######## block 1 ########
Fig. 1: block 1, track usage over the die
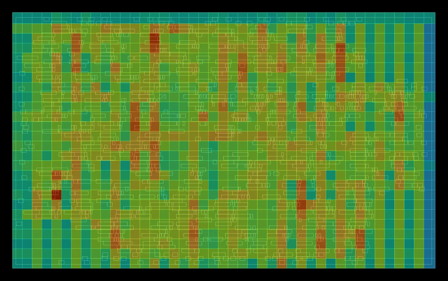

===== config.mk =====
export PLATFORM = sky130hd
export DESIGN_NAME = btb_update_sched
export DESIGN_NICKNAME = d
export VERILOG_FILES = /design/src/rtl/btb_update_sched.sv
export SDC_FILE = /design/constraint.sdc
export NUM_CORES = 1
export LEC_CHECK = 0
export ABC_AREA = 1
export CAP_MARGIN = 20
export CORE_ASPECT_RATIO = 0.6
export CORE_MARGIN = 2
export CORE_UTILIZATION = 25
export DETAILED_ROUTE_END_ITERATION = 10
export PLACE_DENSITY_LB_ADDON = 0.05
export SETUP_SLACK_MARGIN = 0.02
export SYNTH_ARGS = -nofsm -noshare
export SYNTH_HDL_FRONTEND = slang
export SYNTH_SLANG_ARGS = --single-unit

===== constraint.sdc =====
create_clock -name clk -period 5.1 [get_ports clk]
set_clock_uncertainty 0.15 [all_clocks]
set_input_delay 1.02 -clock clk [delete_from_list [all_inputs] [get_ports clk]]
set_output_delay 1.02 -clock clk [all_outputs]
set_load 0.05 [all_outputs]

===== src/rtl/btb_update_sched.sv =====
// BTB write scheduler: queues EX branch updates, issues one per cycle with a same-set bubble,
// and runs a full clear sweep on flush. Optional counters under BTB_SCHED_STATS_EN.
module btb_update_sched #(
    parameter int FIFO_DEPTH = 4,
    parameter int NUM_SETS   = 8,
    parameter int INDEX_W    = 3
) (
    input  logic                                 clk,
    input  logic                                 rst,
    input  logic                                 br_valid,
    input  logic [31:0]                          br_pc,
    input  logic [31:0]                          br_target,
    input  logic                                 br_mispredicted,
    output logic                                 br_ready,
    input  logic                                 flush_req,
    output logic                                 flush_busy,
    output logic                                 btb_update,
    output logic [31:0]                          btb_update_pc,
    output logic [31:0]                          btb_update_target,
    output logic                                 btb_mispredicted,
    output logic                                 btb_clear,
    output logic [INDEX_W-1:0]                   btb_clear_index,
    output logic [$clog2(FIFO_DEPTH+1)-1:0]      fifo_count
`ifdef BTB_SCHED_STATS_EN
    ,
    output logic [31:0]                          stat_issued,
    output logic [31:0]                          stat_hazard
`endif
);

    localparam int PTR_W = $clog2(FIFO_DEPTH);
    localparam int CNT_W = $clog2(FIFO_DEPTH + 1);

    typedef enum logic [1:0] {
        IDLE  = 2'd0,
        ISSUE = 2'd1,
        FLUSH = 2'd2
    } state_t;

    state_t               state;
    logic [31:0]          q_pc  [FIFO_DEPTH];
    logic [31:0]          q_tgt [FIFO_DEPTH];
    logic [FIFO_DEPTH-1:0] q_mis;
    logic [PTR_W-1:0]     wr_ptr;
    logic [PTR_W-1:0]     rd_ptr;
    logic [CNT_W-1:0]     count_next;
    logic                 last_valid;
    logic [INDEX_W-1:0]   last_index;
    logic [INDEX_W-1:0]   head_index;
    logic                 push;
    logic                 head_ready;
    logic                 hazard;
    logic                 issue;
    logic                 bubble;

    // A transfer happens on any cycle where br_valid and br_ready are both high at the clock edge;
    // br_ready never depends on br_valid, and there is no bypass around a full queue.
    assign br_ready = (fifo_count < CNT_W'(FIFO_DEPTH)) && !flush_busy && !flush_req;
    assign push     = br_valid && br_ready;

    assign head_index = q_pc[rd_ptr][INDEX_W+1:2];
    assign head_ready = (state != FLUSH) && !flush_req && (fifo_count != '0);
    // The BTB write lands a cycle late, so a same-set follow-on must wait one cycle.
    assign hazard     = last_valid && (head_index == last_index);
    assign issue      = head_ready && !hazard;
    assign bubble     = head_ready && hazard;

    always_comb begin
        count_next = fifo_count;
        if (push && !issue) begin
            count_next = fifo_count + 1'b1;
        end else if (!push && issue) begin
            count_next = fifo_count - 1'b1;
        end
    end

    always_ff @(posedge clk) begin
        if (push) begin
            q_pc[wr_ptr]  <= br_pc;
            q_tgt[wr_ptr] <= br_target;
            q_mis[wr_ptr] <= br_mispredicted;
        end
    end

    always_ff @(posedge clk or posedge rst) begin
        if (rst) begin
            state             <= IDLE;
            wr_ptr            <= '0;
            rd_ptr            <= '0;
            fifo_count        <= '0;
            last_valid        <= 1'b0;
            last_index        <= '0;
            flush_busy        <= 1'b0;
            btb_update        <= 1'b0;
            btb_update_pc     <= '0;
            btb_update_target <= '0;
            btb_mispredicted  <= 1'b0;
            btb_clear         <= 1'b0;
            btb_clear_index   <= '0;
        end else if (flush_req) begin
            // Flush from any state (including mid-sweep) discards the queue and restarts at set 0.
            state             <= FLUSH;
            wr_ptr            <= '0;
            rd_ptr            <= '0;
            fifo_count        <= '0;
            last_valid        <= 1'b0;
            flush_busy        <= 1'b1;
            btb_update        <= 1'b0;
            btb_update_pc     <= '0;
            btb_update_target <= '0;
            btb_mispredicted  <= 1'b0;
            btb_clear         <= 1'b1;
            btb_clear_index   <= '0;
        end else if (state == FLUSH) begin
            btb_update <= 1'b0;
            if (btb_clear_index == INDEX_W'(NUM_SETS - 1)) begin
                state           <= IDLE;
                flush_busy      <= 1'b0;
                btb_clear       <= 1'b0;
                btb_clear_index <= '0;
            end else begin
                btb_clear_index <= btb_clear_index + 1'b1;
            end
        end else begin
            if (push) begin
                wr_ptr <= wr_ptr + 1'b1;
            end
            if (issue) begin
                rd_ptr            <= rd_ptr + 1'b1;
                btb_update        <= 1'b1;
                btb_update_pc     <= q_pc[rd_ptr];
                btb_update_target <= q_tgt[rd_ptr];
                btb_mispredicted  <= q_mis[rd_ptr];
                last_valid        <= 1'b1;
                last_index        <= head_index;
            end else begin
                btb_update        <= 1'b0;
                btb_update_pc     <= '0;
                btb_update_target <= '0;
                btb_mispredicted  <= 1'b0;
                last_valid        <= 1'b0;
            end
            fifo_count <= count_next;
            state      <= (count_next != '0) ? ISSUE : IDLE;
        end
    end

`ifdef BTB_SCHED_STATS_EN
    // Saturating event counters; only reset clears them, flush does not.
    always_ff @(posedge clk or posedge rst) begin
        if (rst) begin
            stat_issued <= '0;
            stat_hazard <= '0;
        end else begin
            if (issue && (stat_issued != 32'hFFFF_FFFF)) begin
                stat_issued <= stat_issued + 32'd1;
            end
            if (bubble && (stat_hazard != 32'hFFFF_FFFF)) begin
                stat_hazard <= stat_hazard + 32'd1;
            end
        end
    end
`endif

endmodule


######## block 2 ########
File: src/rtl/sigmoid_pkg.sv
// Shared types for the sigmoid scheduler slice: widths, requester id, tag and response entries.
package sigmoid_pkg;

  localparam int unsigned INPUT_WIDTH  = 8;
  localparam int unsigned OUTPUT_WIDTH = 16;
  localparam int unsigned NUM_REQ      = 4;
  localparam int unsigned ID_WIDTH     = $clog2(NUM_REQ);

  typedef logic [ID_WIDTH-1:0] req_id_t;

  typedef struct packed {
    logic    valid;
    req_id_t id;
  } tag_t;

  typedef struct packed {
    req_id_t                 id;
    logic [OUTPUT_WIDTH-1:0] y;
  } rsp_entry_t;

endpackage

File: src/rtl/sigmoid_rr_arbiter.sv
// Round-robin grant among requesters starting at rr_ptr.
// SIGMOID_SCHED_PRIO_EN: requester 0 wins outright; 1..NUM_REQ-1 rotate among themselves.
module sigmoid_rr_arbiter #(
  parameter int unsigned NUM_REQ = 4
) (
  input  logic [NUM_REQ-1:0]         req,
  input  logic                       enable,
  input  logic [$clog2(NUM_REQ)-1:0] rr_ptr,
  output logic [NUM_REQ-1:0]         grant,
  output logic [$clog2(NUM_REQ)-1:0] grant_idx
);

  localparam int unsigned IDW = $clog2(NUM_REQ);

  always_comb begin
    int unsigned idx;
    logic        found;
    grant     = '0;
    grant_idx = '0;
    found     = 1'b0;
    idx       = 0;
    if (enable) begin
`ifdef SIGMOID_SCHED_PRIO_EN
      if (req[0]) begin
        grant[0] = 1'b1;
        found    = 1'b1;
      end
`endif
      for (int unsigned i = 0; i < NUM_REQ; i++) begin
        idx = (32'(rr_ptr) + i) % NUM_REQ;
`ifdef SIGMOID_SCHED_PRIO_EN
        if (!found && idx != 0 && req[idx]) begin
`else
        if (!found && req[idx]) begin
`endif
          grant[idx] = 1'b1;
          grant_idx  = IDW'(idx);
          found      = 1'b1;
        end
      end
    end
  end

endmodule

File: src/rtl/sigmoid_scheduler.sv
// Shares one registered sigmoid datapath among NUM_REQ requesters with tagged, credit-protected responses.
// Optional SIGMOID_SCHED_PRIO_EN gives requester 0 strict priority.
module sigmoid_scheduler #(
  parameter int unsigned NUM_REQ      = sigmoid_pkg::NUM_REQ,
  parameter int unsigned INPUT_WIDTH  = sigmoid_pkg::INPUT_WIDTH,
  parameter int unsigned OUTPUT_WIDTH = sigmoid_pkg::OUTPUT_WIDTH,
  parameter int unsigned LATENCY      = 1,
  parameter int unsigned RSP_DEPTH    = 4
) (
  input  logic                           clk,
  input  logic                           reset,
  input  logic [NUM_REQ-1:0]             req_valid,
  input  logic [NUM_REQ*INPUT_WIDTH-1:0] req_x,
  output logic [NUM_REQ-1:0]             req_ready,
  output logic [INPUT_WIDTH-1:0]         sig_x,
  input  logic [OUTPUT_WIDTH-1:0]        sig_y,
  output logic                           rsp_valid,
  output logic [$clog2(NUM_REQ)-1:0]     rsp_id,
  output logic [OUTPUT_WIDTH-1:0]        rsp_y,
  input  logic                           rsp_ready
);

  import sigmoid_pkg::*;

  localparam int unsigned PW = (RSP_DEPTH > 1) ? $clog2(RSP_DEPTH) : 1;
  localparam int unsigned CW = $clog2(RSP_DEPTH + 1);

  req_id_t            rr_ptr;
  req_id_t            grant_idx;
  logic [NUM_REQ-1:0] grant;
  logic               accept;
  logic               rr_adv;
  logic               issue_ok;
  int unsigned        inflight;

  tag_t               tag_q [LATENCY+1];
  rsp_entry_t         fifo_mem [RSP_DEPTH];
  logic [PW-1:0]      rd_ptr;
  logic [PW-1:0]      wr_ptr;
  logic [CW-1:0]      fifo_count;
  logic               push;
  logic               pop;

  always_comb begin
    inflight = 0;
    for (int unsigned i = 0; i <= LATENCY; i++) inflight += 32'(tag_q[i].valid);
  end

  // reset also masks the grant so req_ready drops as soon as reset rises
  assign issue_ok = !reset && ((32'(fifo_count) + inflight) < RSP_DEPTH);

  sigmoid_rr_arbiter #(
    .NUM_REQ (NUM_REQ)
  ) u_arb (
    .req       (req_valid),
    .enable    (issue_ok),
    .rr_ptr    (rr_ptr),
    .grant     (grant),
    .grant_idx (grant_idx)
  );

  assign req_ready = grant;
  assign accept    = |grant;

`ifdef SIGMOID_SCHED_PRIO_EN
  assign rr_adv = accept && (grant_idx != '0);
`else
  assign rr_adv = accept;
`endif

  always_ff @(posedge clk or posedge reset) begin
    if (reset) begin
      rr_ptr <= '0;
      sig_x  <= '0;
    end else if (accept) begin
      sig_x <= req_x[grant_idx*INPUT_WIDTH +: INPUT_WIDTH];
      if (rr_adv) rr_ptr <= (32'(grant_idx) == NUM_REQ - 1) ? '0 : grant_idx + 1'b1;
    end
  end

  always_ff @(posedge clk or posedge reset) begin
    if (reset) begin
      for (int unsigned i = 0; i <= LATENCY; i++) tag_q[i] <= '0;
    end else begin
      tag_q[0] <= tag_t'{valid: accept, id: grant_idx};
      for (int unsigned i = 1; i <= LATENCY; i++) tag_q[i] <= tag_q[i-1];
    end
  end

  assign push      = tag_q[LATENCY].valid;
  assign rsp_valid = (fifo_count != '0);
  assign pop       = rsp_valid && rsp_ready;

  always_ff @(posedge clk) begin
    if (push) fifo_mem[wr_ptr] <= rsp_entry_t'{id: tag_q[LATENCY].id, y: sig_y};
  end

  always_ff @(posedge clk or posedge reset) begin
    if (reset) begin
      rd_ptr     <= '0;
      wr_ptr     <= '0;
      fifo_count <= '0;
    end else begin
      if (push) wr_ptr <= (32'(wr_ptr) == RSP_DEPTH - 1) ? '0 : wr_ptr + 1'b1;
      if (pop)  rd_ptr <= (32'(rd_ptr) == RSP_DEPTH - 1) ? '0 : rd_ptr + 1'b1;
      if (push && !pop)      fifo_count <= fifo_count + 1'b1;
      else if (!push && pop) fifo_count <= fifo_count - 1'b1;
    end
  end

  assign rsp_id = rsp_valid ? fifo_mem[rd_ptr].id : '0;
  assign rsp_y  = rsp_valid ? fifo_mem[rd_ptr].y  : '0;

endmodule

File: config.mk
export PLATFORM = sky130hd
export DESIGN_NAME = sigmoid_scheduler
export DESIGN_NICKNAME = d
export VERILOG_FILES = /design/src/rtl/sigmoid_pkg.sv /design/src/rtl/sigmoid_rr_arbiter.sv /design/src/rtl/sigmoid_scheduler.sv
export SDC_FILE = /design/constraint.sdc
export NUM_CORES = 1
export LEC_CHECK = 0
export ABC_AREA = 1
export CAP_MARGIN = 5
export CELL_PAD_IN_SITES_DETAIL_PLACEMENT = 1
export CELL_PAD_IN_SITES_GLOBAL_PLACEMENT = 1
export CORE_MARGIN = 3
export CORE_UTILIZATION = 25
export CTS_CLUSTER_SIZE = 24
export DETAILED_ROUTE_END_ITERATION = 6
export HOLD_SLACK_MARGIN = 0.08
export PLACE_DENSITY = 0.52
export SKIP_CTS_REPAIR_TIMING = 1
export SKIP_LAST_GASP = 1
export SYNTH_ARGS = -nofsm -noshare
export SYNTH_HDL_FRONTEND = slang
export SYNTH_SLANG_ARGS = --single-unit
File: constraint.sdc
create_clock -name clk -period 3.1 [get_ports clk]
set_input_delay 0.31 -clock clk [delete_from_list [all_inputs] [get_ports clk]]
set_output_delay 0.31 -clock clk [all_outputs]
set_load 0.02 [all_outputs]

==> screenshots <==
Met3 routing.
Plate I
Scale bar: 100 um. Cells faint in the background.
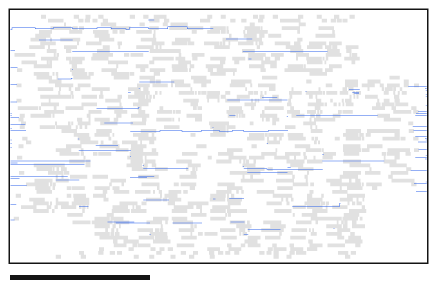
Plate II
Scale bar: 50 um. Cells faint in the background.
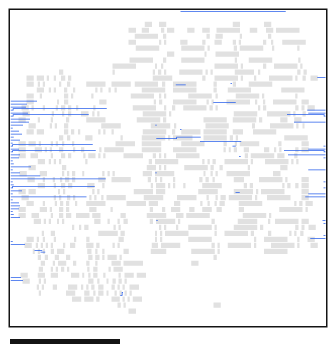
| picture | from |
|---|---|
| Plate II | block 2 |
| Plate I | block 1 |
- largest die: Plate I

Fig. 2: block 1, signal wires on met1
Scale bar: 100 um.
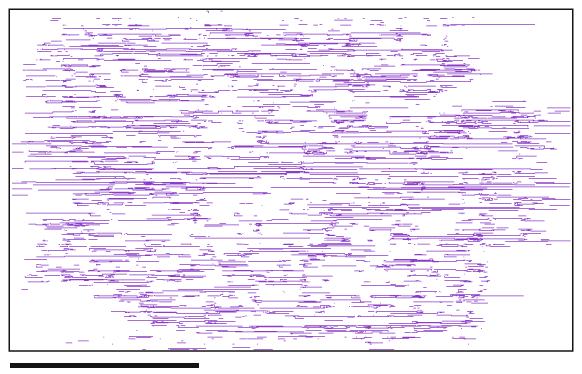
wire length on this layer: 17900 um
share of all routed wire: 51%
longest straight run: 90.8 um

About Fig. 1:
GRT Overall Usage: 0.131
Final Util: 0.323
gr busiest metal: met2
routed len/inst: 19.4 um

==> Slide: Implementation Results, block 1 <==
Physical Implementation Snapshot

Outcome
  • Status: finished, final reports clean

Power and ir drop
  • Leakage power: 5.90 nW
  • P_comb: 163 uW
  • Maximum VDD drop: 0.195 mV
  • NetSw: 1.20 mW
  • Clk pwr share: 0.450

Worst setup path
  • Cells along the critical path: clkdlybuf4s50_1 > nor3_1 > clkdlybuf4s50_1
  • Reg-to-reg slack, setup: 1760 ps
  • Worst path arrival time: 2690 ps
  • Stages on the worst setup path: 3
  • CP endpoint: br_ready

Routing
  • Starting DRT DRC Count: 478
  • Via/cell ratio: 4.28
  • DR top layer: met4
  • Post-Route WL: 35000 um

CTS
  • Postcts setup bufs: 0
  • Cts hold-fix bufs: 0
  • TritonCTS clock tree: built

Placed design
  • DP Worst Slack: 1220 ps

Final layout
  • Multi-In Gates: 484
  • Comb area share: 0.161
  • Most frequent logic cell in the layout: edfxtp_1

Min path
  • Hold Path Class: flip-flop to flip-flop

Final timing
  • Final worst-path cycle share: 0.756

Floorplanning
  • Die Ht: 180 um
  • Row Count: 64
  • Fp_density: 0.254
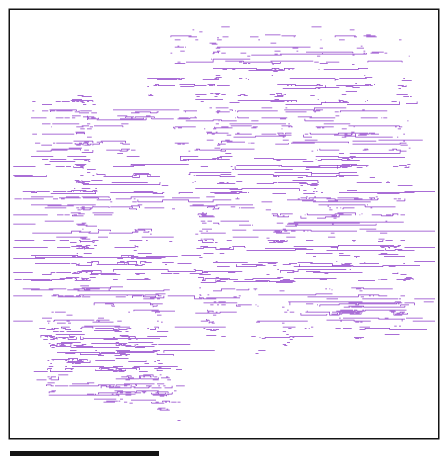
Fig. 3. Signal wires on met1 (block 2).
Scale bar: 50 um.
nets with wire on the layer: 591
longest straight run: 43.7 um
Post-Route WL: 12600 um
via count: 3708
met1 Usage GRT: 0.155

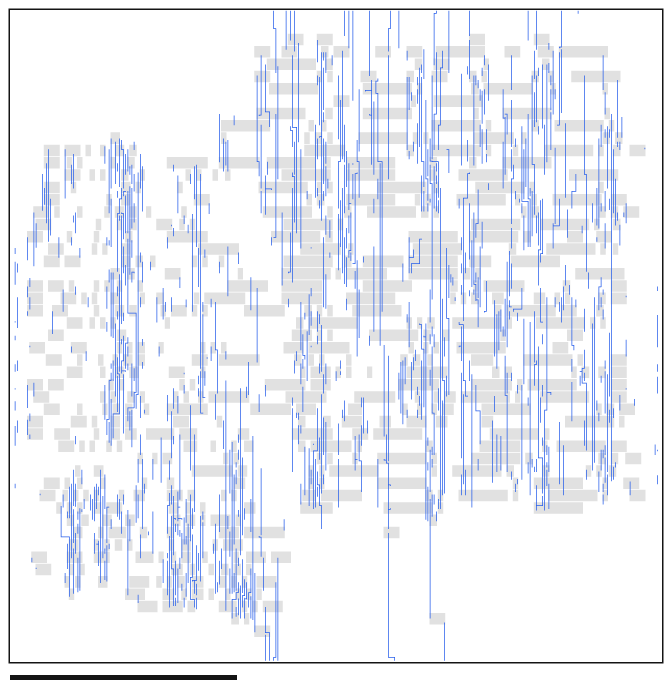
Fig. 4. M2 wires (block 2).
Scale bar: 50 um. Cells faint in the background.
nets with wire on the layer: 512
main direction: vertical
longest straight run: 80.9 um
met2 usage: 0.217

==> Slide: Implementation Results, block 2 <==
Physical Implementation Snapshot

Logic synthesis
  • Sequential-to-total area share from yosys stat: 0.576
  • Mapped Nets: 579
  • Most frequent cell after synthesis: nand2_1
  • Post-synth top area share: 0.455
  • Registers, synthesis: 95
  • Complex Gates by Area: 0.0771
  • Adder-cell area share of the yosys netlist: 0.0437
  • XOR-XNOR Cells, Area Fraction: 0.00553
  • Logic family by area: simple AND/OR/NAND/NOR gates
  • Main area contributors: edfxtp_1 45%, dfrtp_1 12%, nand2_1 7.7%, nor2_1 6.3%, inv_1 4.4%
  • Post-synth cell types: 32
  • Synth warnings: 0

Global routing
  • First-pass GRT wire length: 20500 um
  • Number of global-route vias before repair: 4063
  • Total congestion overflow: 0
  • Grt met3 use: 0.0306
  • Gr busiest metal: met2

Final layout
  • Non-clock buffers: 95
  • Final #Nets: 666
  • Buffering overhead: 0.150
  • Top class by area: sequential cells
  • Fill cells: 2088
  • Finished Layout Cells: 829
  • Largest register FFs: 72
  • Inverters: 63
  • Sequential share of cell area: 0.441
  • Final Cell Area: 0.00621 sq mm
  • Most frequent logic cell in the layout: nand2_1
  • Multi-In Gates: 331

CTS
  • Max clock buf depth: 2
  • CTS root buf: clkbuf_16
  • Clk sinks: 95
  • H-tree depth: 3
  • Clock slew at reported path FFs: 60 ps
  • Insertion delay at the late pin of the worst-skew pair: 330 ps

Routing
  • DR top layer: met4
  • Router iterations before antenna repair: 4
  • M1 wire length: 5660 um
  • Antenna-violating nets left: 0
  • Final routed DRC violation total: 0

Power and ir drop
  • P_comb: 3.30 mW
  • Clock Power: 1.20 mW
  • Clk pwr share: 0.191
  • Comb power frac: 0.526
  • Switching part of the total: 0.426
  • Maximum VDD drop: 0.336 mV
  • Int Power: 3.60 mW

Placed design
  • Input/output buffers: 85
  • DP Worst Slack: 408 ps

Worst setup path
  • Number of buffers and inverters on the critical path: 4
  • Worst r2r src: rr_ptr[0]
  • Cells along the critical path: inv_4 > ha_1 > inv_1 > nand3_1 > nand2_2 > nand2_1 > nor2_2 > nand2_1 > nand3_1 > nand2_1 > inv_1 > clkdlybuf4s50_1
  • Critical-path maximum fanout: 10
  • Slowest stage delay, CP: 590 ps
  • RR Endpoint: rr_ptr[1]
  • Critical path class: flip-flop to output pin

Final timing
  • Slew headroom: 0.395
  • Final Skew: 3.91 ps
  • Final TNS setup: 0 ps
  • Worst-Margin Slew: 906 ps
  • Post-layout min period: 3020 ps
  • Final Worst Setup Slack: 79.2 ps

Min path
  • Hold Path Class: flip-flop to flip-flop
  • Hold Path Stages: 0

Floorplanning
  • DIE WIDTH: 144 um
  • Die Ht: 144 um
  • Die area: 0.0207 sq mm
  • Fp_density: 0.259

Flow run
  • Tool warning count: 37

Outcome
  • Status: finished, final reports clean

######## block 3 ########
Fig. 5: block 3, met3 routing
Scale bar: 20 um. Cells faint in the background.
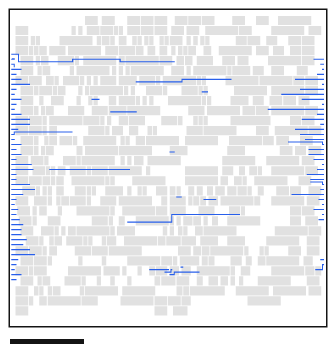

**config.mk**
```make
export PLATFORM = sky130hd
export DESIGN_NAME = crca_arb_seq
export DESIGN_NICKNAME = d
export VERILOG_FILES = /design/src/rtl/crca_arb_seq.sv
export SDC_FILE = /design/constraint.sdc
export NUM_CORES = 1
export LEC_CHECK = 0
export CAP_MARGIN = 20
export CORE_UTILIZATION = 51
export DETAILED_ROUTE_END_ITERATION = 10
export PLACE_DENSITY = 0.86
export SYNTH_ARGS = -nofsm -noshare
export SYNTH_HDL_FRONTEND = slang
export SYNTH_SLANG_ARGS = --single-unit
```
**constraint.sdc**
```tcl
create_clock -name clk_i -period 4.76 [get_ports clk_i]
set_input_delay 0.476 -clock clk_i [delete_from_list [all_inputs] [get_ports clk_i]]
set_output_delay 0.476 -clock clk_i [all_outputs]
set_load 0.02 [all_outputs]
```
**src/rtl/crca_arb_seq.sv**
```systemverilog
// crca_arb_seq: two-port round-robin arbiter that serialises a DATA_W-bit
// payload LSB-first into an external CRC engine, waits (bounded) for the
// engine's done strobe and returns the 16-bit result to the job's owner.
//
// state | meaning
// ------+------------------------------------------------------------
// IDLE  | no job; arbitrate req0/req1, grant latches payload
// START | one-cycle engine start pulse, bit counter loaded
// SHIFT | DATA_W cycles of serial bits on eng_bit_o, LSB first
// WAIT  | wait for eng_done_i, give up after DONE_TMO cycles
// RESP  | result captured; owner's rvalid pulses on the next cycle
module crca_arb_seq #(
  parameter int DATA_W   = 32,
  parameter int DONE_TMO = 8
) (
  input  logic              clk_i,
  input  logic              resetn_i,
  input  logic              req0_i,
  input  logic              req1_i,
  input  logic [DATA_W-1:0] data0_i,
  input  logic [DATA_W-1:0] data1_i,
  output logic              ack0_o,
  output logic              ack1_o,
  output logic              rvalid0_o,
  output logic              rvalid1_o,
  output logic [15:0]       crc_o,
  output logic              err_o,
  output logic              busy_o,
  output logic              eng_en_o,
  output logic              eng_bit_o,
  input  logic              eng_done_i,
  input  logic [15:0]       eng_crc_i
);

  localparam int CNT_W = $clog2(DATA_W);
  localparam int TMO_W = $clog2(DONE_TMO + 1);

  typedef enum logic [2:0] {
    S_IDLE  = 3'd0,
    S_START = 3'd1,
    S_SHIFT = 3'd2,
    S_WAIT  = 3'd3,
    S_RESP  = 3'd4
  } state_t;

  state_t              state_q, state_d;
  logic [DATA_W-1:0]   sr_q, sr_d;
  logic [CNT_W-1:0]    cnt_q, cnt_d;
  logic [TMO_W-1:0]    tmo_q, tmo_d;
  logic                owner_q, owner_d;
  logic                ptr_q, ptr_d;
  logic                ack0_d, ack1_d, rv0_d, rv1_d;
  logic                en_d, bit_d, busy_d, err_d;
  logic [15:0]         crc_d;
  logic                gnt1;
  logic                tmo_hit;

  // ptr_q holds the last granted port; on a tie the other port wins
  assign gnt1    = req1_i & (~req0_i | ~ptr_q);
  assign tmo_hit = (tmo_q == TMO_W'(DONE_TMO - 1));

  // State register
  always_ff @(posedge clk_i or negedge resetn_i) begin
    if (!resetn_i) state_q <= S_IDLE;
    else           state_q <= state_d;
  end

  // Next-state decode
  always_comb begin
    state_d = state_q;
    case (state_q)
      S_IDLE:  if (req0_i || req1_i) state_d = S_START;
      S_START: state_d = S_SHIFT;
      S_SHIFT: if (cnt_q == '0) state_d = S_WAIT;
      S_WAIT:  if (eng_done_i || tmo_hit) state_d = S_RESP;
      S_RESP:  state_d = S_IDLE;
      default: state_d = S_IDLE;
    endcase
  end

  // Next values for datapath and registered outputs
  always_comb begin
    sr_d    = sr_q;
    cnt_d   = cnt_q;
    tmo_d   = tmo_q;
    owner_d = owner_q;
    ptr_d   = ptr_q;
    crc_d   = crc_o;
    err_d   = err_o;
    ack0_d  = 1'b0;
    ack1_d  = 1'b0;
    rv0_d   = 1'b0;
    rv1_d   = 1'b0;
    en_d    = 1'b0;
    bit_d   = 1'b0;
    busy_d  = (state_d != S_IDLE);
    case (state_q)
      S_IDLE: begin
        if (req0_i || req1_i) begin
          ack0_d  = ~gnt1;
          ack1_d  = gnt1;
          sr_d    = gnt1 ? data1_i : data0_i;
          owner_d = gnt1;
          ptr_d   = gnt1;
        end
      end
      S_START: begin
        // First bit is registered here so eng_bit_o lines up with SHIFT
        en_d  = 1'b1;
        cnt_d = CNT_W'(DATA_W - 1);
        bit_d = sr_q[0];
        sr_d  = {1'b0, sr_q[DATA_W-1:1]};
      end
      S_SHIFT: begin
        if (cnt_q == '0) begin
          tmo_d = '0;
        end else begin
          bit_d = sr_q[0];
          sr_d  = {1'b0, sr_q[DATA_W-1:1]};
          cnt_d = cnt_q - 1'b1;
        end
      end
      S_WAIT: begin
        if (eng_done_i) begin
          crc_d = eng_crc_i;
          err_d = 1'b0;
        end else if (tmo_hit) begin
          crc_d = 16'h0000;
          err_d = 1'b1;
        end else begin
          tmo_d = tmo_q + 1'b1;
        end
      end
      S_RESP: begin
        rv0_d = ~owner_q;
        rv1_d = owner_q;
      end
      default: ;
    endcase
  end

  // Datapath and output registers
  always_ff @(posedge clk_i or negedge resetn_i) begin
    if (!resetn_i) begin
      sr_q      <= '0;
      cnt_q     <= '0;
      tmo_q     <= '0;
      owner_q   <= 1'b0;
      ptr_q     <= 1'b1;
      ack0_o    <= 1'b0;
      ack1_o    <= 1'b0;
      rvalid0_o <= 1'b0;
      rvalid1_o <= 1'b0;
      crc_o     <= 16'h0000;
      err_o     <= 1'b0;
      busy_o    <= 1'b0;
      eng_en_o  <= 1'b0;
      eng_bit_o <= 1'b0;
    end else begin
      sr_q      <= sr_d;
      cnt_q     <= cnt_d;
      tmo_q     <= tmo_d;
      owner_q   <= owner_d;
      ptr_q     <= ptr_d;
      ack0_o    <= ack0_d;
      ack1_o    <= ack1_d;
      rvalid0_o <= rv0_d;
      rvalid1_o <= rv1_d;
      crc_o     <= crc_d;
      err_o     <= err_d;
      busy_o    <= busy_d;
      eng_en_o  <= en_d;
      eng_bit_o <= bit_d;
    end
  end

endmodule

```
######## block 4 ########
### src/rtl/layer_compositor.sv
// Per-pixel layer compositor: priority select, 50% blend, frame-counted blink.
// Latency: 3 clk65 cycles from input sample to pixel/active_layer/sync outputs.
// Backpressure: none; one pixel per cycle, never stalls.
module layer_compositor #(
    parameter int NUM_LAYERS   = 8,
    parameter int COLOR_W      = 12,   // three equal R,G,B channels, so divisible by 3
    parameter int BLINK_FRAMES = 30    // frames per blink half-period, at least 1
) (
    input  logic                                 clk65,
    input  logic                                 reset,
    input  logic [NUM_LAYERS*(COLOR_W+1)-1:0]    layer_pixels,
    input  logic [COLOR_W-1:0]                   bg_pixel,
    input  logic                                 hsync_in,
    input  logic                                 vsync_in,
    input  logic                                 blank_in,
    input  logic                                 frame_start,
    input  logic [NUM_LAYERS-1:0]                enable_mask_in,
    input  logic [NUM_LAYERS-1:0]                blend_mask_in,
    input  logic [NUM_LAYERS-1:0]                blink_mask_in,
    output logic [COLOR_W-1:0]                   pixel,
    output logic                                 hsync_out,
    output logic                                 vsync_out,
    output logic                                 blank_out,
    output logic [$clog2(NUM_LAYERS+1)-1:0]      active_layer,
    output logic                                 blink_phase
);

    localparam int LW    = COLOR_W + 1;
    localparam int CH_W  = COLOR_W / 3;
    localparam int AW    = $clog2(NUM_LAYERS + 1);
    // A one-frame half-period still needs a 1-bit counter.
    localparam int CNT_W = (BLINK_FRAMES > 1) ? $clog2(BLINK_FRAMES) : 1;

    // Frame-synchronous shadow state
    logic [NUM_LAYERS-1:0] enable_q;
    logic [NUM_LAYERS-1:0] blend_q;
    logic [NUM_LAYERS-1:0] blink_q;
    logic [CNT_W-1:0]      frame_cnt;

    // Unpacked view of the input bus
    logic [NUM_LAYERS-1:0]              in_vld;
    logic [NUM_LAYERS-1:0][COLOR_W-1:0] in_col;
    logic [NUM_LAYERS-1:0]              eff_vld;

    // Stage 1 registers
    logic [NUM_LAYERS-1:0]              s1_vld;
    logic [NUM_LAYERS-1:0][COLOR_W-1:0] s1_col;
    logic [NUM_LAYERS-1:0]              s1_blend;
    logic [COLOR_W-1:0]                 s1_bg;
    logic                               s1_hs, s1_vs, s1_blank;

    // Stage 2 selection logic and registers
    logic [NUM_LAYERS-1:0]              rest_vld;
    logic [AW-1:0]                      sel_idx;
    logic [COLOR_W-1:0]                 sel_top;
    logic [COLOR_W-1:0]                 sel_under;
    logic                               sel_blend;

    logic [AW-1:0]                      s2_idx;
    logic [COLOR_W-1:0]                 s2_top;
    logic [COLOR_W-1:0]                 s2_under;
    logic                               s2_blend;
    logic                               s2_hs, s2_vs, s2_blank;

    logic [COLOR_W-1:0]                 mix_pix;

    // Per-channel average, rounded down; the extra bit holds the carry.
    function automatic logic [COLOR_W-1:0] blend_avg(input logic [COLOR_W-1:0] a,
                                                     input logic [COLOR_W-1:0] b);
        logic [COLOR_W-1:0] r;
        logic [CH_W:0]      sum;
        r = '0;
        for (int c = 0; c < 3; c++) begin
            sum = {1'b0, a[c*CH_W +: CH_W]} + {1'b0, b[c*CH_W +: CH_W]};
            r[c*CH_W +: CH_W] = sum[CH_W:1];
        end
        return r;
    endfunction

    // Shadow masks and blink counter update only on frame_start
    always_ff @(posedge clk65) begin
        if (reset) begin
            enable_q    <= '1;
            blend_q     <= '0;
            blink_q     <= '0;
            frame_cnt   <= '0;
            blink_phase <= 1'b0;
        end else if (frame_start) begin
            enable_q <= enable_mask_in;
            blend_q  <= blend_mask_in;
            blink_q  <= blink_mask_in;
            if (frame_cnt == CNT_W'(BLINK_FRAMES - 1)) begin
                frame_cnt   <= '0;
                blink_phase <= ~blink_phase;
            end else begin
                frame_cnt <= frame_cnt + 1'b1;
            end
        end
    end

    // Split the packed bus and apply enable/blink using pre-edge shadow values
    always_comb begin
        in_vld = '0;
        in_col = '0;
        for (int i = 0; i < NUM_LAYERS; i++) begin
            in_vld[i] = layer_pixels[i*LW + COLOR_W];
            in_col[i] = layer_pixels[i*LW +: COLOR_W];
        end
        eff_vld = in_vld & enable_q & ~(blink_q & {NUM_LAYERS{blink_phase}});
    end

    // Stage 1: register inputs together with the blend bits in force for them
    always_ff @(posedge clk65) begin
        if (reset) begin
            s1_vld   <= '0;
            s1_col   <= '0;
            s1_blend <= '0;
            s1_bg    <= '0;
            s1_hs    <= 1'b0;
            s1_vs    <= 1'b0;
            s1_blank <= 1'b0;
        end else begin
            s1_vld   <= eff_vld;
            s1_col   <= in_col;
            s1_blend <= blend_q;
            s1_bg    <= bg_pixel;
            s1_hs    <= hsync_in;
            s1_vs    <= vsync_in;
            s1_blank <= blank_in;
        end
    end

    // Winner is the lowest valid index; the under layer is the next valid one
    // above it, found by clearing the winner's bit (lowest set bit) first.
    always_comb begin
        sel_idx   = AW'(NUM_LAYERS);
        sel_top   = s1_bg;
        sel_blend = 1'b0;
        sel_under = s1_bg;
        rest_vld  = s1_vld & (s1_vld - NUM_LAYERS'(1));
        for (int i = NUM_LAYERS - 1; i >= 0; i--) begin
            if (s1_vld[i]) begin
                sel_idx   = AW'(i);
                sel_top   = s1_col[i];
                sel_blend = s1_blend[i];
            end
            if (rest_vld[i]) begin
                sel_under = s1_col[i];
            end
        end
    end

    // Stage 2: register the selection; index resets to background so that
    // active_layer keeps its reset value while the pipe refills.
    always_ff @(posedge clk65) begin
        if (reset) begin
            s2_idx   <= AW'(NUM_LAYERS);
            s2_top   <= '0;
            s2_under <= '0;
            s2_blend <= 1'b0;
            s2_hs    <= 1'b0;
            s2_vs    <= 1'b0;
            s2_blank <= 1'b0;
        end else begin
            s2_idx   <= sel_idx;
            s2_top   <= sel_top;
            s2_under <= sel_under;
            s2_blend <= sel_blend;
            s2_hs    <= s1_hs;
            s2_vs    <= s1_vs;
            s2_blank <= s1_blank;
        end
    end

    // Single-level blend: the under layer's own blend bit plays no part
    always_comb begin
        mix_pix = s2_blend ? blend_avg(s2_top, s2_under) : s2_top;
    end

    // Stage 3: output register, pixel blanked but winner index still reported
    always_ff @(posedge clk65) begin
        if (reset) begin
            pixel        <= '0;
            active_layer <= AW'(NUM_LAYERS);
            hsync_out    <= 1'b0;
            vsync_out    <= 1'b0;
            blank_out    <= 1'b0;
        end else begin
            pixel        <= s2_blank ? '0 : mix_pix;
            active_layer <= s2_idx;
            hsync_out    <= s2_hs;
            vsync_out    <= s2_vs;
            blank_out    <= s2_blank;
        end
    end

endmodule
### config.mk
export PLATFORM = sky130hd
export DESIGN_NAME = layer_compositor
export DESIGN_NICKNAME = d
export VERILOG_FILES = /design/src/rtl/layer_compositor.sv
export SDC_FILE = /design/constraint.sdc
export NUM_CORES = 1
export LEC_CHECK = 0
export CAP_MARGIN = 20
export CORE_ASPECT_RATIO = 0.8
export CORE_MARGIN = 3
export CORE_UTILIZATION = 53
export CTS_CLUSTER_DIAMETER = 100
export DETAILED_ROUTE_END_ITERATION = 8
export PLACE_DENSITY = 0.85
export SYNTH_ARGS = -nofsm -noshare
export SYNTH_HDL_FRONTEND = slang
export SYNTH_SLANG_ARGS = --single-unit
### constraint.sdc
create_clock -name clk65 -period 1.9 [get_ports clk65]
set_input_delay 0.38 -clock clk65 [delete_from_list [all_inputs] [get_ports clk65]]
set_output_delay 0.38 -clock clk65 [all_outputs]
set_load 0.02 [all_outputs]
######## block 5 ########
$ cat src/rtl/mc_controller.sv
// Multicycle MIPS control unit: sequences fetch/decode/execute/memory/writeback
// and drives every datapath mux, write enable and the ALU operation code.
module mc_controller (
    input  logic       clk,
    input  logic       rst_n,
    input  logic [5:0] op,
    input  logic [5:0] funct,
    input  logic       zero,
    output logic       irwrite,
    output logic       pcen,
    output logic       memwrite,
    output logic       regwrite,
    output logic       iord,
    output logic       regdst,
    output logic       memtoreg,
    output logic       alusrca,
    output logic [1:0] alusrcb,
    output logic [1:0] pcsrc,
    output logic [2:0] alucontrol,
    output logic [3:0] state
);

    typedef enum logic [3:0] {
        FETCH   = 4'd0,
        DECODE  = 4'd1,
        MEMADR  = 4'd2,
        MEMRD   = 4'd3,
        MEMWB   = 4'd4,
        MEMWR   = 4'd5,
        EXECUTE = 4'd6,
        ALUWB   = 4'd7,
        BEQEX   = 4'd8,
        ADDIEX  = 4'd9,
        ADDIWB  = 4'd10,
        JEX     = 4'd11
    } state_t;

    localparam logic [5:0] OP_RTYPE = 6'b000000;
    localparam logic [5:0] OP_LW    = 6'b100011;
    localparam logic [5:0] OP_SW    = 6'b101011;
    localparam logic [5:0] OP_BEQ   = 6'b000100;
    localparam logic [5:0] OP_ADDI  = 6'b001000;
    localparam logic [5:0] OP_J     = 6'b000010;

    typedef struct packed {
        logic       irwrite;
        logic       pcwrite;
        logic       branch;
        logic       memwrite;
        logic       regwrite;
        logic       iord;
        logic       regdst;
        logic       memtoreg;
        logic       alusrca;
        logic [1:0] alusrcb;
        logic [1:0] pcsrc;
        logic [2:0] alucontrol;
    } ctrl_t;

    function automatic logic funct_legal(input logic [5:0] f);
        return (f == 6'b100000) || (f == 6'b100010) || (f == 6'b100100) ||
               (f == 6'b100101) || (f == 6'b101010);
    endfunction

    function automatic logic [2:0] funct_alu(input logic [5:0] f);
        case (f)
            6'b100010: return 3'b110;
            6'b100100: return 3'b000;
            6'b100101: return 3'b001;
            6'b101010: return 3'b111;
            default:   return 3'b010;
        endcase
    endfunction

    function automatic ctrl_t decode(input state_t s, input logic [5:0] f);
        ctrl_t c;
        c            = '0;
        c.alucontrol = 3'b010;
        case (s)
            FETCH: begin
                c.irwrite = 1'b1;
                c.pcwrite = 1'b1;
                c.alusrcb = 2'b01;
            end
            DECODE:  c.alusrcb = 2'b11;
            MEMADR, ADDIEX: begin
                c.alusrca = 1'b1;
                c.alusrcb = 2'b10;
            end
            MEMRD:   c.iord = 1'b1;
            MEMWR: begin
                c.iord     = 1'b1;
                c.memwrite = 1'b1;
            end
            MEMWB: begin
                c.regwrite = 1'b1;
                c.memtoreg = 1'b1;
            end
            EXECUTE: begin
                c.alusrca    = 1'b1;
                c.alucontrol = funct_alu(f);
            end
            ALUWB: begin
                c.regwrite = 1'b1;
                c.regdst   = 1'b1;
            end
            ADDIWB:  c.regwrite = 1'b1;
            BEQEX: begin
                c.alusrca    = 1'b1;
                c.alucontrol = 3'b110;
                c.pcsrc      = 2'b01;
                c.branch     = 1'b1;
            end
            JEX: begin
                c.pcsrc   = 2'b10;
                c.pcwrite = 1'b1;
            end
            default: ;
        endcase
        return c;
    endfunction

    state_t state_q, state_d;
    ctrl_t  ctrl_q;

    always_comb begin
        state_d = FETCH;
        case (state_q)
            FETCH:   state_d = DECODE;
            DECODE: begin
                case (op)
                    OP_LW, OP_SW: state_d = MEMADR;
                    OP_RTYPE:     state_d = funct_legal(funct) ? EXECUTE : FETCH;
                    OP_BEQ:       state_d = BEQEX;
                    OP_ADDI:      state_d = ADDIEX;
                    OP_J:         state_d = JEX;
                    default:      state_d = FETCH;
                endcase
            end
            MEMADR:  state_d = (op == OP_LW) ? MEMRD : MEMWR;
            MEMRD:   state_d = MEMWB;
            EXECUTE: state_d = ALUWB;
            ADDIEX:  state_d = ADDIWB;
            default: state_d = FETCH;
        endcase
    end

    // Outputs are decoded from the next state so they line up with state_q.
    always_ff @(posedge clk or negedge rst_n) begin
        if (!rst_n) begin
            state_q <= FETCH;
            ctrl_q  <= decode(FETCH, 6'b000000);
        end else begin
            state_q <= state_d;
            ctrl_q  <= decode(state_d, funct);
        end
    end

    // Write enables are held off asynchronously so nothing pulses during reset.
    assign irwrite    = rst_n & ctrl_q.irwrite;
    assign pcen       = rst_n & (ctrl_q.pcwrite | (ctrl_q.branch & zero));
    assign memwrite   = rst_n & ctrl_q.memwrite;
    assign regwrite   = rst_n & ctrl_q.regwrite;
    assign iord       = ctrl_q.iord;
    assign regdst     = ctrl_q.regdst;
    assign memtoreg   = ctrl_q.memtoreg;
    assign alusrca    = ctrl_q.alusrca;
    assign alusrcb    = ctrl_q.alusrcb;
    assign pcsrc      = ctrl_q.pcsrc;
    assign alucontrol = ctrl_q.alucontrol;
    assign state      = state_q;

endmodule

$ cat config.mk
export PLATFORM = sky130hd
export DESIGN_NAME = mc_controller
export DESIGN_NICKNAME = d
export VERILOG_FILES = /design/src/rtl/mc_controller.sv
export SDC_FILE = /design/constraint.sdc
export NUM_CORES = 1
export LEC_CHECK = 0
export CAP_MARGIN = 20
export CELL_PAD_IN_SITES_DETAIL_PLACEMENT = 1
export CELL_PAD_IN_SITES_GLOBAL_PLACEMENT = 1
export CORE_MARGIN = 4
export CORE_UTILIZATION = 30
export DETAILED_ROUTE_END_ITERATION = 12
export PLACE_DENSITY_LB_ADDON = 0.1
export SYNTH_ARGS = -nofsm -noshare
export SYNTH_HDL_FRONTEND = slang
export SYNTH_SLANG_ARGS = --single-unit
$ cat constraint.sdc
create_clock -name clk -period 1.75 [get_ports clk]
set_input_delay 0.525 -clock clk [delete_from_list [all_inputs] [get_ports clk]]
set_output_delay 0.525 -clock clk [all_outputs]
set_load 0.05 [all_outputs]
######## block 6 ########
`src/rtl/reduce_pkg.sv`:
```
// Shared opcode constants and FSM state encoding for the reduce_arbiter slice.
package reduce_pkg;

  localparam logic [2:0] OP_AND_OR  = 3'd0;
  localparam logic [2:0] OP_OR_AND  = 3'd1;
  localparam logic [2:0] OP_XOR_ADD = 3'd2;
  localparam logic [2:0] OP_AND_SHL = 3'd3;
  localparam logic [2:0] OP_OR_NEST = 3'd4;

  typedef enum logic [1:0] {
    IDLE = 2'd0,
    EXEC = 2'd1,
    DONE = 2'd2
  } state_e;

endpackage

```
`src/rtl/reduce_unit.sv`:
```
// Combinational grouped-reduction evaluator: one of five expressions over 8-bit operands.
module reduce_unit
  import reduce_pkg::*;
(
  input  logic [2:0] op,
  input  logic [7:0] a,
  input  logic [7:0] b,
  input  logic [7:0] c,
  output logic       rbit,
  output logic       err
);

  // Sum and shift are held at 8 bits so carry and shifted-out bits are dropped.
  logic [7:0] sum;
  logic [7:0] shl;

  assign sum = a + b;
  assign shl = a << 2;

  always_comb begin
    rbit = 1'b0;
    err  = 1'b0;
    case (op)
      OP_AND_OR:  rbit = &(a | b);
      OP_OR_AND:  rbit = |(a & b);
      OP_XOR_ADD: rbit = ^sum;
      OP_AND_SHL: rbit = &(shl | b);
      OP_OR_NEST: rbit = |(a & (b | c));
      default:    err  = 1'b1;
    endcase
  end

endmodule

```
`src/rtl/reduce_arbiter.sv`:
```
// Round-robin arbiter sharing one reduce_unit among N_REQ requesters, with a
// registered valid/ready response carrying the owner index.
module reduce_arbiter
  import reduce_pkg::*;
#(
  parameter int unsigned N_REQ = 3,
  parameter int unsigned ID_W  = (N_REQ > 1) ? $clog2(N_REQ) : 1
) (
  input  logic                 clk,
  input  logic                 rst,
  input  logic [N_REQ-1:0]     req_valid,
  output logic [N_REQ-1:0]     req_ready,
  input  logic [3*N_REQ-1:0]   req_op,
  input  logic [8*N_REQ-1:0]   req_a,
  input  logic [8*N_REQ-1:0]   req_b,
  input  logic [8*N_REQ-1:0]   req_c,
  output logic                 rsp_valid,
  input  logic                 rsp_ready,
  output logic [ID_W-1:0]      rsp_id,
  output logic                 rsp_bit,
  output logic                 rsp_err
);

  state_e state_q, state_d;

  logic [ID_W-1:0]    ptr_q, ptr_d;
  logic [ID_W-1:0]    win;
  logic [ID_W-1:0]    off;
  logic [ID_W:0]      win_sum;
  logic [ID_W:0]      nxt_sum;
  logic [2*N_REQ-1:0] dbl;
  logic [N_REQ-1:0]   rot;
  logic               found;
  logic               grant_window;
  logic               grant;

  logic [2:0]         sel_op;
  logic [7:0]         sel_a, sel_b, sel_c;

  logic [2:0]         op_q;
  logic [7:0]         a_q, b_q, c_q;
  logic [ID_W-1:0]    id_q;

  logic               rsp_valid_q;
  logic [ID_W-1:0]    rsp_id_q;
  logic               rsp_bit_q;
  logic               rsp_err_q;

  logic               unit_bit;
  logic               unit_err;

  // Rotate the request vector so bit 0 is the current priority holder, then
  // take the first set bit and map its offset back to an absolute index.
  always_comb begin
    dbl   = {req_valid, req_valid} >> ptr_q;
    rot   = dbl[N_REQ-1:0];
    found = 1'b0;
    off   = '0;
    for (int k = 0; k < int'(N_REQ); k++) begin
      if (!found && rot[k]) begin
        found = 1'b1;
        off   = ID_W'(k);
      end
    end
    win_sum = {1'b0, ptr_q} + {1'b0, off};
    if (win_sum >= (ID_W+1)'(N_REQ)) begin
      win = ID_W'(win_sum - (ID_W+1)'(N_REQ));
    end else begin
      win = win_sum[ID_W-1:0];
    end
  end

  assign grant_window = (state_q == IDLE) || ((state_q == DONE) && rsp_ready);
  assign grant        = !rst && grant_window && found;

  always_comb begin
    req_ready = '0;
    for (int i = 0; i < int'(N_REQ); i++) begin
      req_ready[i] = grant && (win == ID_W'(i));
    end
  end

  always_comb begin
    sel_op = '0;
    sel_a  = '0;
    sel_b  = '0;
    sel_c  = '0;
    for (int i = 0; i < int'(N_REQ); i++) begin
      if (win == ID_W'(i)) begin
        sel_op = req_op[3*i +: 3];
        sel_a  = req_a[8*i +: 8];
        sel_b  = req_b[8*i +: 8];
        sel_c  = req_c[8*i +: 8];
      end
    end
  end

  always_comb begin
    nxt_sum = {1'b0, win} + (ID_W+1)'(1);
    ptr_d   = ptr_q;
    if (grant) begin
      ptr_d = (nxt_sum == (ID_W+1)'(N_REQ)) ? '0 : nxt_sum[ID_W-1:0];
    end
  end

  always_comb begin
    state_d = state_q;
    case (state_q)
      IDLE: if (grant) state_d = EXEC;
      EXEC: state_d = DONE;
      DONE: if (rsp_ready) state_d = grant ? EXEC : IDLE;
      default: state_d = IDLE;
    endcase
  end

  always_ff @(posedge clk) begin
    if (rst) begin
      state_q     <= IDLE;
      ptr_q       <= '0;
      op_q        <= '0;
      a_q         <= '0;
      b_q         <= '0;
      c_q         <= '0;
      id_q        <= '0;
      rsp_valid_q <= 1'b0;
      rsp_id_q    <= '0;
      rsp_bit_q   <= 1'b0;
      rsp_err_q   <= 1'b0;
    end else begin
      state_q <= state_d;
      ptr_q   <= ptr_d;
      if (grant) begin
        op_q <= sel_op;
        a_q  <= sel_a;
        b_q  <= sel_b;
        c_q  <= sel_c;
        id_q <= win;
      end
      if (state_q == EXEC) begin
        rsp_valid_q <= 1'b1;
        rsp_id_q    <= id_q;
        rsp_bit_q   <= unit_bit;
        rsp_err_q   <= unit_err;
      end else if ((state_q == DONE) && rsp_ready) begin
        rsp_valid_q <= 1'b0;
      end
    end
  end

  reduce_unit u_reduce_unit (
    .op   (op_q),
    .a    (a_q),
    .b    (b_q),
    .c    (c_q),
    .rbit (unit_bit),
    .err  (unit_err)
  );

  assign rsp_valid = rsp_valid_q;
  assign rsp_id    = rsp_id_q;
  assign rsp_bit   = rsp_bit_q;
  assign rsp_err   = rsp_err_q;

endmodule

```
`config.mk`:
```
export PLATFORM = sky130hd
export DESIGN_NAME = reduce_arbiter
export DESIGN_NICKNAME = d
export VERILOG_FILES = /design/src/rtl/reduce_pkg.sv /design/src/rtl/reduce_unit.sv /design/src/rtl/reduce_arbiter.sv
export SDC_FILE = /design/constraint.sdc
export NUM_CORES = 1
export LEC_CHECK = 0
export ABC_AREA = 1
export CAP_MARGIN = 10
export CELL_PAD_IN_SITES_DETAIL_PLACEMENT = 0
export CELL_PAD_IN_SITES_GLOBAL_PLACEMENT = 1
export CORE_UTILIZATION = 31
export DETAILED_ROUTE_END_ITERATION = 8
export PLACE_DENSITY_LB_ADDON = 0.1
export RECOVER_POWER = 50
export SKIP_LAST_GASP = 1
export SYNTH_ARGS = -nofsm -noshare
export SYNTH_HDL_FRONTEND = slang
export SYNTH_SLANG_ARGS = --single-unit
export TNS_END_PERCENT = 10
```
`constraint.sdc`:
```
create_clock -name clk -period 5.91 [get_ports clk]
set_input_delay 1.4775 -clock clk [delete_from_list [all_inputs] [get_ports clk]]
set_output_delay 1.4775 -clock clk [all_outputs]
set_load 0.01 [all_outputs]
```
Fig. 6: block 5, track usage over the die
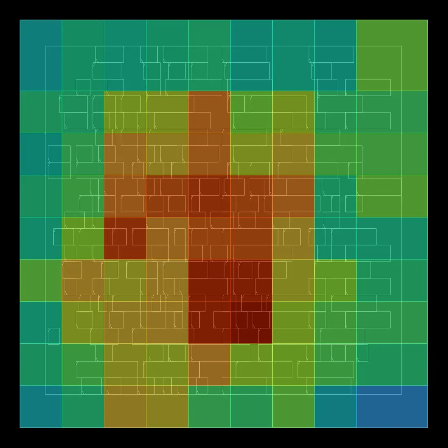
gr busiest metal: met2
GRT Overall Usage: 0.168
met2 usage: 0.318

==> Slide: Implementation Results, block 5 <==
Physical Implementation Snapshot

Logic synthesis
  • Syn avg cell area: 10.4 sq um
  • Complex Gates by Area: 0.142
  • XOR-XNOR Cells, Area Fraction: 0.0169
  • Logic family by area: simple AND/OR/NAND/NOR gates

CTS
  • Cts hold-fix bufs: 0
  • Insertion delay at the late pin of the worst-skew pair: 300 ps

Worst setup path
  • Worst r2r src: state[0]

Floorplanning
  • Row Count: 21

Routing
  • Post-Route WL: 3650 um

Outcome
  • Status: finished with violations
  • Failing checks: setup timing

Power and ir drop
  • Power Density: 953 mW/mm^2

Final timing
  • # setup viols final: 5
  • Final Hold Vio Count: 0
  • Final Worst Setup Slack: -82.4 ps
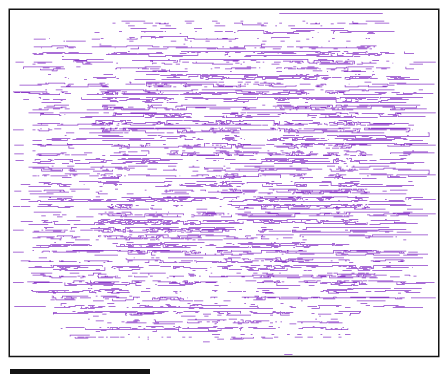
Fig. 7. Signal wires on met1 (block 4).
Scale bar: 50 um.
nets with wire on the layer: 1175
wire length on this layer: 10800 um
main direction: horizontal
longest straight run: 49.4 um
share of all routed wire: 42%

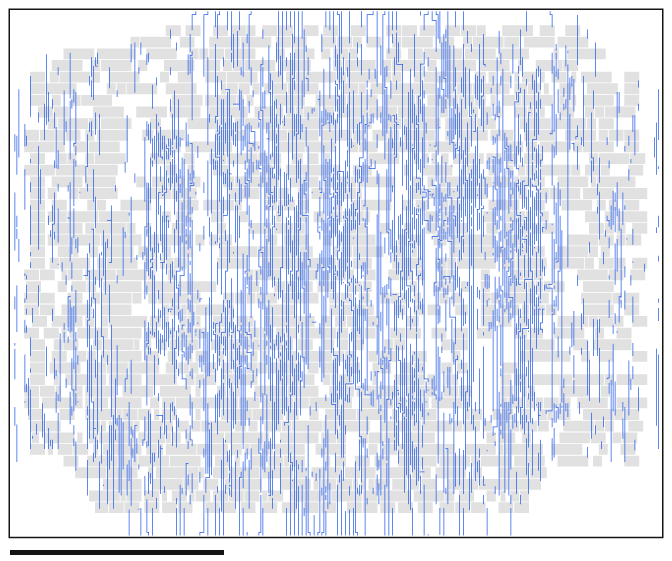
Fig. 8. M2 wires (block 4).
Scale bar: 50 um. Cells faint in the background.
longest straight run: 54.4 um
main direction: vertical
nets with wire on the layer: 1094
wire length on this layer: 11800 um
via count: 7748
Post-Route WL: 25500 um
met2 usage: 0.440

==> Slide: Implementation Results, block 4 <==
Physical Implementation Snapshot

Final timing
  • Unrepaired setup endpoints after global routing: false
  • Final TNS setup: 0 ps
  • Final Worst Setup Slack: 67.3 ps
  • Final Skew: 9.53 ps
  • Worst-Margin Slew: 557 ps

Worst setup path
  • Stages on the worst setup path: 7
  • Worst path arrival time: 2200 ps
  • Reg-to-reg slack, setup: 70 ps
  • CP dominant cell by count: buf_4
  • Critical Path RT: 2270 ps
  • Crit. Startpoint: s1_vld[1]
  • CP endpoint: s2_under[7]
  • Critical-path maximum fanout: 10
  • Crit path max-delay family: AND-OR/OR-AND gates
  • Slowest-stage cell, CP: dfxtp_1
  • RR Endpoint: s2_under[7]

Placed design
  • Input/output buffers: 165

Floorplanning
  • Die Ht: 123 um

Final layout
  • Sequential share of cell area: 0.351
  • Most frequent logic cell in the layout: dfxtp_1
  • Buffering overhead: 0.174
  • Final #Nets: 1288
  • Non-clock buffers: 215

Logic synthesis
  • Logic family by area: simple AND/OR/NAND/NOR gates
  • Syn avg cell area: 9.39 sq um
  • Synth warnings: 0
  • Most frequent cell after synthesis: dfxtp_1

Routing
  • WL met3: 1560 um

Global routing
  • Met1 Usage GRT: 0.335

Outcome
  • Status: finished, final reports clean
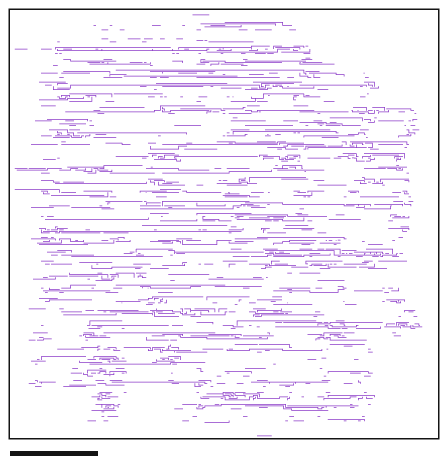
Fig. 9. Signal wires on met1 (block 6).
Scale bar: 20 um.
wire length on this layer: 4010 um
share of all routed wire: 48%
nets with wire on the layer: 556
longest straight run: 43.0 um

==> Slide: Implementation Results, block 6 <==
Physical Implementation Snapshot

Logic synthesis
  • Adder-cell area share of the yosys netlist: 0.0938
  • XOR-XNOR Cells, Area Fraction: 0.00619

Outcome
  • Status: finished, final reports clean

Floorplanning
  • Die area: 0.00951 sq mm
  • Fp_density: 0.323

Final timing
  • Unrepaired setup endpoints after global routing: false

Worst setup path
  • Crit end category: output pin
  • Slowest-stage cell, CP: fa_1

Power and ir drop
  • Leakage power: 1.81 nW

Global routing
  • Met1 Usage GRT: 0.237
  • Number of global-route vias before repair: 3006

CTS
  • Post-CTS resize count: 2
  • Cts bufs inserted: 5

Final layout
  • Top class by area: logic gates
  • Buffering overhead: 0.252
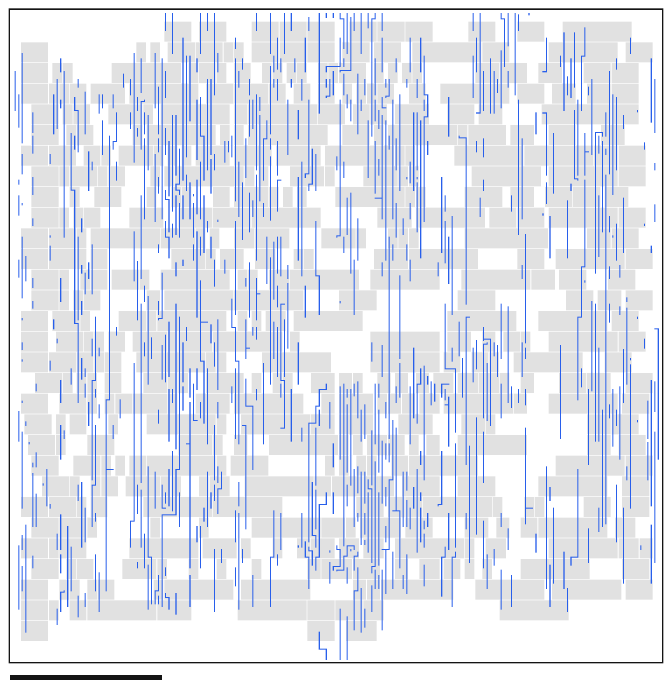
Fig. 10. M2 wires (block 3).
Scale bar: 20 um. Cells faint in the background.
nets with wire on the layer: 458
wire length on this layer: 3670 um

Notes on Fig. 5 above:
longest straight run: 21.6 um
share of all routed wire: 5.5%

==> Slide: Implementation Results, block 3 <==
Physical Implementation Snapshot

Flow run
  • Max cap viols: 0
  • Tool warning count: 27

Worst setup path
  • Crit. Startpoint: cnt_q[0]
  • Critical path startpoint category: flip-flop
  • Reg-to-reg slack, setup: 2050 ps
  • RR Endpoint: sr_q[22]

Routing
  • Final routed DRC violation total: 0
  • Met2 WL post-DR: 3670 um
  • Router iterations before antenna repair: 4

Placed design
  • Post-DP HPWL: 5310 um
  • DP Worst Slack: 2080 ps

Global routing
  • GRT Overall Usage: 0.223
  • Met1 Usage GRT: 0.291

Final layout
  • Largest register FFs: 32
  • Fill cells: 541
  • Syn-to-layout area delta: 35.9%
  • Top flop regs: sr_q: 32 flops, crc_o: 16 flops, cnt_q: 5 flops
  • Most frequent logic cells in the routed design: 107 x clkdlybuf4s50_1, 101 x nand2_1, 69 x dfrtp_1
  • Flip-flops: 70
  • Sequential share of cell area: 0.360

Final timing
  • Final Worst Setup Slack: 2050 ps

Power and ir drop
  • P_comb: 1.54 mW
  • Part of the power in registers: 0.345

Outcome
  • Status: finished, final reports clean

Logic synthesis
  • Async set or reset register ratio after synthesis: 1.00
  • Syn avg cell area: 9.43 sq um
  • Main area contributors: dfrtp_1 48%, nand2_1 11%, o31ai_2 10%, and3_1 5.6%, nor2_1 4.2%
  • Post-synth cell types: 42

CTS
  • Max clock buf depth: 2
  • Clk sinks: 70

Floorplanning
  • Die area: 0.00736 sq mm

######## block 7 ########
Fig. 11: block 7, signal wires on met1
Scale bar: 100 um.
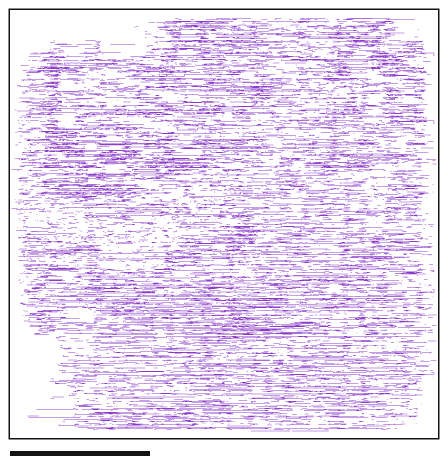

**src/rtl/hog_pkg.sv**
```systemverilog
// Shared definitions for the streaming HOG block normaliser.
// Provides the width helpers, norm-mode constants and the controller state type.
package hog_pkg;

  localparam int unsigned MODE_L2 = 0;
  localparam int unsigned MODE_L1 = 1;

  typedef enum logic [1:0] {LOAD, NORM, DIV, OUT} state_t;

  // Ceiling log2; clog2(1) = 0.
  function automatic int unsigned clog2(input int unsigned v);
    int unsigned r;
    r = 0;
    for (int unsigned i = 0; i < 32; i++) begin
      if ((32'd1 << i) < v) r = i + 1;
    end
    return r;
  endfunction

  // Accumulator holds the sum of n squared in_w-bit values without overflow.
  function automatic int unsigned acc_w(input int unsigned in_w, input int unsigned n);
    return 2 * in_w + clog2(n);
  endfunction

  // Dividend is the bin value pre-shifted into the Q1.(out_w-1) output scale.
  function automatic int unsigned num_w(input int unsigned in_w, input int unsigned out_w);
    return in_w + out_w - 1;
  endfunction

  function automatic int unsigned den_w(input int unsigned in_w, input int unsigned n);
    return acc_w(in_w, n);
  endfunction

endpackage

```
**src/rtl/hog_div_seq.sv**
```systemverilog
// Restoring unsigned sequential divider, one quotient bit per cycle.
// Ports: iClk/iRst (async high), iStart loads iNum/iDen; oQuot valid when
// oDone pulses, NUM_W cycles after iStart; oBusy high while iterating.
module hog_div_seq
  import hog_pkg::*;
#(
  parameter int unsigned NUM_W = 31,
  parameter int unsigned DEN_W = 38
) (
  input  logic             iClk,
  input  logic             iRst,
  input  logic             iStart,
  input  logic [NUM_W-1:0] iNum,
  input  logic [DEN_W-1:0] iDen,
  output logic [NUM_W-1:0] oQuot,
  output logic             oBusy,
  output logic             oDone
);

  localparam int unsigned CNT_W = clog2(NUM_W + 1);

  logic [DEN_W-1:0] rem;
  logic [DEN_W-1:0] den_r;
  logic [CNT_W-1:0] cnt;
  logic [DEN_W:0]   trial_c;
  logic             ge_c;
  logic [DEN_W-1:0] diff_c;

  // oQuot doubles as the dividend shift register; quotient bits enter at the LSB.
  assign trial_c = {rem, oQuot[NUM_W-1]};
  assign ge_c    = trial_c >= {1'b0, den_r};
  assign diff_c  = trial_c[DEN_W-1:0] - den_r;

  always_ff @(posedge iClk or posedge iRst) begin
    if (iRst) begin
      rem   <= '0;
      den_r <= '0;
      cnt   <= '0;
      oQuot <= '0;
      oBusy <= 1'b0;
      oDone <= 1'b0;
    end else begin
      oDone <= 1'b0;
      if (iStart) begin
        rem   <= '0;
        den_r <= iDen;
        oQuot <= iNum;
        cnt   <= CNT_W'(NUM_W);
        oBusy <= 1'b1;
      end else if (oBusy) begin
        rem   <= ge_c ? diff_c : trial_c[DEN_W-1:0];
        oQuot <= {oQuot[NUM_W-2:0], ge_c};
        cnt   <= cnt - CNT_W'(1);
        if (cnt == CNT_W'(1)) begin
          oBusy <= 1'b0;
          oDone <= 1'b1;
        end
      end
    end
  end

endmodule

```
**src/rtl/hog_block_norm_stream.sv**
```systemverilog
// Streaming HOG block normaliser: buffers N_CELLS*N_BINS bins, computes the
// L2 (integer sqrt) or L1 block norm, then streams each bin / norm in
// Q1.(OUT_W-1), saturated and clipped to CLIP.
// Ports: iClk, iRst (async high); input stream iValid/iFirst/iData with
// oInReady; output stream oValid/oData/oLast with iOutReady; oDONE pulses
// after the final output is taken; oSyncErr pulses when a partial block is
// dropped on an early iFirst.
module hog_block_norm_stream
  import hog_pkg::*;
#(
  parameter int unsigned N_CELLS = 4,
  parameter int unsigned N_BINS  = 9,
  parameter int unsigned IN_W    = 16,
  parameter int unsigned OUT_W   = 16,
  parameter int unsigned MODE    = 0,
  parameter int unsigned EPS     = 1,
  parameter int unsigned CLIP    = (32'd1 << OUT_W) - 32'd1
) (
  input  logic             iClk,
  input  logic             iRst,
  input  logic             iValid,
  input  logic             iFirst,
  input  logic [IN_W-1:0]  iData,
  output logic             oInReady,
  output logic             oValid,
  output logic [OUT_W-1:0] oData,
  output logic             oLast,
  input  logic             iOutReady,
  output logic             oDONE,
  output logic             oSyncErr
);

  localparam int unsigned N     = N_CELLS * N_BINS;
  localparam int unsigned ACC_W = acc_w(IN_W, N);
  localparam int unsigned NUM_W = num_w(IN_W, OUT_W);
  localparam int unsigned DEN_W = den_w(IN_W, N);
  localparam int unsigned SQ_W  = (ACC_W + 1) / 2;
  localparam int unsigned RAD_W = 2 * SQ_W;
  localparam int unsigned R_W   = SQ_W + 4;
  localparam int unsigned SQC_W = clog2(SQ_W + 1);
  localparam int unsigned IDX_W = clog2(N + 1);
  localparam int unsigned QMAX  = (32'd1 << OUT_W) - 32'd1;

  state_t state, next_state;

  logic [IN_W-1:0]  bin_mem [N];
  logic [IDX_W-1:0] count, idx;
  logic [ACC_W-1:0] acc;
  logic [RAD_W-1:0] rad;
  logic signed [R_W-1:0] sq_r;
  logic [SQ_W-1:0]  sq_q;
  logic [SQC_W-1:0] sq_cnt;
  logic [DEN_W-1:0] den;
  logic [OUT_W-1:0] data_q;
  logic             last_q, valid_q, in_ready_q, done_q, sync_q;

  logic [NUM_W-1:0] div_quot;
  logic             div_busy, div_done;

  logic             accept_c, resync_c, last_in_c, out_fire_c, last_out_c, div_start_c;
  logic [IDX_W-1:0] widx_c;
  logic [ACC_W-1:0] term_c, acc_next_c;
  logic signed [R_W-1:0] sq_sh_c, sq_sub_c, sq_add_c, sq_r_n_c;
  logic [SQ_W-1:0]  sq_q_n_c;
  logic [OUT_W-1:0] q_sat_c, q_clip_c;

  // Input side: an early iFirst restarts the block at index 0.
  assign accept_c   = (state == LOAD) && iValid;
  assign resync_c   = accept_c && iFirst && (count != '0);
  assign widx_c     = resync_c ? '0 : count;
  assign term_c     = (MODE == MODE_L1) ? ACC_W'(iData) : ACC_W'(iData) * ACC_W'(iData);
  assign acc_next_c = (resync_c ? '0 : acc) + term_c;
  assign last_in_c  = accept_c && (widx_c == IDX_W'(N - 1));

  assign out_fire_c  = (state == OUT) && iOutReady;
  assign last_out_c  = (idx == IDX_W'(N - 1));
  assign div_start_c = (state == DIV) && !div_busy && !div_done;

  // Non-restoring sqrt step: sign of the partial remainder picks add or subtract.
  assign sq_sh_c  = (sq_r <<< 2) | $signed({{(R_W-2){1'b0}}, rad[RAD_W-1 -: 2]});
  assign sq_sub_c = $signed(R_W'({sq_q, 2'b01}));
  assign sq_add_c = $signed(R_W'({sq_q, 2'b11}));
  assign sq_r_n_c = sq_r[R_W-1] ? (sq_sh_c + sq_add_c) : (sq_sh_c - sq_sub_c);
  assign sq_q_n_c = {sq_q[SQ_W-2:0], ~sq_r_n_c[R_W-1]};

  assign q_sat_c  = (div_quot > NUM_W'(QMAX)) ? OUT_W'(QMAX) : div_quot[OUT_W-1:0];
  assign q_clip_c = (q_sat_c > OUT_W'(CLIP)) ? OUT_W'(CLIP) : q_sat_c;

  hog_div_seq #(
    .NUM_W(NUM_W),
    .DEN_W(DEN_W)
  ) u_div (
    .iClk  (iClk),
    .iRst  (iRst),
    .iStart(div_start_c),
    .iNum  ({bin_mem[idx], (OUT_W-1)'(0)}),
    .iDen  (den),
    .oQuot (div_quot),
    .oBusy (div_busy),
    .oDone (div_done)
  );

  // State register.
  always_ff @(posedge iClk or posedge iRst) begin
    if (iRst) state <= LOAD;
    else      state <= next_state;
  end

  // Next-state logic.
  always_comb begin
    next_state = state;
    case (state)
      LOAD: if (last_in_c) next_state = NORM;
      NORM: if ((MODE == MODE_L1) || (sq_cnt == SQC_W'(1))) next_state = DIV;
      DIV:  if (div_done) next_state = OUT;
      OUT:  if (iOutReady) next_state = last_out_c ? LOAD : DIV;
      default: next_state = LOAD;
    endcase
  end

  // Bin buffer; contents are don't-care after reset.
  always_ff @(posedge iClk) begin
    if (accept_c) bin_mem[widx_c] <= iData;
  end

  // Datapath and registered outputs.
  always_ff @(posedge iClk or posedge iRst) begin
    if (iRst) begin
      count      <= '0;
      idx        <= '0;
      acc        <= '0;
      rad        <= '0;
      sq_r       <= '0;
      sq_q       <= '0;
      sq_cnt     <= '0;
      den        <= '0;
      data_q     <= '0;
      last_q     <= 1'b0;
      valid_q    <= 1'b0;
      in_ready_q <= 1'b1;
      done_q     <= 1'b0;
      sync_q     <= 1'b0;
    end else begin
      valid_q    <= (next_state == OUT);
      in_ready_q <= (next_state == LOAD);
      done_q     <= out_fire_c && last_out_c;
      sync_q     <= resync_c;
      case (state)
        LOAD: begin
          if (accept_c) begin
            acc   <= acc_next_c;
            count <= widx_c + IDX_W'(1);
          end
          if (last_in_c) begin
            rad    <= RAD_W'(acc_next_c) + RAD_W'(EPS);
            sq_r   <= '0;
            sq_q   <= '0;
            sq_cnt <= SQC_W'(SQ_W);
          end
        end
        NORM: begin
          if (MODE == MODE_L1) begin
            den <= DEN_W'(acc) + DEN_W'(EPS);
          end else begin
            rad    <= {rad[RAD_W-3:0], 2'b00};
            sq_r   <= sq_r_n_c;
            sq_q   <= sq_q_n_c;
            sq_cnt <= sq_cnt - SQC_W'(1);
            if (sq_cnt == SQC_W'(1)) den <= DEN_W'(sq_q_n_c);
          end
        end
        DIV: begin
          if (div_done) begin
            data_q <= q_clip_c;
            last_q <= last_out_c;
          end
        end
        OUT: begin
          if (out_fire_c) begin
            last_q <= 1'b0;
            if (last_out_c) begin
              idx   <= '0;
              count <= '0;
              acc   <= '0;
            end else begin
              idx <= idx + IDX_W'(1);
            end
          end
        end
        default: ;
      endcase
    end
  end

  assign oInReady = in_ready_q;
  assign oValid   = valid_q;
  assign oData    = data_q;
  assign oLast    = last_q;
  assign oDONE    = done_q;
  assign oSyncErr = sync_q;

endmodule

```
**config.mk**
```make
export PLATFORM = sky130hd
export DESIGN_NAME = hog_block_norm_stream
export DESIGN_NICKNAME = d
export VERILOG_FILES = /design/src/rtl/hog_pkg.sv /design/src/rtl/hog_div_seq.sv /design/src/rtl/hog_block_norm_stream.sv
export SDC_FILE = /design/constraint.sdc
export NUM_CORES = 2
export LEC_CHECK = 0
export CELL_PAD_IN_SITES_DETAIL_PLACEMENT = 1
export CELL_PAD_IN_SITES_GLOBAL_PLACEMENT = 1
export CORE_MARGIN = 3
export CORE_UTILIZATION = 50
export CTS_BUF_LIST = sky130_fd_sc_hd__clkbuf_4
export DETAILED_ROUTE_END_ITERATION = 10
export PLACE_DENSITY_LB_ADDON = 0.1
export RECOVER_POWER = 50
export SLEW_MARGIN = 20
export SYNTH_ARGS = -nofsm -noshare
export SYNTH_HDL_FRONTEND = slang
export SYNTH_SLANG_ARGS = --single-unit
export TNS_END_PERCENT = 100
```
**constraint.sdc**
```tcl
create_clock -name iClk -period 12.9 [get_ports iClk]
set_input_delay 2.58 -clock iClk [delete_from_list [all_inputs] [get_ports iClk]]
set_output_delay 2.58 -clock iClk [all_outputs]
set_load 0.01 [all_outputs]
```
######## block 8 ########
**config.mk**
```make
export PLATFORM = sky130hd
export DESIGN_NAME = sar_compare_search_flat
export DESIGN_NICKNAME = d
export VERILOG_FILES = /design/src/rtl/sar_compare_search_if.sv /design/src/rtl/sar_compare_search.sv /design/src/flat_wrapper.sv
export SDC_FILE = /design/constraint.sdc
export NUM_CORES = 1
export LEC_CHECK = 0
export CAP_MARGIN = 25
export CORE_ASPECT_RATIO = 1.25
export CORE_MARGIN = 8
export CORE_UTILIZATION = 33
export CTS_BUF_LIST = sky130_fd_sc_hd__clkbuf_16
export DETAILED_ROUTE_END_ITERATION = 10
export PLACE_DENSITY_LB_ADDON = 0.1
export SETUP_SLACK_MARGIN = 0.5
export SYNTH_ARGS = -nofsm -noshare
export SYNTH_HDL_FRONTEND = slang
export SYNTH_SLANG_ARGS = --single-unit
export TNS_END_PERCENT = 30
```
**constraint.sdc**
```tcl
create_clock -name clk -period 2.5 [get_ports clk]
set_clock_uncertainty 0.05 [all_clocks]
set_input_delay 0.5 -clock clk [delete_from_list [all_inputs] [get_ports clk]]
set_output_delay 0.5 -clock clk [all_outputs]
set_load 0.03 [all_outputs]
```
**src/rtl/sar_compare_search_if.sv**
```systemverilog
// Comparator-side bus of the SAR search controller: start request, comparator flags,
// and the trial/result outputs.
interface sar_compare_search_if #(
  parameter int unsigned WIDTH = 4
);
  logic             start;
  logic             cmp_equal;
  logic             cmp_lesser;
  logic             cmp_greater;
  logic [WIDTH-1:0] trial;
  logic             busy;
  logic             done;
  logic [WIDTH-1:0] result;
  logic             matched;
  logic             error;

  modport master (
    output start, cmp_equal, cmp_lesser, cmp_greater,
    input  trial, busy, done, result, matched, error
  );

  modport slave (
    input  start, cmp_equal, cmp_lesser, cmp_greater,
    output trial, busy, done, result, matched, error
  );
endinterface

```
**src/rtl/sar_compare_search.sv**
```systemverilog
// Successive-approximation search: drives a trial operand into an external comparator and
// recovers the hidden target MSB first, one bit decision per flag sample.
module sar_compare_search #(
  parameter int unsigned WIDTH         = 4,
  parameter int unsigned SETTLE_CYCLES = 0
) (
  input logic                 clk,
  input logic                 rst,
  sar_compare_search_if.slave bus
);

  localparam int unsigned CntW = (SETTLE_CYCLES > 0) ? $clog2(SETTLE_CYCLES + 1) : 1;
  localparam int unsigned IdxW = (WIDTH > 1) ? $clog2(WIDTH) : 1;
  localparam logic [CntW-1:0] SettleInit = CntW'(SETTLE_CYCLES);
  localparam logic [IdxW-1:0] IdxInit    = IdxW'(WIDTH - 1);
  localparam logic [WIDTH-1:0] TrialInit = WIDTH'(1) << (WIDTH - 1);

  typedef enum logic [1:0] {StIdle, StTrial, StDone} state_t;

  state_t           r_state;
  logic [WIDTH-1:0] r_trial;
  logic [WIDTH-1:0] r_result;
  logic             r_busy;
  logic             r_done;
  logic             r_matched;
  logic             r_error;
  logic [IdxW-1:0]  r_idx;
  logic [CntW-1:0]  r_cnt;

  logic [2:0]       w_flags;
  logic [WIDTH-1:0] w_bit_mask;
  logic [WIDTH-1:0] w_trial_upd;

  assign w_flags     = {bus.cmp_equal, bus.cmp_lesser, bus.cmp_greater};
  assign w_bit_mask  = WIDTH'(1) << r_idx;
  // Only a greater decision clears the bit under test; lesser keeps it.
  assign w_trial_upd = bus.cmp_greater ? (r_trial & ~w_bit_mask) : r_trial;

  always_ff @(posedge clk) begin
    if (rst) begin
      r_state   <= StIdle;
      r_trial   <= '0;
      r_result  <= '0;
      r_busy    <= 1'b0;
      r_done    <= 1'b0;
      r_matched <= 1'b0;
      r_error   <= 1'b0;
      r_idx     <= '0;
      r_cnt     <= '0;
    end else begin
      r_done <= 1'b0;
      case (r_state)
        StIdle: begin
          if (bus.start) begin
            r_trial   <= TrialInit;
            r_idx     <= IdxInit;
            r_cnt     <= SettleInit;
            r_matched <= 1'b0;
            r_error   <= 1'b0;
            r_busy    <= 1'b1;
            r_state   <= StTrial;
          end
        end
        StTrial: begin
          if (r_cnt != '0) begin
            r_cnt <= r_cnt - 1'b1;
          end else begin
            case (w_flags)
              3'b100: begin
                r_result  <= r_trial;
                r_matched <= 1'b1;
                r_busy    <= 1'b0;
                r_done    <= 1'b1;
                r_state   <= StDone;
              end
              3'b010, 3'b001: begin
                if (r_idx == '0) begin
                  r_trial  <= w_trial_upd;
                  r_result <= w_trial_upd;
                  r_busy   <= 1'b0;
                  r_done   <= 1'b1;
                  r_state  <= StDone;
                end else begin
                  // Tentatively set the next lower bit for the following compare.
                  r_trial <= w_trial_upd | (w_bit_mask >> 1);
                  r_idx   <= r_idx - 1'b1;
                  r_cnt   <= SettleInit;
                end
              end
              default: begin
                r_error  <= 1'b1;
                r_result <= '0;
                r_busy   <= 1'b0;
                r_done   <= 1'b1;
                r_state  <= StDone;
              end
            endcase
          end
        end
        StDone: begin
          r_state <= StIdle;
        end
        default: begin
          r_state <= StIdle;
        end
      endcase
    end
  end

  assign bus.trial   = r_trial;
  assign bus.result  = r_result;
  assign bus.busy    = r_busy;
  assign bus.done    = r_done;
  assign bus.matched = r_matched;
  assign bus.error   = r_error;

endmodule

```
**src/flat_wrapper.sv**
```systemverilog
// flat-port wrapper written by rule: the top's interface ports become plain ports
module sar_compare_search_flat 
#(
  parameter int unsigned WIDTH         = 4,
  parameter int unsigned SETTLE_CYCLES = 0
)
  (clk, rst, bus_start, bus_cmp_equal, bus_cmp_lesser, bus_cmp_greater, bus_trial, bus_busy, bus_done, bus_result, bus_matched, bus_error);
  sar_compare_search_if #(.WIDTH(WIDTH)) bus_i ();
  input logic clk;
  input logic rst;
  input wire logic [$bits(bus_i.start)-1:0] bus_start;
  input wire logic [$bits(bus_i.cmp_equal)-1:0] bus_cmp_equal;
  input wire logic [$bits(bus_i.cmp_lesser)-1:0] bus_cmp_lesser;
  input wire logic [$bits(bus_i.cmp_greater)-1:0] bus_cmp_greater;
  output wire logic [$bits(bus_i.trial)-1:0] bus_trial;
  output wire logic [$bits(bus_i.busy)-1:0] bus_busy;
  output wire logic [$bits(bus_i.done)-1:0] bus_done;
  output wire logic [$bits(bus_i.result)-1:0] bus_result;
  output wire logic [$bits(bus_i.matched)-1:0] bus_matched;
  output wire logic [$bits(bus_i.error)-1:0] bus_error;
  assign bus_i.start = bus_start;
  assign bus_i.cmp_equal = bus_cmp_equal;
  assign bus_i.cmp_lesser = bus_cmp_lesser;
  assign bus_i.cmp_greater = bus_cmp_greater;
  assign bus_trial = bus_i.trial;
  assign bus_busy = bus_i.busy;
  assign bus_done = bus_i.done;
  assign bus_result = bus_i.result;
  assign bus_matched = bus_i.matched;
  assign bus_error = bus_i.error;
  sar_compare_search #(.WIDTH(WIDTH), .SETTLE_CYCLES(SETTLE_CYCLES)) u_core (.clk(clk), .rst(rst), .bus(bus_i));
endmodule
```
######## block 9 ########
==> src/rtl/mult_4x4.sv <==
// Unsigned 4x4 shift-and-add array multiplier with a registered 8-bit product.
// AND-gate partial product rows are summed by three 4-bit ripple-carry stages.
module mult_4x4 (
  input  logic       clk,
  input  logic       reset_n,
  input  logic [3:0] dataam,
  input  logic [3:0] databm,
  output logic [7:0] product
);

  logic [3:0] row [4];
  logic [7:0] comb_product;

  function automatic logic [1:0] full_add(input logic a, input logic b, input logic cin);
    return {(a & b) | (a & cin) | (b & cin), a ^ b ^ cin};
  endfunction

  // Stage k adds row k to the upper bits of the running sum and retires one product bit.
  always_comb begin
    logic [3:0] acc;
    logic [3:0] sum;
    logic       carry;
    for (int i = 0; i < 4; i++) begin
      row[i] = databm[i] ? dataam : 4'b0000;
    end
    comb_product    = 8'h00;
    comb_product[0] = row[0][0];
    acc             = {1'b0, row[0][3:1]};
    sum             = 4'b0000;
    carry           = 1'b0;
    for (int k = 1; k < 4; k++) begin
      carry = 1'b0;
      for (int j = 0; j < 4; j++) begin
        {carry, sum[j]} = full_add(row[k][j], acc[j], carry);
      end
      comb_product[k] = sum[0];
      acc             = {carry, sum[3:1]};
    end
    comb_product[7:4] = acc;
  end

  always_ff @(posedge clk or negedge reset_n) begin
    if (!reset_n) begin
      product <= 8'h00;
    end else begin
      product <= comb_product;
    end
  end

endmodule

==> config.mk <==
export PLATFORM = sky130hd
export DESIGN_NAME = mult_4x4
export DESIGN_NICKNAME = d
export VERILOG_FILES = /design/src/rtl/mult_4x4.sv
export SDC_FILE = /design/constraint.sdc
export NUM_CORES = 1
export LEC_CHECK = 0
export ABC_AREA = 1
export CAP_MARGIN = 20
export CORE_AREA = 2 2 39 41
export DETAILED_ROUTE_END_ITERATION = 12
export DIE_AREA = 0 0 41 43
export GPL_TIMING_DRIVEN = 0
export PLACE_DENSITY = 0.8
export SETUP_SLACK_MARGIN = 0.1
export SLEW_MARGIN = 40
export SYNTH_ARGS = -nofsm -noshare
export SYNTH_HDL_FRONTEND = slang
export SYNTH_SLANG_ARGS = --single-unit
==> constraint.sdc <==
create_clock -name clk -period 0.8 [get_ports clk]
set_input_delay 0.12 -clock clk [delete_from_list [all_inputs] [get_ports clk]]
set_output_delay 0.12 -clock clk [all_outputs]
set_load 0.05 [all_outputs]
Fig. 12: block 9, signal wires on met1
Scale bar: 10 um.
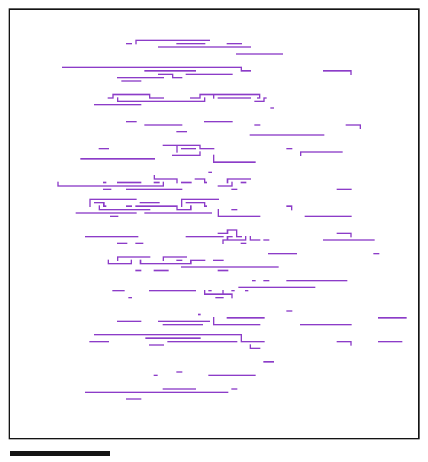
share of all routed wire: 36%
wire length on this layer: 408 um
nets with wire on the layer: 82
main direction: horizontal

==> Slide: Implementation Results, block 9 <==
Physical Implementation Snapshot

Floorplanning
  • # IOs: 18
  • Tapcells: 16

Final timing
  • Final Worst Setup Slack: -2330 ps
  • Post-layout min period: 3130 ps
  • # setup viols final: 14

Worst setup path
  • Stages on the worst setup path: 15
  • CP endpoint: product[6]
  • Critical Path RT: 990 ps
  • Slowest stage delay, CP: 530 ps

Outcome
  • Failing checks: setup timing
  • Status: finished with violations

Logic synthesis
  • Most frequent cell after synthesis: inv_1
  • Synth warnings: 0
  • Mapped Area: 542 sq um
  • Post-synth top cells: 19 x inv_1, 16 x nand2_1, 8 x dfrtp_1, 8 x fa_1, 4 x ha_1
  • Adder-cell area share of the yosys netlist: 0.388

Power and ir drop
  • P_comb: 820 uW
  • Clock Power: 337 uW
  • Seq group: 533 uW

Routing
  • Routed len/inst: 12.2 um

Final layout
  • Clk_buf instances: 4
  • FF/Latch Area: 209 sq um
  • Final #Nets: 101
  • Finished Layout Cells: 94

CTS
  • Cts bufs inserted: 3
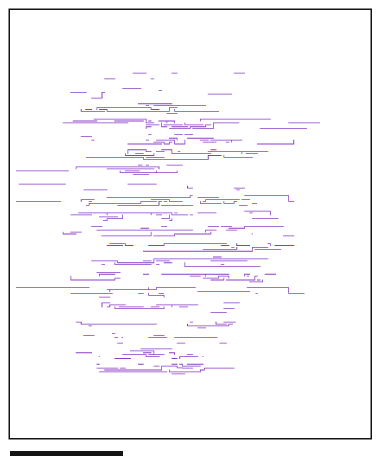
Fig. 13. Signal wires on met1 (block 8).
Scale bar: 20 um.
share of all routed wire: 45%
longest straight run: 20.2 um
main direction: horizontal
wire length on this layer: 995 um

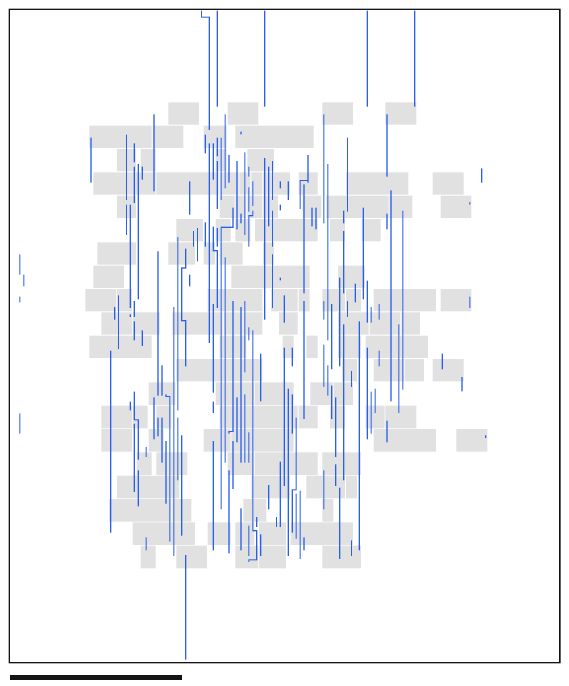
Fig. 14. M2 wires (block 8).
Scale bar: 20 um. Cells faint in the background.
main direction: vertical
wire length on this layer: 1080 um
longest straight run: 32.8 um
via count: 770
Post-Route WL: 2230 um
met2 usage: 0.167

==> Slide: Implementation Results, block 8 <==
Physical Implementation Snapshot

Outcome
  • Status: finished, final reports clean

Power and ir drop
  • Switching part of the total: 0.257
  • NetSw: 186 uW
  • Clock Power: 312 uW
  • Design Power: 723 uW
  • Power Density: 603 mW/mm^2
  • Part of the power in registers: 0.386
  • Int Power: 537 uW

Final layout
  • Syn-to-layout area delta: 26.4%
  • FF/Latch Area: 320 sq um
  • Comb area share: 0.472
  • Layout cells sized above 1: 0.112
  • Fill cells: 272
  • ANT cells: 0
  • Final Util: 0.443
  • Clock network area share: 0.0657

Logic synthesis
  • Logic family by area: simple AND/OR/NAND/NOR gates
  • Complex Gates by Area: 0.219
  • Synth warnings: 0
  • Mux frac, synth: 0.0316
  • Adder-cell area share of the yosys netlist: 0.0527
  • Post-synth cell types: 39
  • Most frequent cell after synthesis: dfxtp_1
  • Mapped Nets: 110

Routing
  • WL met3: 113 um
  • Antenna-violating nets left: 0
  • M1 wire length: 995 um

Worst setup path
  • Critical path class: input port to flip-flop
  • Reg2Reg Depth: 5
  • Number of buffers and inverters on the critical path: 1
  • Crit end category: flip-flop
  • RR Endpoint: u_core.r_idx[1]

CTS
  • H-tree depth: 1
  • Insertion delay at the late pin of the worst-skew pair: 250 ps
  • Postcts setup bufs: 0

Floorplanning
  • Core box area: 0.00271 sq mm
  • Fp_density: 0.351
  • Die area: 0.00486 sq mm

Placed design
  • Post-DP HPWL: 1710 um

Final timing
  • Unrepaired setup endpoints after global routing: false
  • Final Hold Vio Count: 0
  • Max Slew Vio Count: 0
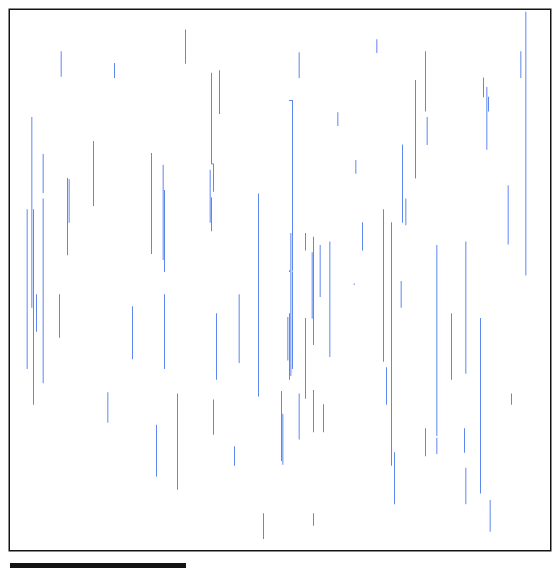
Fig. 15. Metal 4 (block 7).
Scale bar: 100 um.
longest straight run: 150 um
main direction: vertical
nets with wire on the layer: 54
wire length on this layer: 3180 um
share of all routed wire: 2.7%

About Fig. 11:
longest straight run: 115 um
share of all routed wire: 42%
wire length on this layer: 49.8 mm
nets with wire on the layer: 3907
main direction: horizontal

==> Slide: Implementation Results, block 7 <==
Physical Implementation Snapshot

Floorplanning
  • Die area: 0.0941 sq mm

Global routing
  • First-pass GRT wire length: 189000 um
  • Grt met3 use: 0.0539
  • Largest net degree at the start of global routing: 146
  • Gr busiest metal: met2
  • Met1 Usage GRT: 0.347

Worst setup path
  • Slowest-stage cell, CP: clkbuf_1
  • Critical path startpoint category: input port

Final layout
  • Comb area share: 0.383
  • Final Cell Area: 0.0497 sq mm
  • Layout cells sized above 1: 0.166
  • Multi-In Gates: 2102
  • Fill cells: 9002
  • Sequential share of cell area: 0.484
  • Most frequent logic cells in the routed design: 576 x edfxtp_1, 381 x inv_1, 351 x nand2_1

CTS
  • Cts bufs inserted: 219
  • TritonCTS clock tree: built
  • CTS root buf: clkbuf_4
  • Clock slew at reported path FFs: 70 ps
  • Cts hold-fix bufs: 0

Outcome
  • Status: finished with violations
  • Failing checks: capacitance limit, slew limit

Power and ir drop
  • Part of the power in registers: 0.268
  • Maximum VDD drop: 0.293 mV
  • Highest-power group: combinational cells
  • NetSw: 5.34 mW
  • Power Density: 244 mW/mm^2
  • Clk pwr share: 0.195

Routing
  • Starting DRT DRC Count: 2161

Logic synthesis
  • Post-Syn Instances: 3497
  • Synth warnings: 0

Placed design
  • Post-DP HPWL: 80300 um
  • Placer Congestion: 0.864

Final timing
  • Final TNS setup: 0 ps
  • Max Slew Vio Count: 1130

Flow run
  • Max cap viols: 23

==> screenshots <==
Met3 routing.
picture 1
Scale bar: 100 um. Cells faint in the background.
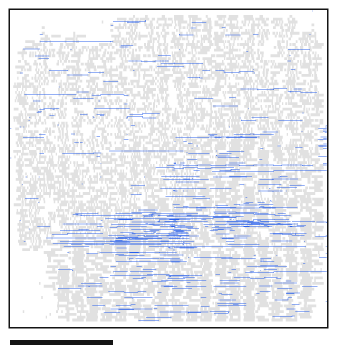
picture 2
Scale bar: 20 um. Cells faint in the background.
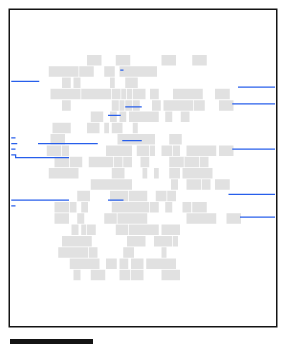
picture 3
Scale bar: 10 um. Cells faint in the background.
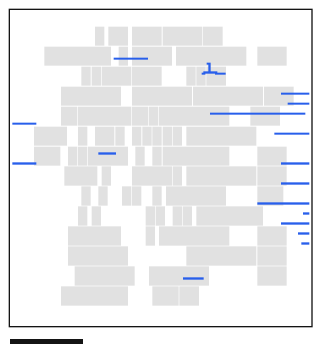
Picture 3 comes from block 9.
Picture 2 comes from block 8.
Picture 1 comes from block 7.
- smallest die: picture 3
- largest die: picture 1


######## block 10 ########
<file path="src/rtl/neighbor_count_sequencer.sv">
// neighbor_count_sequencer: time-multiplexed Life-rule evaluator; build option NEIGHBOR_SEQ_EARLY_EXIT_EN
module neighbor_count_sequencer #(
    parameter int BITS_PER_CYCLE = 1,
    parameter int BIRTH_COUNT    = 3,
    parameter int SURVIVE_MIN    = 2,
    parameter int SURVIVE_MAX    = 3
) (
    input  logic       clk,
    input  logic       reset,
    input  logic       start_valid,
    output logic       start_ready,
    input  logic [7:0] neighbors,
    input  logic       cell_alive,
    output logic       result_valid,
    input  logic       result_ready,
    output logic [3:0] count,
    output logic       next_alive,
    output logic       busy
);
    localparam int STEPS = 8 / BITS_PER_CYCLE;
`ifdef NEIGHBOR_SEQ_EARLY_EXIT_EN
    localparam int EXIT_LIMIT = (BIRTH_COUNT > SURVIVE_MAX) ? BIRTH_COUNT : SURVIVE_MAX;
`endif

    typedef enum logic [1:0] {IDLE, ACCUM, RESOLVE, DONE} state_t;

    state_t     state;
    logic [7:0] shift;
    logic [3:0] acc;
    logic [3:0] acc_next;
    logic [3:0] step;
    logic       alive;
    logic       leave_accum;

    // next accumulator value and whether this accumulate step is the final one
    always_comb begin
        acc_next = acc + 4'($countones(shift[BITS_PER_CYCLE-1:0]));
`ifdef NEIGHBOR_SEQ_EARLY_EXIT_EN
        leave_accum = (step == 4'(STEPS - 1)) || (acc_next > 4'(EXIT_LIMIT));
`else
        leave_accum = step == 4'(STEPS - 1);
`endif
    end

    // sequencer FSM with registered handshake and result outputs
    always_ff @(posedge clk or posedge reset) begin
        if (reset) begin
            state        <= IDLE;
            shift        <= '0;
            acc          <= '0;
            step         <= '0;
            alive        <= 1'b0;
            start_ready  <= 1'b1;
            result_valid <= 1'b0;
            count        <= '0;
            next_alive   <= 1'b0;
            busy         <= 1'b0;
        end else begin
            case (state)
                IDLE: if (start_valid && start_ready) begin
                    shift       <= neighbors;
                    alive       <= cell_alive;
                    acc         <= '0;
                    step        <= '0;
                    start_ready <= 1'b0;
                    busy        <= 1'b1;
                    state       <= ACCUM;
                end
                ACCUM: begin
                    acc   <= acc_next;
                    shift <= shift >> BITS_PER_CYCLE;
                    step  <= step + 4'd1;
                    if (leave_accum) state <= RESOLVE;
                end
                RESOLVE: begin
                    count        <= acc;
                    next_alive   <= (acc == 4'(BIRTH_COUNT)) |
                                    (alive & (acc >= 4'(SURVIVE_MIN)) & (acc <= 4'(SURVIVE_MAX)));
                    result_valid <= 1'b1;
                    state        <= DONE;
                end
                DONE: if (result_ready) begin
                    result_valid <= 1'b0;
                    start_ready  <= 1'b1;
                    busy         <= 1'b0;
                    state        <= IDLE;
                end
                default: state <= IDLE;
            endcase
        end
    end
endmodule

</file>
<file path="config.mk">
export PLATFORM = sky130hd
export DESIGN_NAME = neighbor_count_sequencer
export DESIGN_NICKNAME = d
export VERILOG_FILES = /design/src/rtl/neighbor_count_sequencer.sv
export SDC_FILE = /design/constraint.sdc
export NUM_CORES = 1
export LEC_CHECK = 0
export CAP_MARGIN = 10
export CORE_UTILIZATION = 56
export DETAILED_ROUTE_END_ITERATION = 7
export GPL_ROUTABILITY_DRIVEN = 1
export PLACE_DENSITY = 0.83
export SETUP_SLACK_MARGIN = 0.5
export SLEW_MARGIN = 20
export SYNTH_ARGS = -nofsm -noshare
export SYNTH_HDL_FRONTEND = slang
export SYNTH_SLANG_ARGS = --single-unit
</file>
<file path="constraint.sdc">
create_clock -name clk -period 4.5 [get_ports clk]
set_input_delay 0.9 -clock clk [delete_from_list [all_inputs] [get_ports clk]]
set_output_delay 0.9 -clock clk [all_outputs]
set_load 0.05 [all_outputs]
</file>
######## block 11 ########
File: src/rtl/hevc_interp_pkg.sv
`default_nettype none
// ============================================================================
// hevc_interp_pkg : shared window-buffer state type and width helpers
// Revision: 1.0
// ============================================================================
package hevc_interp_pkg;

  typedef enum logic [1:0] {
    IDLE   = 2'd0,
    FILL   = 2'd1,
    STREAM = 2'd2
  } win_state_e;

  localparam int c_DEFAULT_PIX_W = 8;

  function automatic int win_bits(input int depth, input int row_pix, input int pix_w);
    return depth * row_pix * pix_w;
  endfunction

  function automatic int cnt_bits(input int max_val);
    return $clog2(max_val + 1);
  endfunction

endpackage
`default_nettype wire

File: src/rtl/window_transpose.sv
`default_nettype none
// ============================================================================
// window_transpose : row-major to column-major window reorder (PIXEL_WINDOW_TRANSPOSE_EN only)
// Revision: 1.0
// ============================================================================
`ifdef PIXEL_WINDOW_TRANSPOSE_EN
module window_transpose
  import hevc_interp_pkg::*;
#(
  parameter int ROW_PIX = 8,
  parameter int DEPTH   = 15,
  parameter int PIX_W   = c_DEFAULT_PIX_W
) (
  input  logic [DEPTH*ROW_PIX*PIX_W-1:0] row_major_i,
  output logic [DEPTH*ROW_PIX*PIX_W-1:0] col_major_o
);

  // Lane j gathers pixel j of every row, oldest row in the lowest position.
  for (genvar j = 0; j < ROW_PIX; j++) begin : g_lane
    for (genvar r = 0; r < DEPTH; r++) begin : g_row
      assign col_major_o[(j*DEPTH + r)*PIX_W +: PIX_W] =
             row_major_i[(r*ROW_PIX + j)*PIX_W +: PIX_W];
    end
  end

endmodule
`endif
`default_nettype wire

File: src/rtl/pixel_window_buffer.sv
`default_nettype none
// ============================================================================
// pixel_window_buffer : sliding DEPTH-row window with block framing; PIXEL_WINDOW_TRANSPOSE_EN selects column-major output
// Revision: 1.0
// ============================================================================
module pixel_window_buffer
  import hevc_interp_pkg::*;
#(
  parameter int PIX_W    = c_DEFAULT_PIX_W,
  parameter int ROW_PIX  = 8,
  parameter int DEPTH    = 15,
  parameter int BLK_ROWS = 15
) (
  input  logic                             clock,
  input  logic                             reset,
  input  logic                             in_valid,
  output logic                             in_ready,
  input  logic                             in_sof,
  input  logic [ROW_PIX*PIX_W-1:0]         in_row,
  output logic                             win_valid,
  input  logic                             win_ready,
  output logic                             win_last,
  output logic [DEPTH*ROW_PIX*PIX_W-1:0]   win_data,
  output logic [$clog2(DEPTH+1)-1:0]       fill,
  output logic                             err_drop
);

  localparam int c_ROW_W  = ROW_PIX * PIX_W;
  localparam int c_WIN_W  = win_bits(DEPTH, ROW_PIX, PIX_W);
  localparam int c_FILL_W = cnt_bits(DEPTH);
  localparam int c_CNT_W  = cnt_bits(BLK_ROWS);

  localparam logic [c_FILL_W-1:0] c_FILL_FULL = c_FILL_W'(DEPTH);
  localparam logic [c_FILL_W-1:0] c_FILL_ONE  = c_FILL_W'(1);
  localparam logic [c_CNT_W-1:0]  c_ROW_LAST  = c_CNT_W'(BLK_ROWS);
  localparam logic [c_CNT_W-1:0]  c_ROW_ONE   = c_CNT_W'(1);

  win_state_e                      state_q, state_d, w_state_eff;
  logic [DEPTH-1:0][c_ROW_W-1:0]   slot_q, slot_d;
  logic [c_FILL_W-1:0]             fill_q, fill_d, w_fill_inc;
  logic [c_CNT_W-1:0]              rowcnt_q, rowcnt_d, w_row_inc;
  logic                            win_valid_q, win_valid_d;
  logic                            win_last_q, win_last_d;
  logic                            err_drop_q, err_drop_d;
  logic                            w_acc, w_hs, w_blk_done;
  logic [c_WIN_W-1:0]              w_row_major;

  assign in_ready   = !reset && (!win_valid_q || win_ready);
  assign w_acc      = in_valid && in_ready;
  assign w_hs       = win_valid_q && win_ready;
  assign w_blk_done = w_hs && win_last_q;
  assign w_fill_inc = fill_q + 1'b1;
  assign w_row_inc  = rowcnt_q + 1'b1;
  // A row arriving with the final handshake is judged as if already in IDLE.
  assign w_state_eff = w_blk_done ? IDLE : state_q;

  always_comb begin
    state_d     = state_q;
    slot_d      = slot_q;
    fill_d      = fill_q;
    rowcnt_d    = rowcnt_q;
    win_valid_d = win_valid_q;
    win_last_d  = win_last_q;
    err_drop_d  = err_drop_q;

    if (w_hs) begin
      win_valid_d = 1'b0;
    end
    if (w_blk_done) begin
      win_last_d = 1'b0;
      fill_d     = '0;
      rowcnt_d   = '0;
      state_d    = IDLE;
    end

    if (w_acc) begin
      if (in_sof) begin
        slot_d            = '0;
        slot_d[DEPTH-1]   = in_row;
        fill_d            = c_FILL_ONE;
        rowcnt_d          = c_ROW_ONE;
        win_valid_d       = 1'b0;
        win_last_d        = 1'b0;
        state_d           = FILL;
      end else begin
        unique case (w_state_eff)
          FILL: begin
            slot_d   = {in_row, slot_q[DEPTH-1:1]};
            fill_d   = w_fill_inc;
            rowcnt_d = w_row_inc;
            if (w_fill_inc == c_FILL_FULL) begin
              win_valid_d = 1'b1;
              state_d     = STREAM;
            end
            if (w_row_inc == c_ROW_LAST) begin
              win_last_d = 1'b1;
            end
          end
          STREAM: begin
            slot_d      = {in_row, slot_q[DEPTH-1:1]};
            rowcnt_d    = w_row_inc;
            win_valid_d = 1'b1;
            if (w_row_inc == c_ROW_LAST) begin
              win_last_d = 1'b1;
            end
          end
          default: begin
            err_drop_d = 1'b1;
          end
        endcase
      end
    end
  end

  always_ff @(posedge clock) begin
    if (reset) begin
      state_q     <= IDLE;
      slot_q      <= '0;
      fill_q      <= '0;
      rowcnt_q    <= '0;
      win_valid_q <= 1'b0;
      win_last_q  <= 1'b0;
      err_drop_q  <= 1'b0;
    end else begin
      state_q     <= state_d;
      slot_q      <= slot_d;
      fill_q      <= fill_d;
      rowcnt_q    <= rowcnt_d;
      win_valid_q <= win_valid_d;
      win_last_q  <= win_last_d;
      err_drop_q  <= err_drop_d;
    end
  end

  assign w_row_major = slot_q;
  assign win_valid   = win_valid_q;
  assign win_last    = win_last_q;
  assign fill        = fill_q;
  assign err_drop    = err_drop_q;

`ifdef PIXEL_WINDOW_TRANSPOSE_EN
  window_transpose #(
    .ROW_PIX (ROW_PIX),
    .DEPTH   (DEPTH),
    .PIX_W   (PIX_W)
  ) u_transpose (
    .row_major_i (w_row_major),
    .col_major_o (win_data)
  );
`else
  assign win_data = w_row_major;
`endif

endmodule
`default_nettype wire

File: config.mk
export PLATFORM = sky130hd
export DESIGN_NAME = pixel_window_buffer
export DESIGN_NICKNAME = d
export VERILOG_FILES = /design/src/rtl/hevc_interp_pkg.sv /design/src/rtl/window_transpose.sv /design/src/rtl/pixel_window_buffer.sv
export SDC_FILE = /design/constraint.sdc
export NUM_CORES = 2
export LEC_CHECK = 0
export CORE_AREA = 2 2 410 412
export CTS_CLUSTER_DIAMETER = 150
export DETAILED_ROUTE_END_ITERATION = 7
export DIE_AREA = 0 0 412 414
export PLACE_DENSITY = 0.42
export SLEW_MARGIN = 20
export SYNTH_ARGS = -nofsm -noshare
export SYNTH_HDL_FRONTEND = slang
export SYNTH_SLANG_ARGS = --single-unit
export TNS_END_PERCENT = 5
File: constraint.sdc
create_clock -name clock -period 2.39 [get_ports clock]
set_input_delay 0.478 -clock clock [delete_from_list [all_inputs] [get_ports clock]]
set_output_delay 0.478 -clock clock [all_outputs]
set_load 0.01 [all_outputs]
######## block 12 ########
$ cat config.mk
export PLATFORM = sky130hd
export DESIGN_NAME = jtpopeye_dwnld
export DESIGN_NICKNAME = d
export VERILOG_FILES = /design/src/rtl/jtpopeye_dwnld_pkg.sv /design/src/rtl/jtpopeye_dwnld_rstseq.sv /design/src/rtl/jtpopeye_dwnld.sv
export SDC_FILE = /design/constraint.sdc
export NUM_CORES = 1
export LEC_CHECK = 0
export CORE_MARGIN = 2
export CORE_UTILIZATION = 39
export DETAILED_ROUTE_END_ITERATION = 16
export GPL_TIMING_DRIVEN = 1
export PLACE_DENSITY = 0.77
export REMOVE_ABC_BUFFERS = 1
export SLEW_MARGIN = 20
export SYNTH_ARGS = -nofsm -noshare
export SYNTH_HDL_FRONTEND = slang
export SYNTH_SLANG_ARGS = --single-unit
$ cat constraint.sdc
create_clock -name clk -period 1.95 [get_ports clk]
set_input_delay 0.39 -clock clk [delete_from_list [all_inputs] [get_ports clk]]
set_output_delay 0.39 -clock clk [all_outputs]
set_load 0.1 [all_outputs]
$ cat src/rtl/jtpopeye_dwnld_pkg.sv
// jtpopeye_dwnld_pkg: shared constants, reset FSM states and Popeye PROM indices
package jtpopeye_dwnld_pkg;

    localparam logic [21:0] DEF_PROM_START = 22'h10000;
    localparam logic [21:0] DEF_ENC_ADDR   = 22'h0FFFF;

    localparam logic [1:0] ST_WAIT_RDY = 2'd0;
    localparam logic [1:0] ST_LOAD     = 2'd1;
    localparam logic [1:0] ST_HOLD     = 2'd2;
    localparam logic [1:0] ST_RUN      = 2'd3;

    typedef enum logic [2:0] {
        PROM_7J = 3'd0,
        PROM_5B = 3'd1,
        PROM_5A = 3'd2,
        PROM_4A = 3'd3,
        PROM_3A = 3'd4,
        PROM_5N = 3'd5
    } popeye_prom_e;

endpackage

$ cat src/rtl/jtpopeye_dwnld_rstseq.sv
// jtpopeye_dwnld_rstseq: game reset sequencer, holds game_rst until download done and ROM ready
module jtpopeye_dwnld_rstseq
    import jtpopeye_dwnld_pkg::*;
#(
    parameter int RST_HOLD = 16
) (
    input  logic clk,
    input  logic rst,
    input  logic dwn_rise,
    input  logic downloading,
    input  logic pending,
    input  logic rom_ready,
    output logic game_rst
);

    localparam int CW = RST_HOLD > 1 ? $clog2(RST_HOLD) : 1;

    logic [1:0]    state;
    logic [1:0]    nxt;
    logic [CW-1:0] cnt;

    // next state: a new download always restarts the load phase
    always_comb begin
        nxt = dwn_rise ? ST_LOAD :
              state == ST_LOAD     ? (!downloading && !pending ? ST_WAIT_RDY : ST_LOAD) :
              state == ST_WAIT_RDY ? (rom_ready ? ST_HOLD : ST_WAIT_RDY) :
              !rom_ready           ? ST_WAIT_RDY :
              state == ST_HOLD && cnt == '0 ? ST_RUN : state;
    end

    // state register and hold counter, loaded on entry to HOLD
    always_ff @(posedge clk or posedge rst) begin
        if (rst) begin
            state <= ST_WAIT_RDY;
            cnt   <= '0;
        end else begin
            state <= nxt;
            cnt   <= state == ST_WAIT_RDY && nxt == ST_HOLD ? CW'(RST_HOLD - 1) :
                     state == ST_HOLD && cnt != '0         ? cnt - CW'(1) : cnt;
        end
    end

    assign game_rst = state != ST_RUN;

endmodule

$ cat src/rtl/jtpopeye_dwnld.sv
// jtpopeye_dwnld: ioctl download router to SDRAM and PROM regions plus game reset control
// Optional: define JTPOPEYE_CHKSUM_EN to build the 16-bit download checksum.
module jtpopeye_dwnld
    import jtpopeye_dwnld_pkg::*;
#(
    parameter int                ROM_AW     = 22,
    parameter int                PROM_CH    = 6,
    parameter int                PROM_AW    = 11,
    parameter logic [ROM_AW-1:0] PROM_START = ROM_AW'(DEF_PROM_START),
    parameter logic [ROM_AW-1:0] ENC_ADDR   = ROM_AW'(DEF_ENC_ADDR),
    parameter int                RST_HOLD   = 16
) (
    input  logic               clk,
    input  logic               rst,
    input  logic               downloading,
    input  logic [ROM_AW-1:0]  ioctl_addr,
    input  logic [7:0]         ioctl_data,
    input  logic               ioctl_wr,
    output logic [ROM_AW-2:0]  prog_addr,
    output logic [15:0]        prog_data,
    output logic [1:0]         prog_mask,
    output logic               prog_we,
    input  logic               prog_ack,
    output logic [PROM_AW-1:0] prom_addr,
    output logic [7:0]         prom_data,
    output logic [PROM_CH-1:0] prom_we,
    output logic               encrypted,
    input  logic               rom_ready,
    output logic               game_rst,
    output logic               dwn_err,
    output logic [15:0]        checksum
);

    localparam logic [ROM_AW:0] PROM_LEN = (ROM_AW + 1)'(PROM_CH) << PROM_AW;

    logic              dwn_l;
    logic              dwn_rise;
    logic              wr;
    logic              in_sdram;
    logic              in_prom;
    logic              sd_acc;
    logic              drop;
    logic [ROM_AW-1:0] prom_off;

    // address decode and SDRAM slot arbitration
    always_comb begin
        dwn_rise = downloading & ~dwn_l;
        wr       = ioctl_wr & downloading;
        prom_off = ioctl_addr - PROM_START;
        in_sdram = ioctl_addr < PROM_START;
        in_prom  = !in_sdram && {1'b0, prom_off} < PROM_LEN;
        sd_acc   = wr & in_sdram & (~prog_we | prog_ack);
        drop     = wr & in_sdram & prog_we & ~prog_ack;
    end

    // single pending SDRAM slot; an ack frees it unless a new byte refills it
    always_ff @(posedge clk or posedge rst) begin
        if (rst) begin
            dwn_l     <= 1'b0;
            prog_we   <= 1'b0;
            prog_addr <= '0;
            prog_data <= '0;
            prog_mask <= '0;
            dwn_err   <= 1'b0;
        end else begin
            dwn_l   <= downloading;
            prog_we <= sd_acc | (prog_we & ~prog_ack);
            dwn_err <= drop | (dwn_err & ~dwn_rise);
            if (sd_acc) begin
                prog_addr <= ioctl_addr[ROM_AW-1:1];
                prog_data <= {ioctl_data, ioctl_data};
                prog_mask <= ioctl_addr[0] ? 2'b01 : 2'b10;
            end
        end
    end

    // one-cycle PROM strobe for the region the address falls in
    always_ff @(posedge clk or posedge rst) begin
        if (rst) begin
            prom_we   <= '0;
            prom_addr <= '0;
            prom_data <= '0;
        end else begin
            prom_we <= wr && in_prom ? PROM_CH'(1) << prom_off[ROM_AW-1:PROM_AW] : '0;
            if (wr && in_prom) begin
                prom_addr <= prom_off[PROM_AW-1:0];
                prom_data <= ioctl_data;
            end
        end
    end

    // encryption flag taken from bit 0 of the byte at ENC_ADDR
    always_ff @(posedge clk or posedge rst) begin
        if (rst) encrypted <= 1'b0;
        else if (wr && ioctl_addr == ENC_ADDR) encrypted <= ioctl_data[0];
    end

`ifdef JTPOPEYE_CHKSUM_EN
    logic acc;

    assign acc = sd_acc | (wr & in_prom);

    // running sum of accepted bytes, restarted with every download
    always_ff @(posedge clk or posedge rst) begin
        if (rst) checksum <= '0;
        else checksum <= (dwn_rise ? 16'd0 : checksum) + (acc ? {8'd0, ioctl_data} : 16'd0);
    end
`else
    assign checksum = '0;
`endif

    jtpopeye_dwnld_rstseq #(
        .RST_HOLD(RST_HOLD)
    ) u_rstseq (
        .clk        (clk),
        .rst        (rst),
        .dwn_rise   (dwn_rise),
        .downloading(downloading),
        .pending    (prog_we),
        .rom_ready  (rom_ready),
        .game_rst   (game_rst)
    );

endmodule

Fig. 16: block 11, signal wires on met1
Scale bar: 100 um.
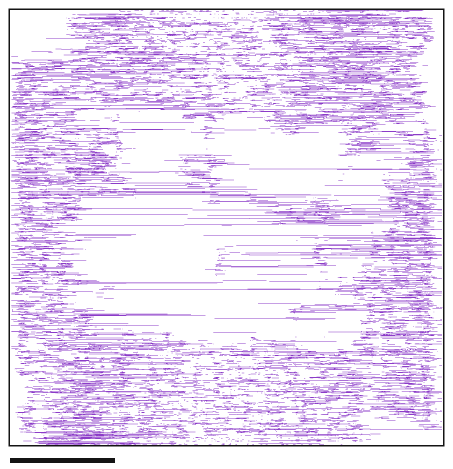
wire length on this layer: 67.9 mm
longest straight run: 215 um
main direction: horizontal
Post-Route WL: 167000 um
met1 Usage GRT: 0.218
via count: 30200

==> Slide: Implementation Results, block 11 <==
Physical Implementation Snapshot

Outcome
  • Status: finished, final reports clean

Final timing
  • Final Skew: 29.1 ps
  • Final TNS setup: 0 ps
  • # setup viols final: 0
  • Max Clk Rate: 0.434 GHz
  • Slew headroom: 0.0770
  • Final worst-path cycle share: 0.965
  • Final Worst Setup Slack: 83.8 ps
  • Unrepaired setup endpoints after global routing: true
  • Final Hold Vio Count: 0

Worst setup path
  • Critical Path RT: 1910 ps
  • Critical path startpoint category: flip-flop
  • Worst path arrival time: 1830 ps
  • RR Endpoint: win_data[914]
  • Worst r2r src: win_valid
  • CP endpoint: win_data[192]
  • Reg-to-reg slack, setup: 150 ps
  • Slowest-stage cell, CP: clkdlybuf4s50_1
  • Crit. Startpoint: win_data[192]
  • Number of buffers and inverters on the critical path: 1

Final layout
  • Clk_buf instances: 183
  • Finished Layout Cells: 6689
  • Top class by area: sequential cells
  • Clock network area share: 0.0764
  • Sequential share of cell area: 0.388
  • Final #Nets: 4463
  • ANT cells: 3
  • Layout cells sized above 1: 0.0993
  • Fill cells: 17500
  • Final Cell Area: 0.0503 sq mm
  • Most frequent logic cells in the routed design: 937 x clkdlybuf4s50_1, 921 x dfxtp_1, 902 x nor2_1

CTS
  • TritonCTS clock tree: built
  • Max clock buf depth: 3
  • Cts bufs inserted: 116
  • Clk sinks: 973
  • H-tree depth: 3

Logic synthesis
  • XOR-XNOR Cells, Area Fraction: 0.000810
  • Sequential-to-total area share from yosys stat: 0.600
  • Complex Gates by Area: 0.223
  • Logic family by area: AND-OR/OR-AND gates
  • Synth warnings: 0
  • Mapped Area: 0.0324 sq mm
  • Simple Share, Synth: 0.125
  • Most frequent cell after synthesis: dfxtp_1
  • Dominant register cell: dfxtp_1

Floorplanning
  • Die area: 0.171 sq mm
  • DIE WIDTH: 412 um
  • Fp_density: 0.195

Power and ir drop
  • Design Power: 35.6 mW
  • Highest-power group: clock
  • Clock Power: 18.0 mW
  • Seq group: 16.3 mW
  • Part of the power in registers: 0.458
  • Switching part of the total: 0.231
  • Leakage power: 17.8 nW
  • P_comb: 1.35 mW

Routing
  • Antenna-violating nets left: 0
  • Routed len/inst: 24.9 um
  • DR top layer: met4
  • Router iterations before antenna repair: 5
  • WL met3: 10900 um

Global routing
  • Number of global-route vias before repair: 28900
  • Grt met3 use: 0.0542
  • First-pass GRT wire length: 230000 um

Placed design
  • DP Worst Slack: -615 ps
  • Input/output buffers: 1036
  • Post-DP HPWL: 124000 um

Min path
  • Hold Path Class: input port to flip-flop

Flow run
  • Max cap viols: 0
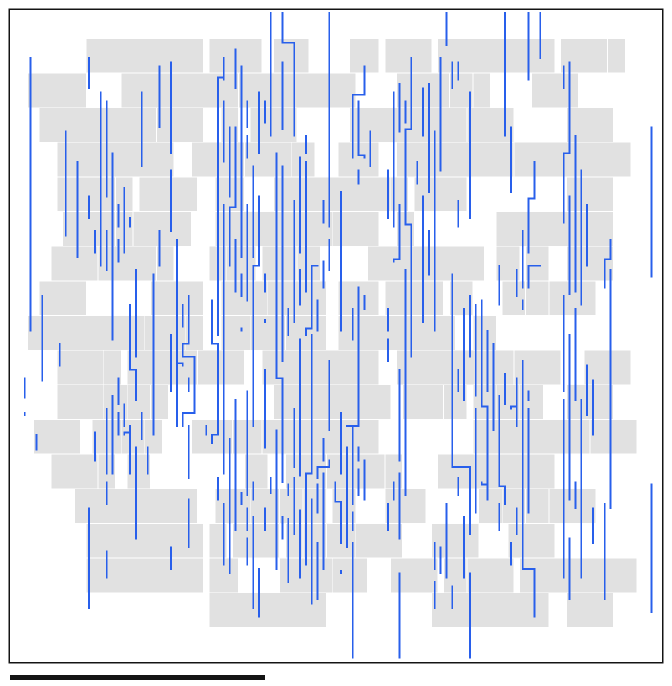
Fig. 17. M2 wires (block 10).
Scale bar: 20 um. Cells faint in the background.
wire length on this layer: 1300 um
share of all routed wire: 51%

==> Slide: Implementation Results, block 10 <==
Physical Implementation Snapshot

Routing
  • WL met3: 74 um
  • Via count: 982
  • DR top layer: met4
  • M1 wire length: 1130 um
  • Final routed DRC violation total: 0
  • Antenna-violating nets left: 0
  • Routed len/inst: 15.3 um

Final layout
  • Clock network area share: 0.0174
  • Final Cell Area: 0.00158 sq mm
  • Largest register FFs: 8
  • Clk_buf instances: 3
  • Final #Nets: 162
  • Sequential share of cell area: 0.427
  • Layout cells sized above 1: 0.100
  • Inverters: 7
  • ANT cells: 0
  • Comb area share: 0.390
  • Comb area: 618 sq um
  • Multi-In Gates: 82
  • Final Util: 0.703

Logic synthesis
  • Post-synth top area share: 0.480
  • Logic family by area: multiplexers
  • Mapped Area: 0.00136 sq mm
  • Post-synth EDFFs: 0
  • Yosys cell count: 121
  • Post-synth top cells: 26 x dfrtp_1, 11 x mux2i_1, 10 x nand3_1, 10 x o21ai_0, 8 x ha_1
  • Registers, synthesis: 27
  • Sequential-to-total area share from yosys stat: 0.500
  • Cell taking the most area after synthesis: dfrtp_1

Floorplanning
  • # IOs: 21
  • Tapcells: 28
  • Fp_density: 0.601
  • DIE WIDTH: 51.2 um

Worst setup path
  • Reg2Reg Depth: 5
  • Crit end category: output pin
  • Cells along the critical path: clkdlybuf4s50_1
  • Stages on the worst setup path: 1
  • CP endpoint: start_ready
  • Critical-path maximum fanout: 7

Outcome
  • Status: finished, final reports clean

Power and ir drop
  • Highest-power group: combinational cells
  • Leakage power: 0.696 nW
  • Clock Power: 107 uW
  • Switching part of the total: 0.429
  • Power Density: 696 mW/mm^2
  • P_comb: 561 uW
  • Comb power frac: 0.509

CTS
  • Insertion delay at the late pin of the worst-skew pair: 340 ps
  • Clock slew at reported path FFs: 150 ps
  • Cts hold-fix bufs: 0
  • Cts bufs inserted: 3
  • H-tree depth: 1

Min path
  • Hold Path Stages: 1
  • Hold Path End: count[0]

Final timing
  • Slew headroom: 0.380
  • # setup viols final: 0
  • Unrepaired setup endpoints after global routing: false
  • Final worst-path cycle share: 0.594
  • Final Worst Setup Slack: 1830 ps

Flow run
  • Max cap viols: 0

Global routing
  • Number of global-route vias before repair: 994
  • Grt met3 use: 0.0268
  • Gr busiest metal: met2

Placed design
  • Input/output buffers: 20
  • Post-DP HPWL: 1840 um
  • Dpl cell area: 0.00156 sq mm
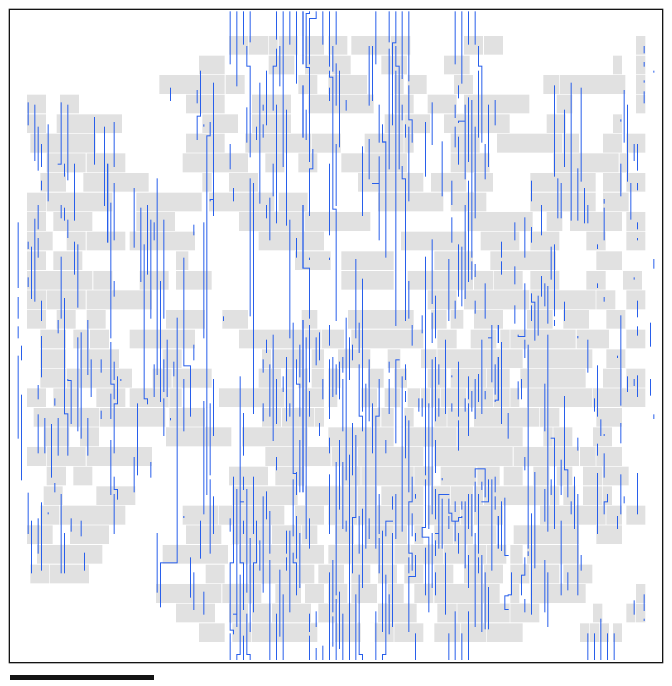
Fig. 18. M2 wires (block 12).
Scale bar: 20 um. Cells faint in the background.
wire length on this layer: 3620 um
main direction: vertical
nets with wire on the layer: 370
share of all routed wire: 49%
longest straight run: 49.8 um

==> Slide: Implementation Results, block 12 <==
Physical Implementation Snapshot

Outcome
  • Status: finished with violations
  • Failing checks: setup timing

CTS
  • H-tree depth: 3
  • Clk sinks: 66
  • Postcts setup bufs: 12
  • CTS root buf: clkbuf_8
  • TritonCTS clock tree: built
  • Post-CTS resize count: 59

Power and ir drop
  • Int Power: 2.38 mW
  • Power Density: 838 mW/mm^2
  • Comb power frac: 0.300
  • P_comb: 1.14 mW
  • Seq group: 1.53 mW
  • Leakage power: 2.30 nW

Worst setup path
  • Crit path max-delay family: simple AND/OR/NAND/NOR gates
  • Reg-to-reg slack, setup: 330 ps
  • CP endpoint: prom_addr[1]
  • Slowest stage delay, CP: 570 ps
  • Crit end category: flip-flop
  • Critical-path maximum fanout: 7
  • Cells along the critical path: clkdlybuf4s15_1 > or4b_4 > buf_6 > nor2_4 > o2111a_2 > bufbuf_16 > mux2_2
  • Critical path startpoint category: input port
  • Worst r2r src: u_rstseq.cnt[0]

Logic synthesis
  • Dominant register cell: dfrtp_1
  • Mapped Area: 0.00292 sq mm
  • Main area contributors: dfrtp_1 56%, mux2_2 16%, buf_4 6.4%, buf_6 1.9%, ha_1 1.7%
  • Post-synth EDFFs: 0
  • XOR-XNOR Cells, Area Fraction: 0.00899
  • Async set or reset register ratio after synthesis: 1.00
  • Sequential-to-total area share from yosys stat: 0.565
  • Yosys synthesis chip area: 0.00292 sq mm

Global routing
  • Number of global-route vias before repair: 2294
  • Grt met3 use: 0.0534
  • Met1 Usage GRT: 0.224

Routing
  • Router iterations before antenna repair: 4
  • Antenna-violating nets left: 0
  • Starting DRT DRC Count: 67
  • Met2 WL post-DR: 3620 um
  • WL met3: 467 um

Final timing
  • # setup viols final: 1
  • Final Hold Vio Count: 0
  • Final Worst Setup Slack: -11.8 ps
  • Unrepaired setup endpoints after global routing: true
  • Final worst-path cycle share: 1.01

Floorplanning
  • Tapcells: 99
  • Fp_density: 0.403
  • # IOs: 120

Final layout
  • Layout cells sized above 1: 0.501
  • Non-clock buffers: 143
  • Most frequent logic cell in the layout: buf_4
  • Most frequent logic cells in the routed design: 94 x buf_4, 66 x dfrtp_1, 29 x clkdlybuf4s50_1
  • Final Cell Area: 0.00453 sq mm
  • Multi-In Gates: 131
  • Comb area share: 0.262
  • Fill cells: 586
  • Finished Layout Cells: 464
  • Top class by area: sequential cells

Placed design
  • Input/output buffers: 103

Flow run
  • Max cap viols: 0
  • Tool warning count: 28

Min path
  • Start point of the worst hold path: ioctl_addr[17]
  • Hold Path Stages: 3
  • Hold Path Class: input port to flip-flop

==> gallery <==
Track usage over the die.
shot_01.png
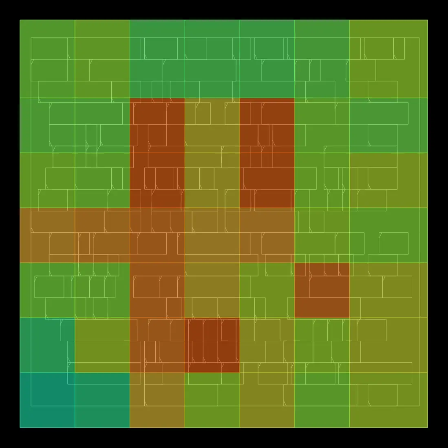
shot_02.png
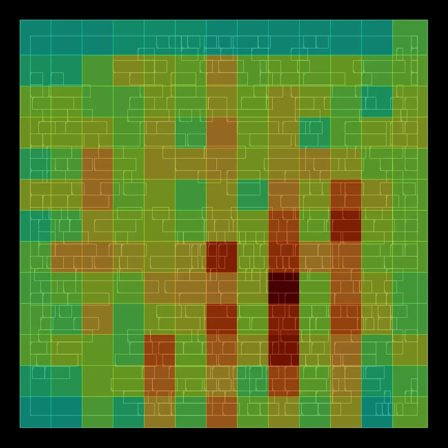
shot_03.png
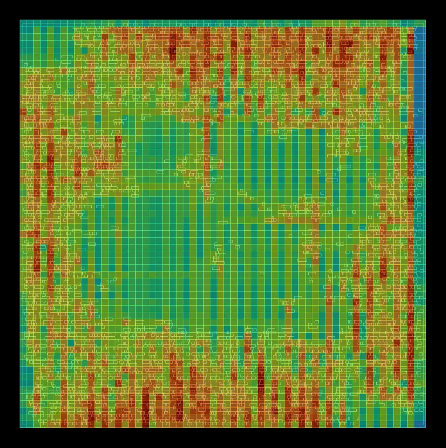
shot_03.png comes from block 11.
shot_02.png comes from block 12.
shot_01.png comes from block 10.
The one with the most wire per cell is shot_03.png.
The one with the lowest utilization is shot_03.png.



## Gallery

M2 wires.
image #1
Scale bar: 100 um. Cells faint in the background.
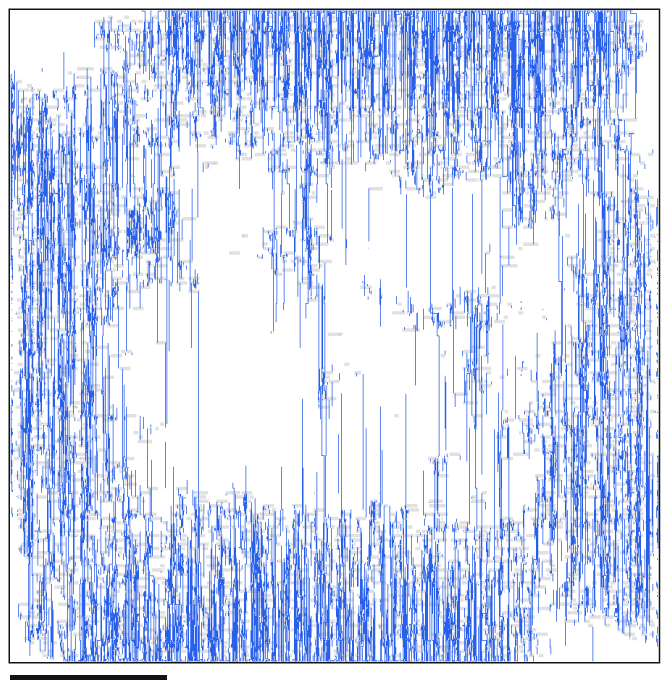
image #2
Scale bar: 10 um. Cells faint in the background.
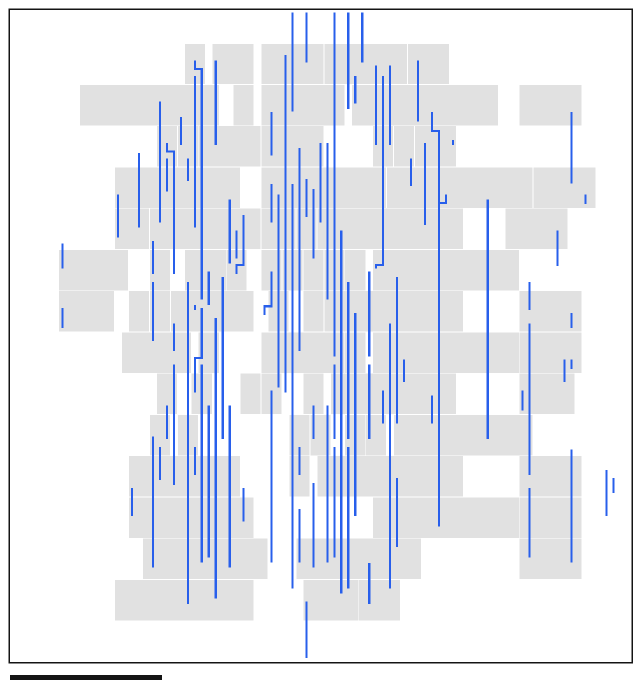
image #3
Scale bar: 100 um. Cells faint in the background.
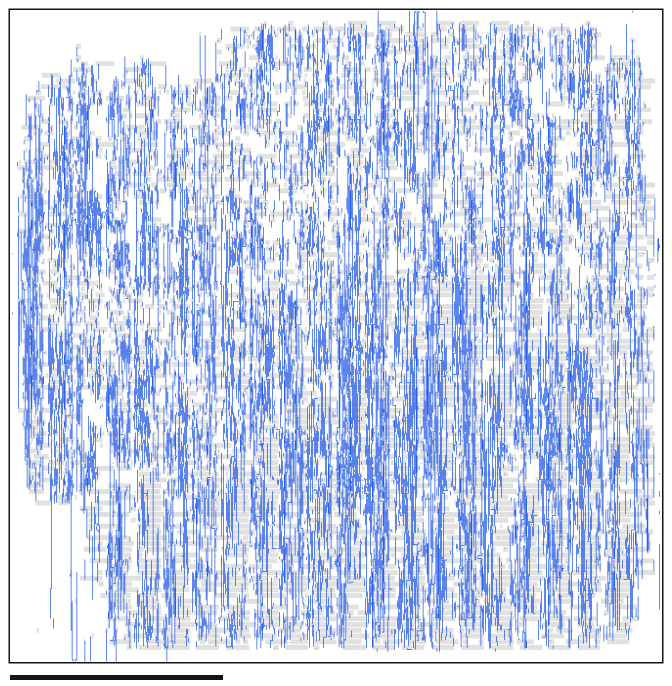
image #4
Scale bar: 100 um. Cells faint in the background.
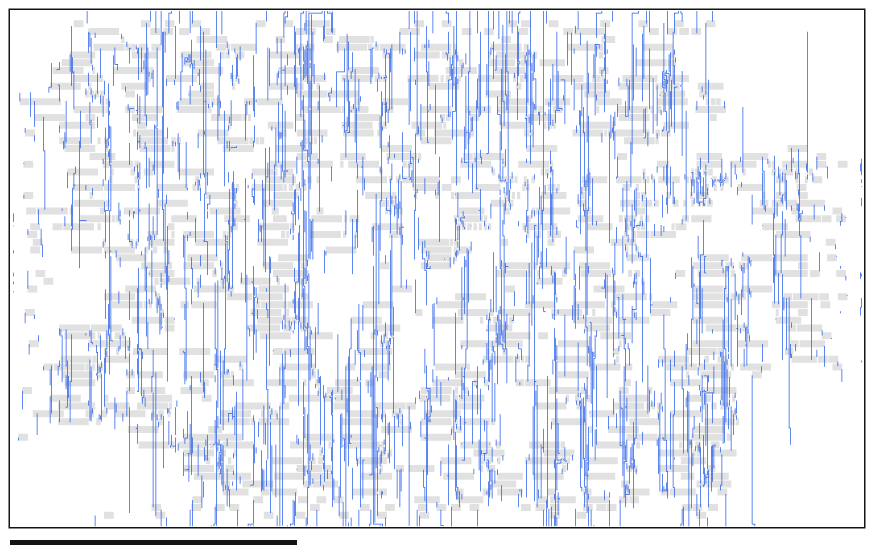
image #5
Scale bar: 20 um. Cells faint in the background.
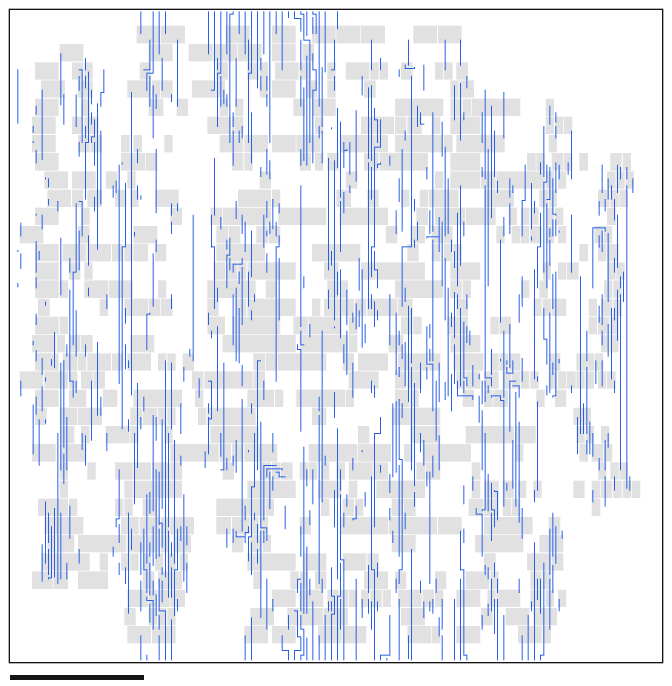
image #6
Scale bar: 20 um. Cells faint in the background.
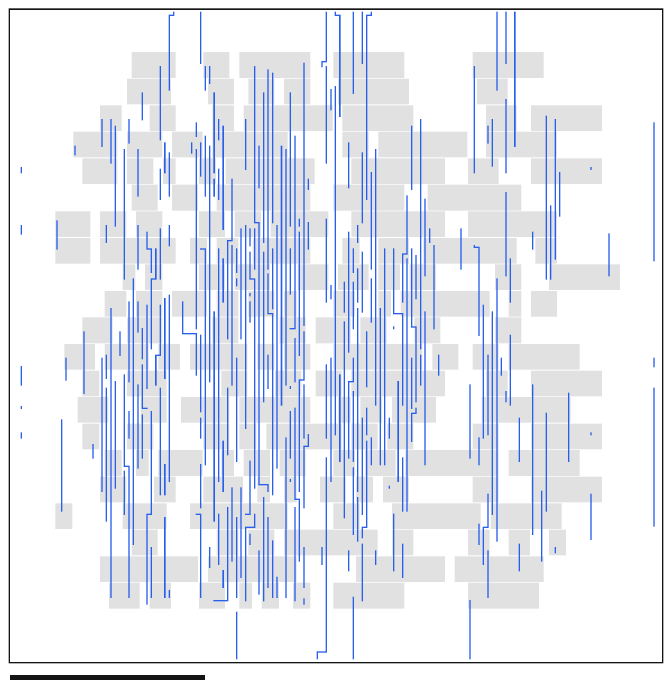
block 9: image #2
block 5: image #6
block 7: image #3
block 6: image #5
block 1: image #4
block 11: image #1
Of these, smallest die: image #2
Of these, largest die: image #1

Key to image #1:
main direction: vertical
nets with wire on the layer: 3714
longest straight run: 172 um
wire length on this layer: 83.8 mm


==> layout pictures side by side <==
Signal wires on met1.
Scale bar: 20 um.
panel A
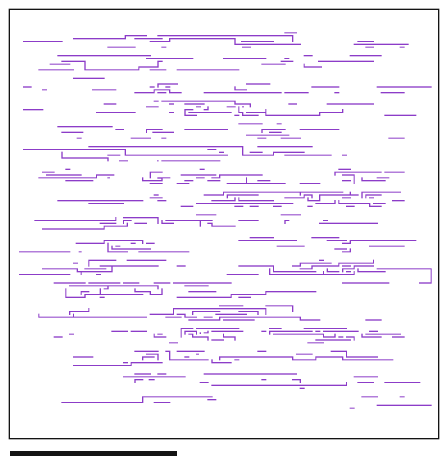
panel B
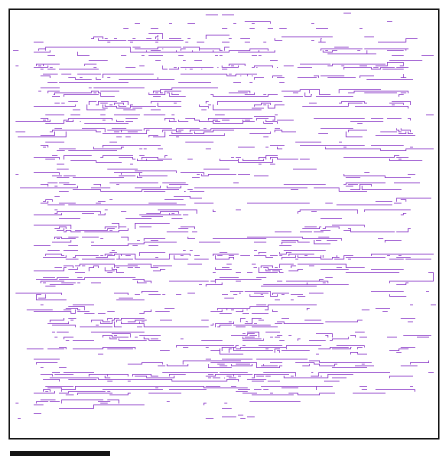
panel C
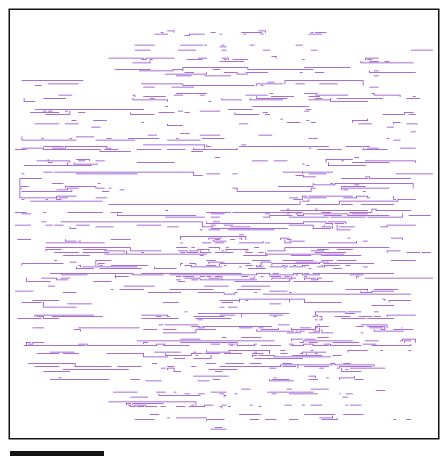
panel D
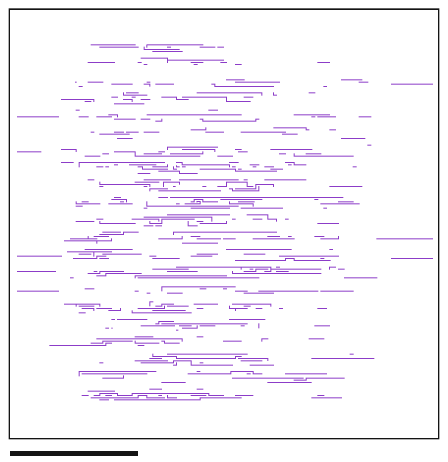
Panel B comes from block 3.
Panel C comes from block 12.
Panel A comes from block 10.
Panel D comes from block 5.

Key to panel D:
longest straight run: 26.9 um
share of all routed wire: 37%
nets with wire on the layer: 155
main direction: horizontal

No activity file was given, so power comes from the tool's default toggle rates.
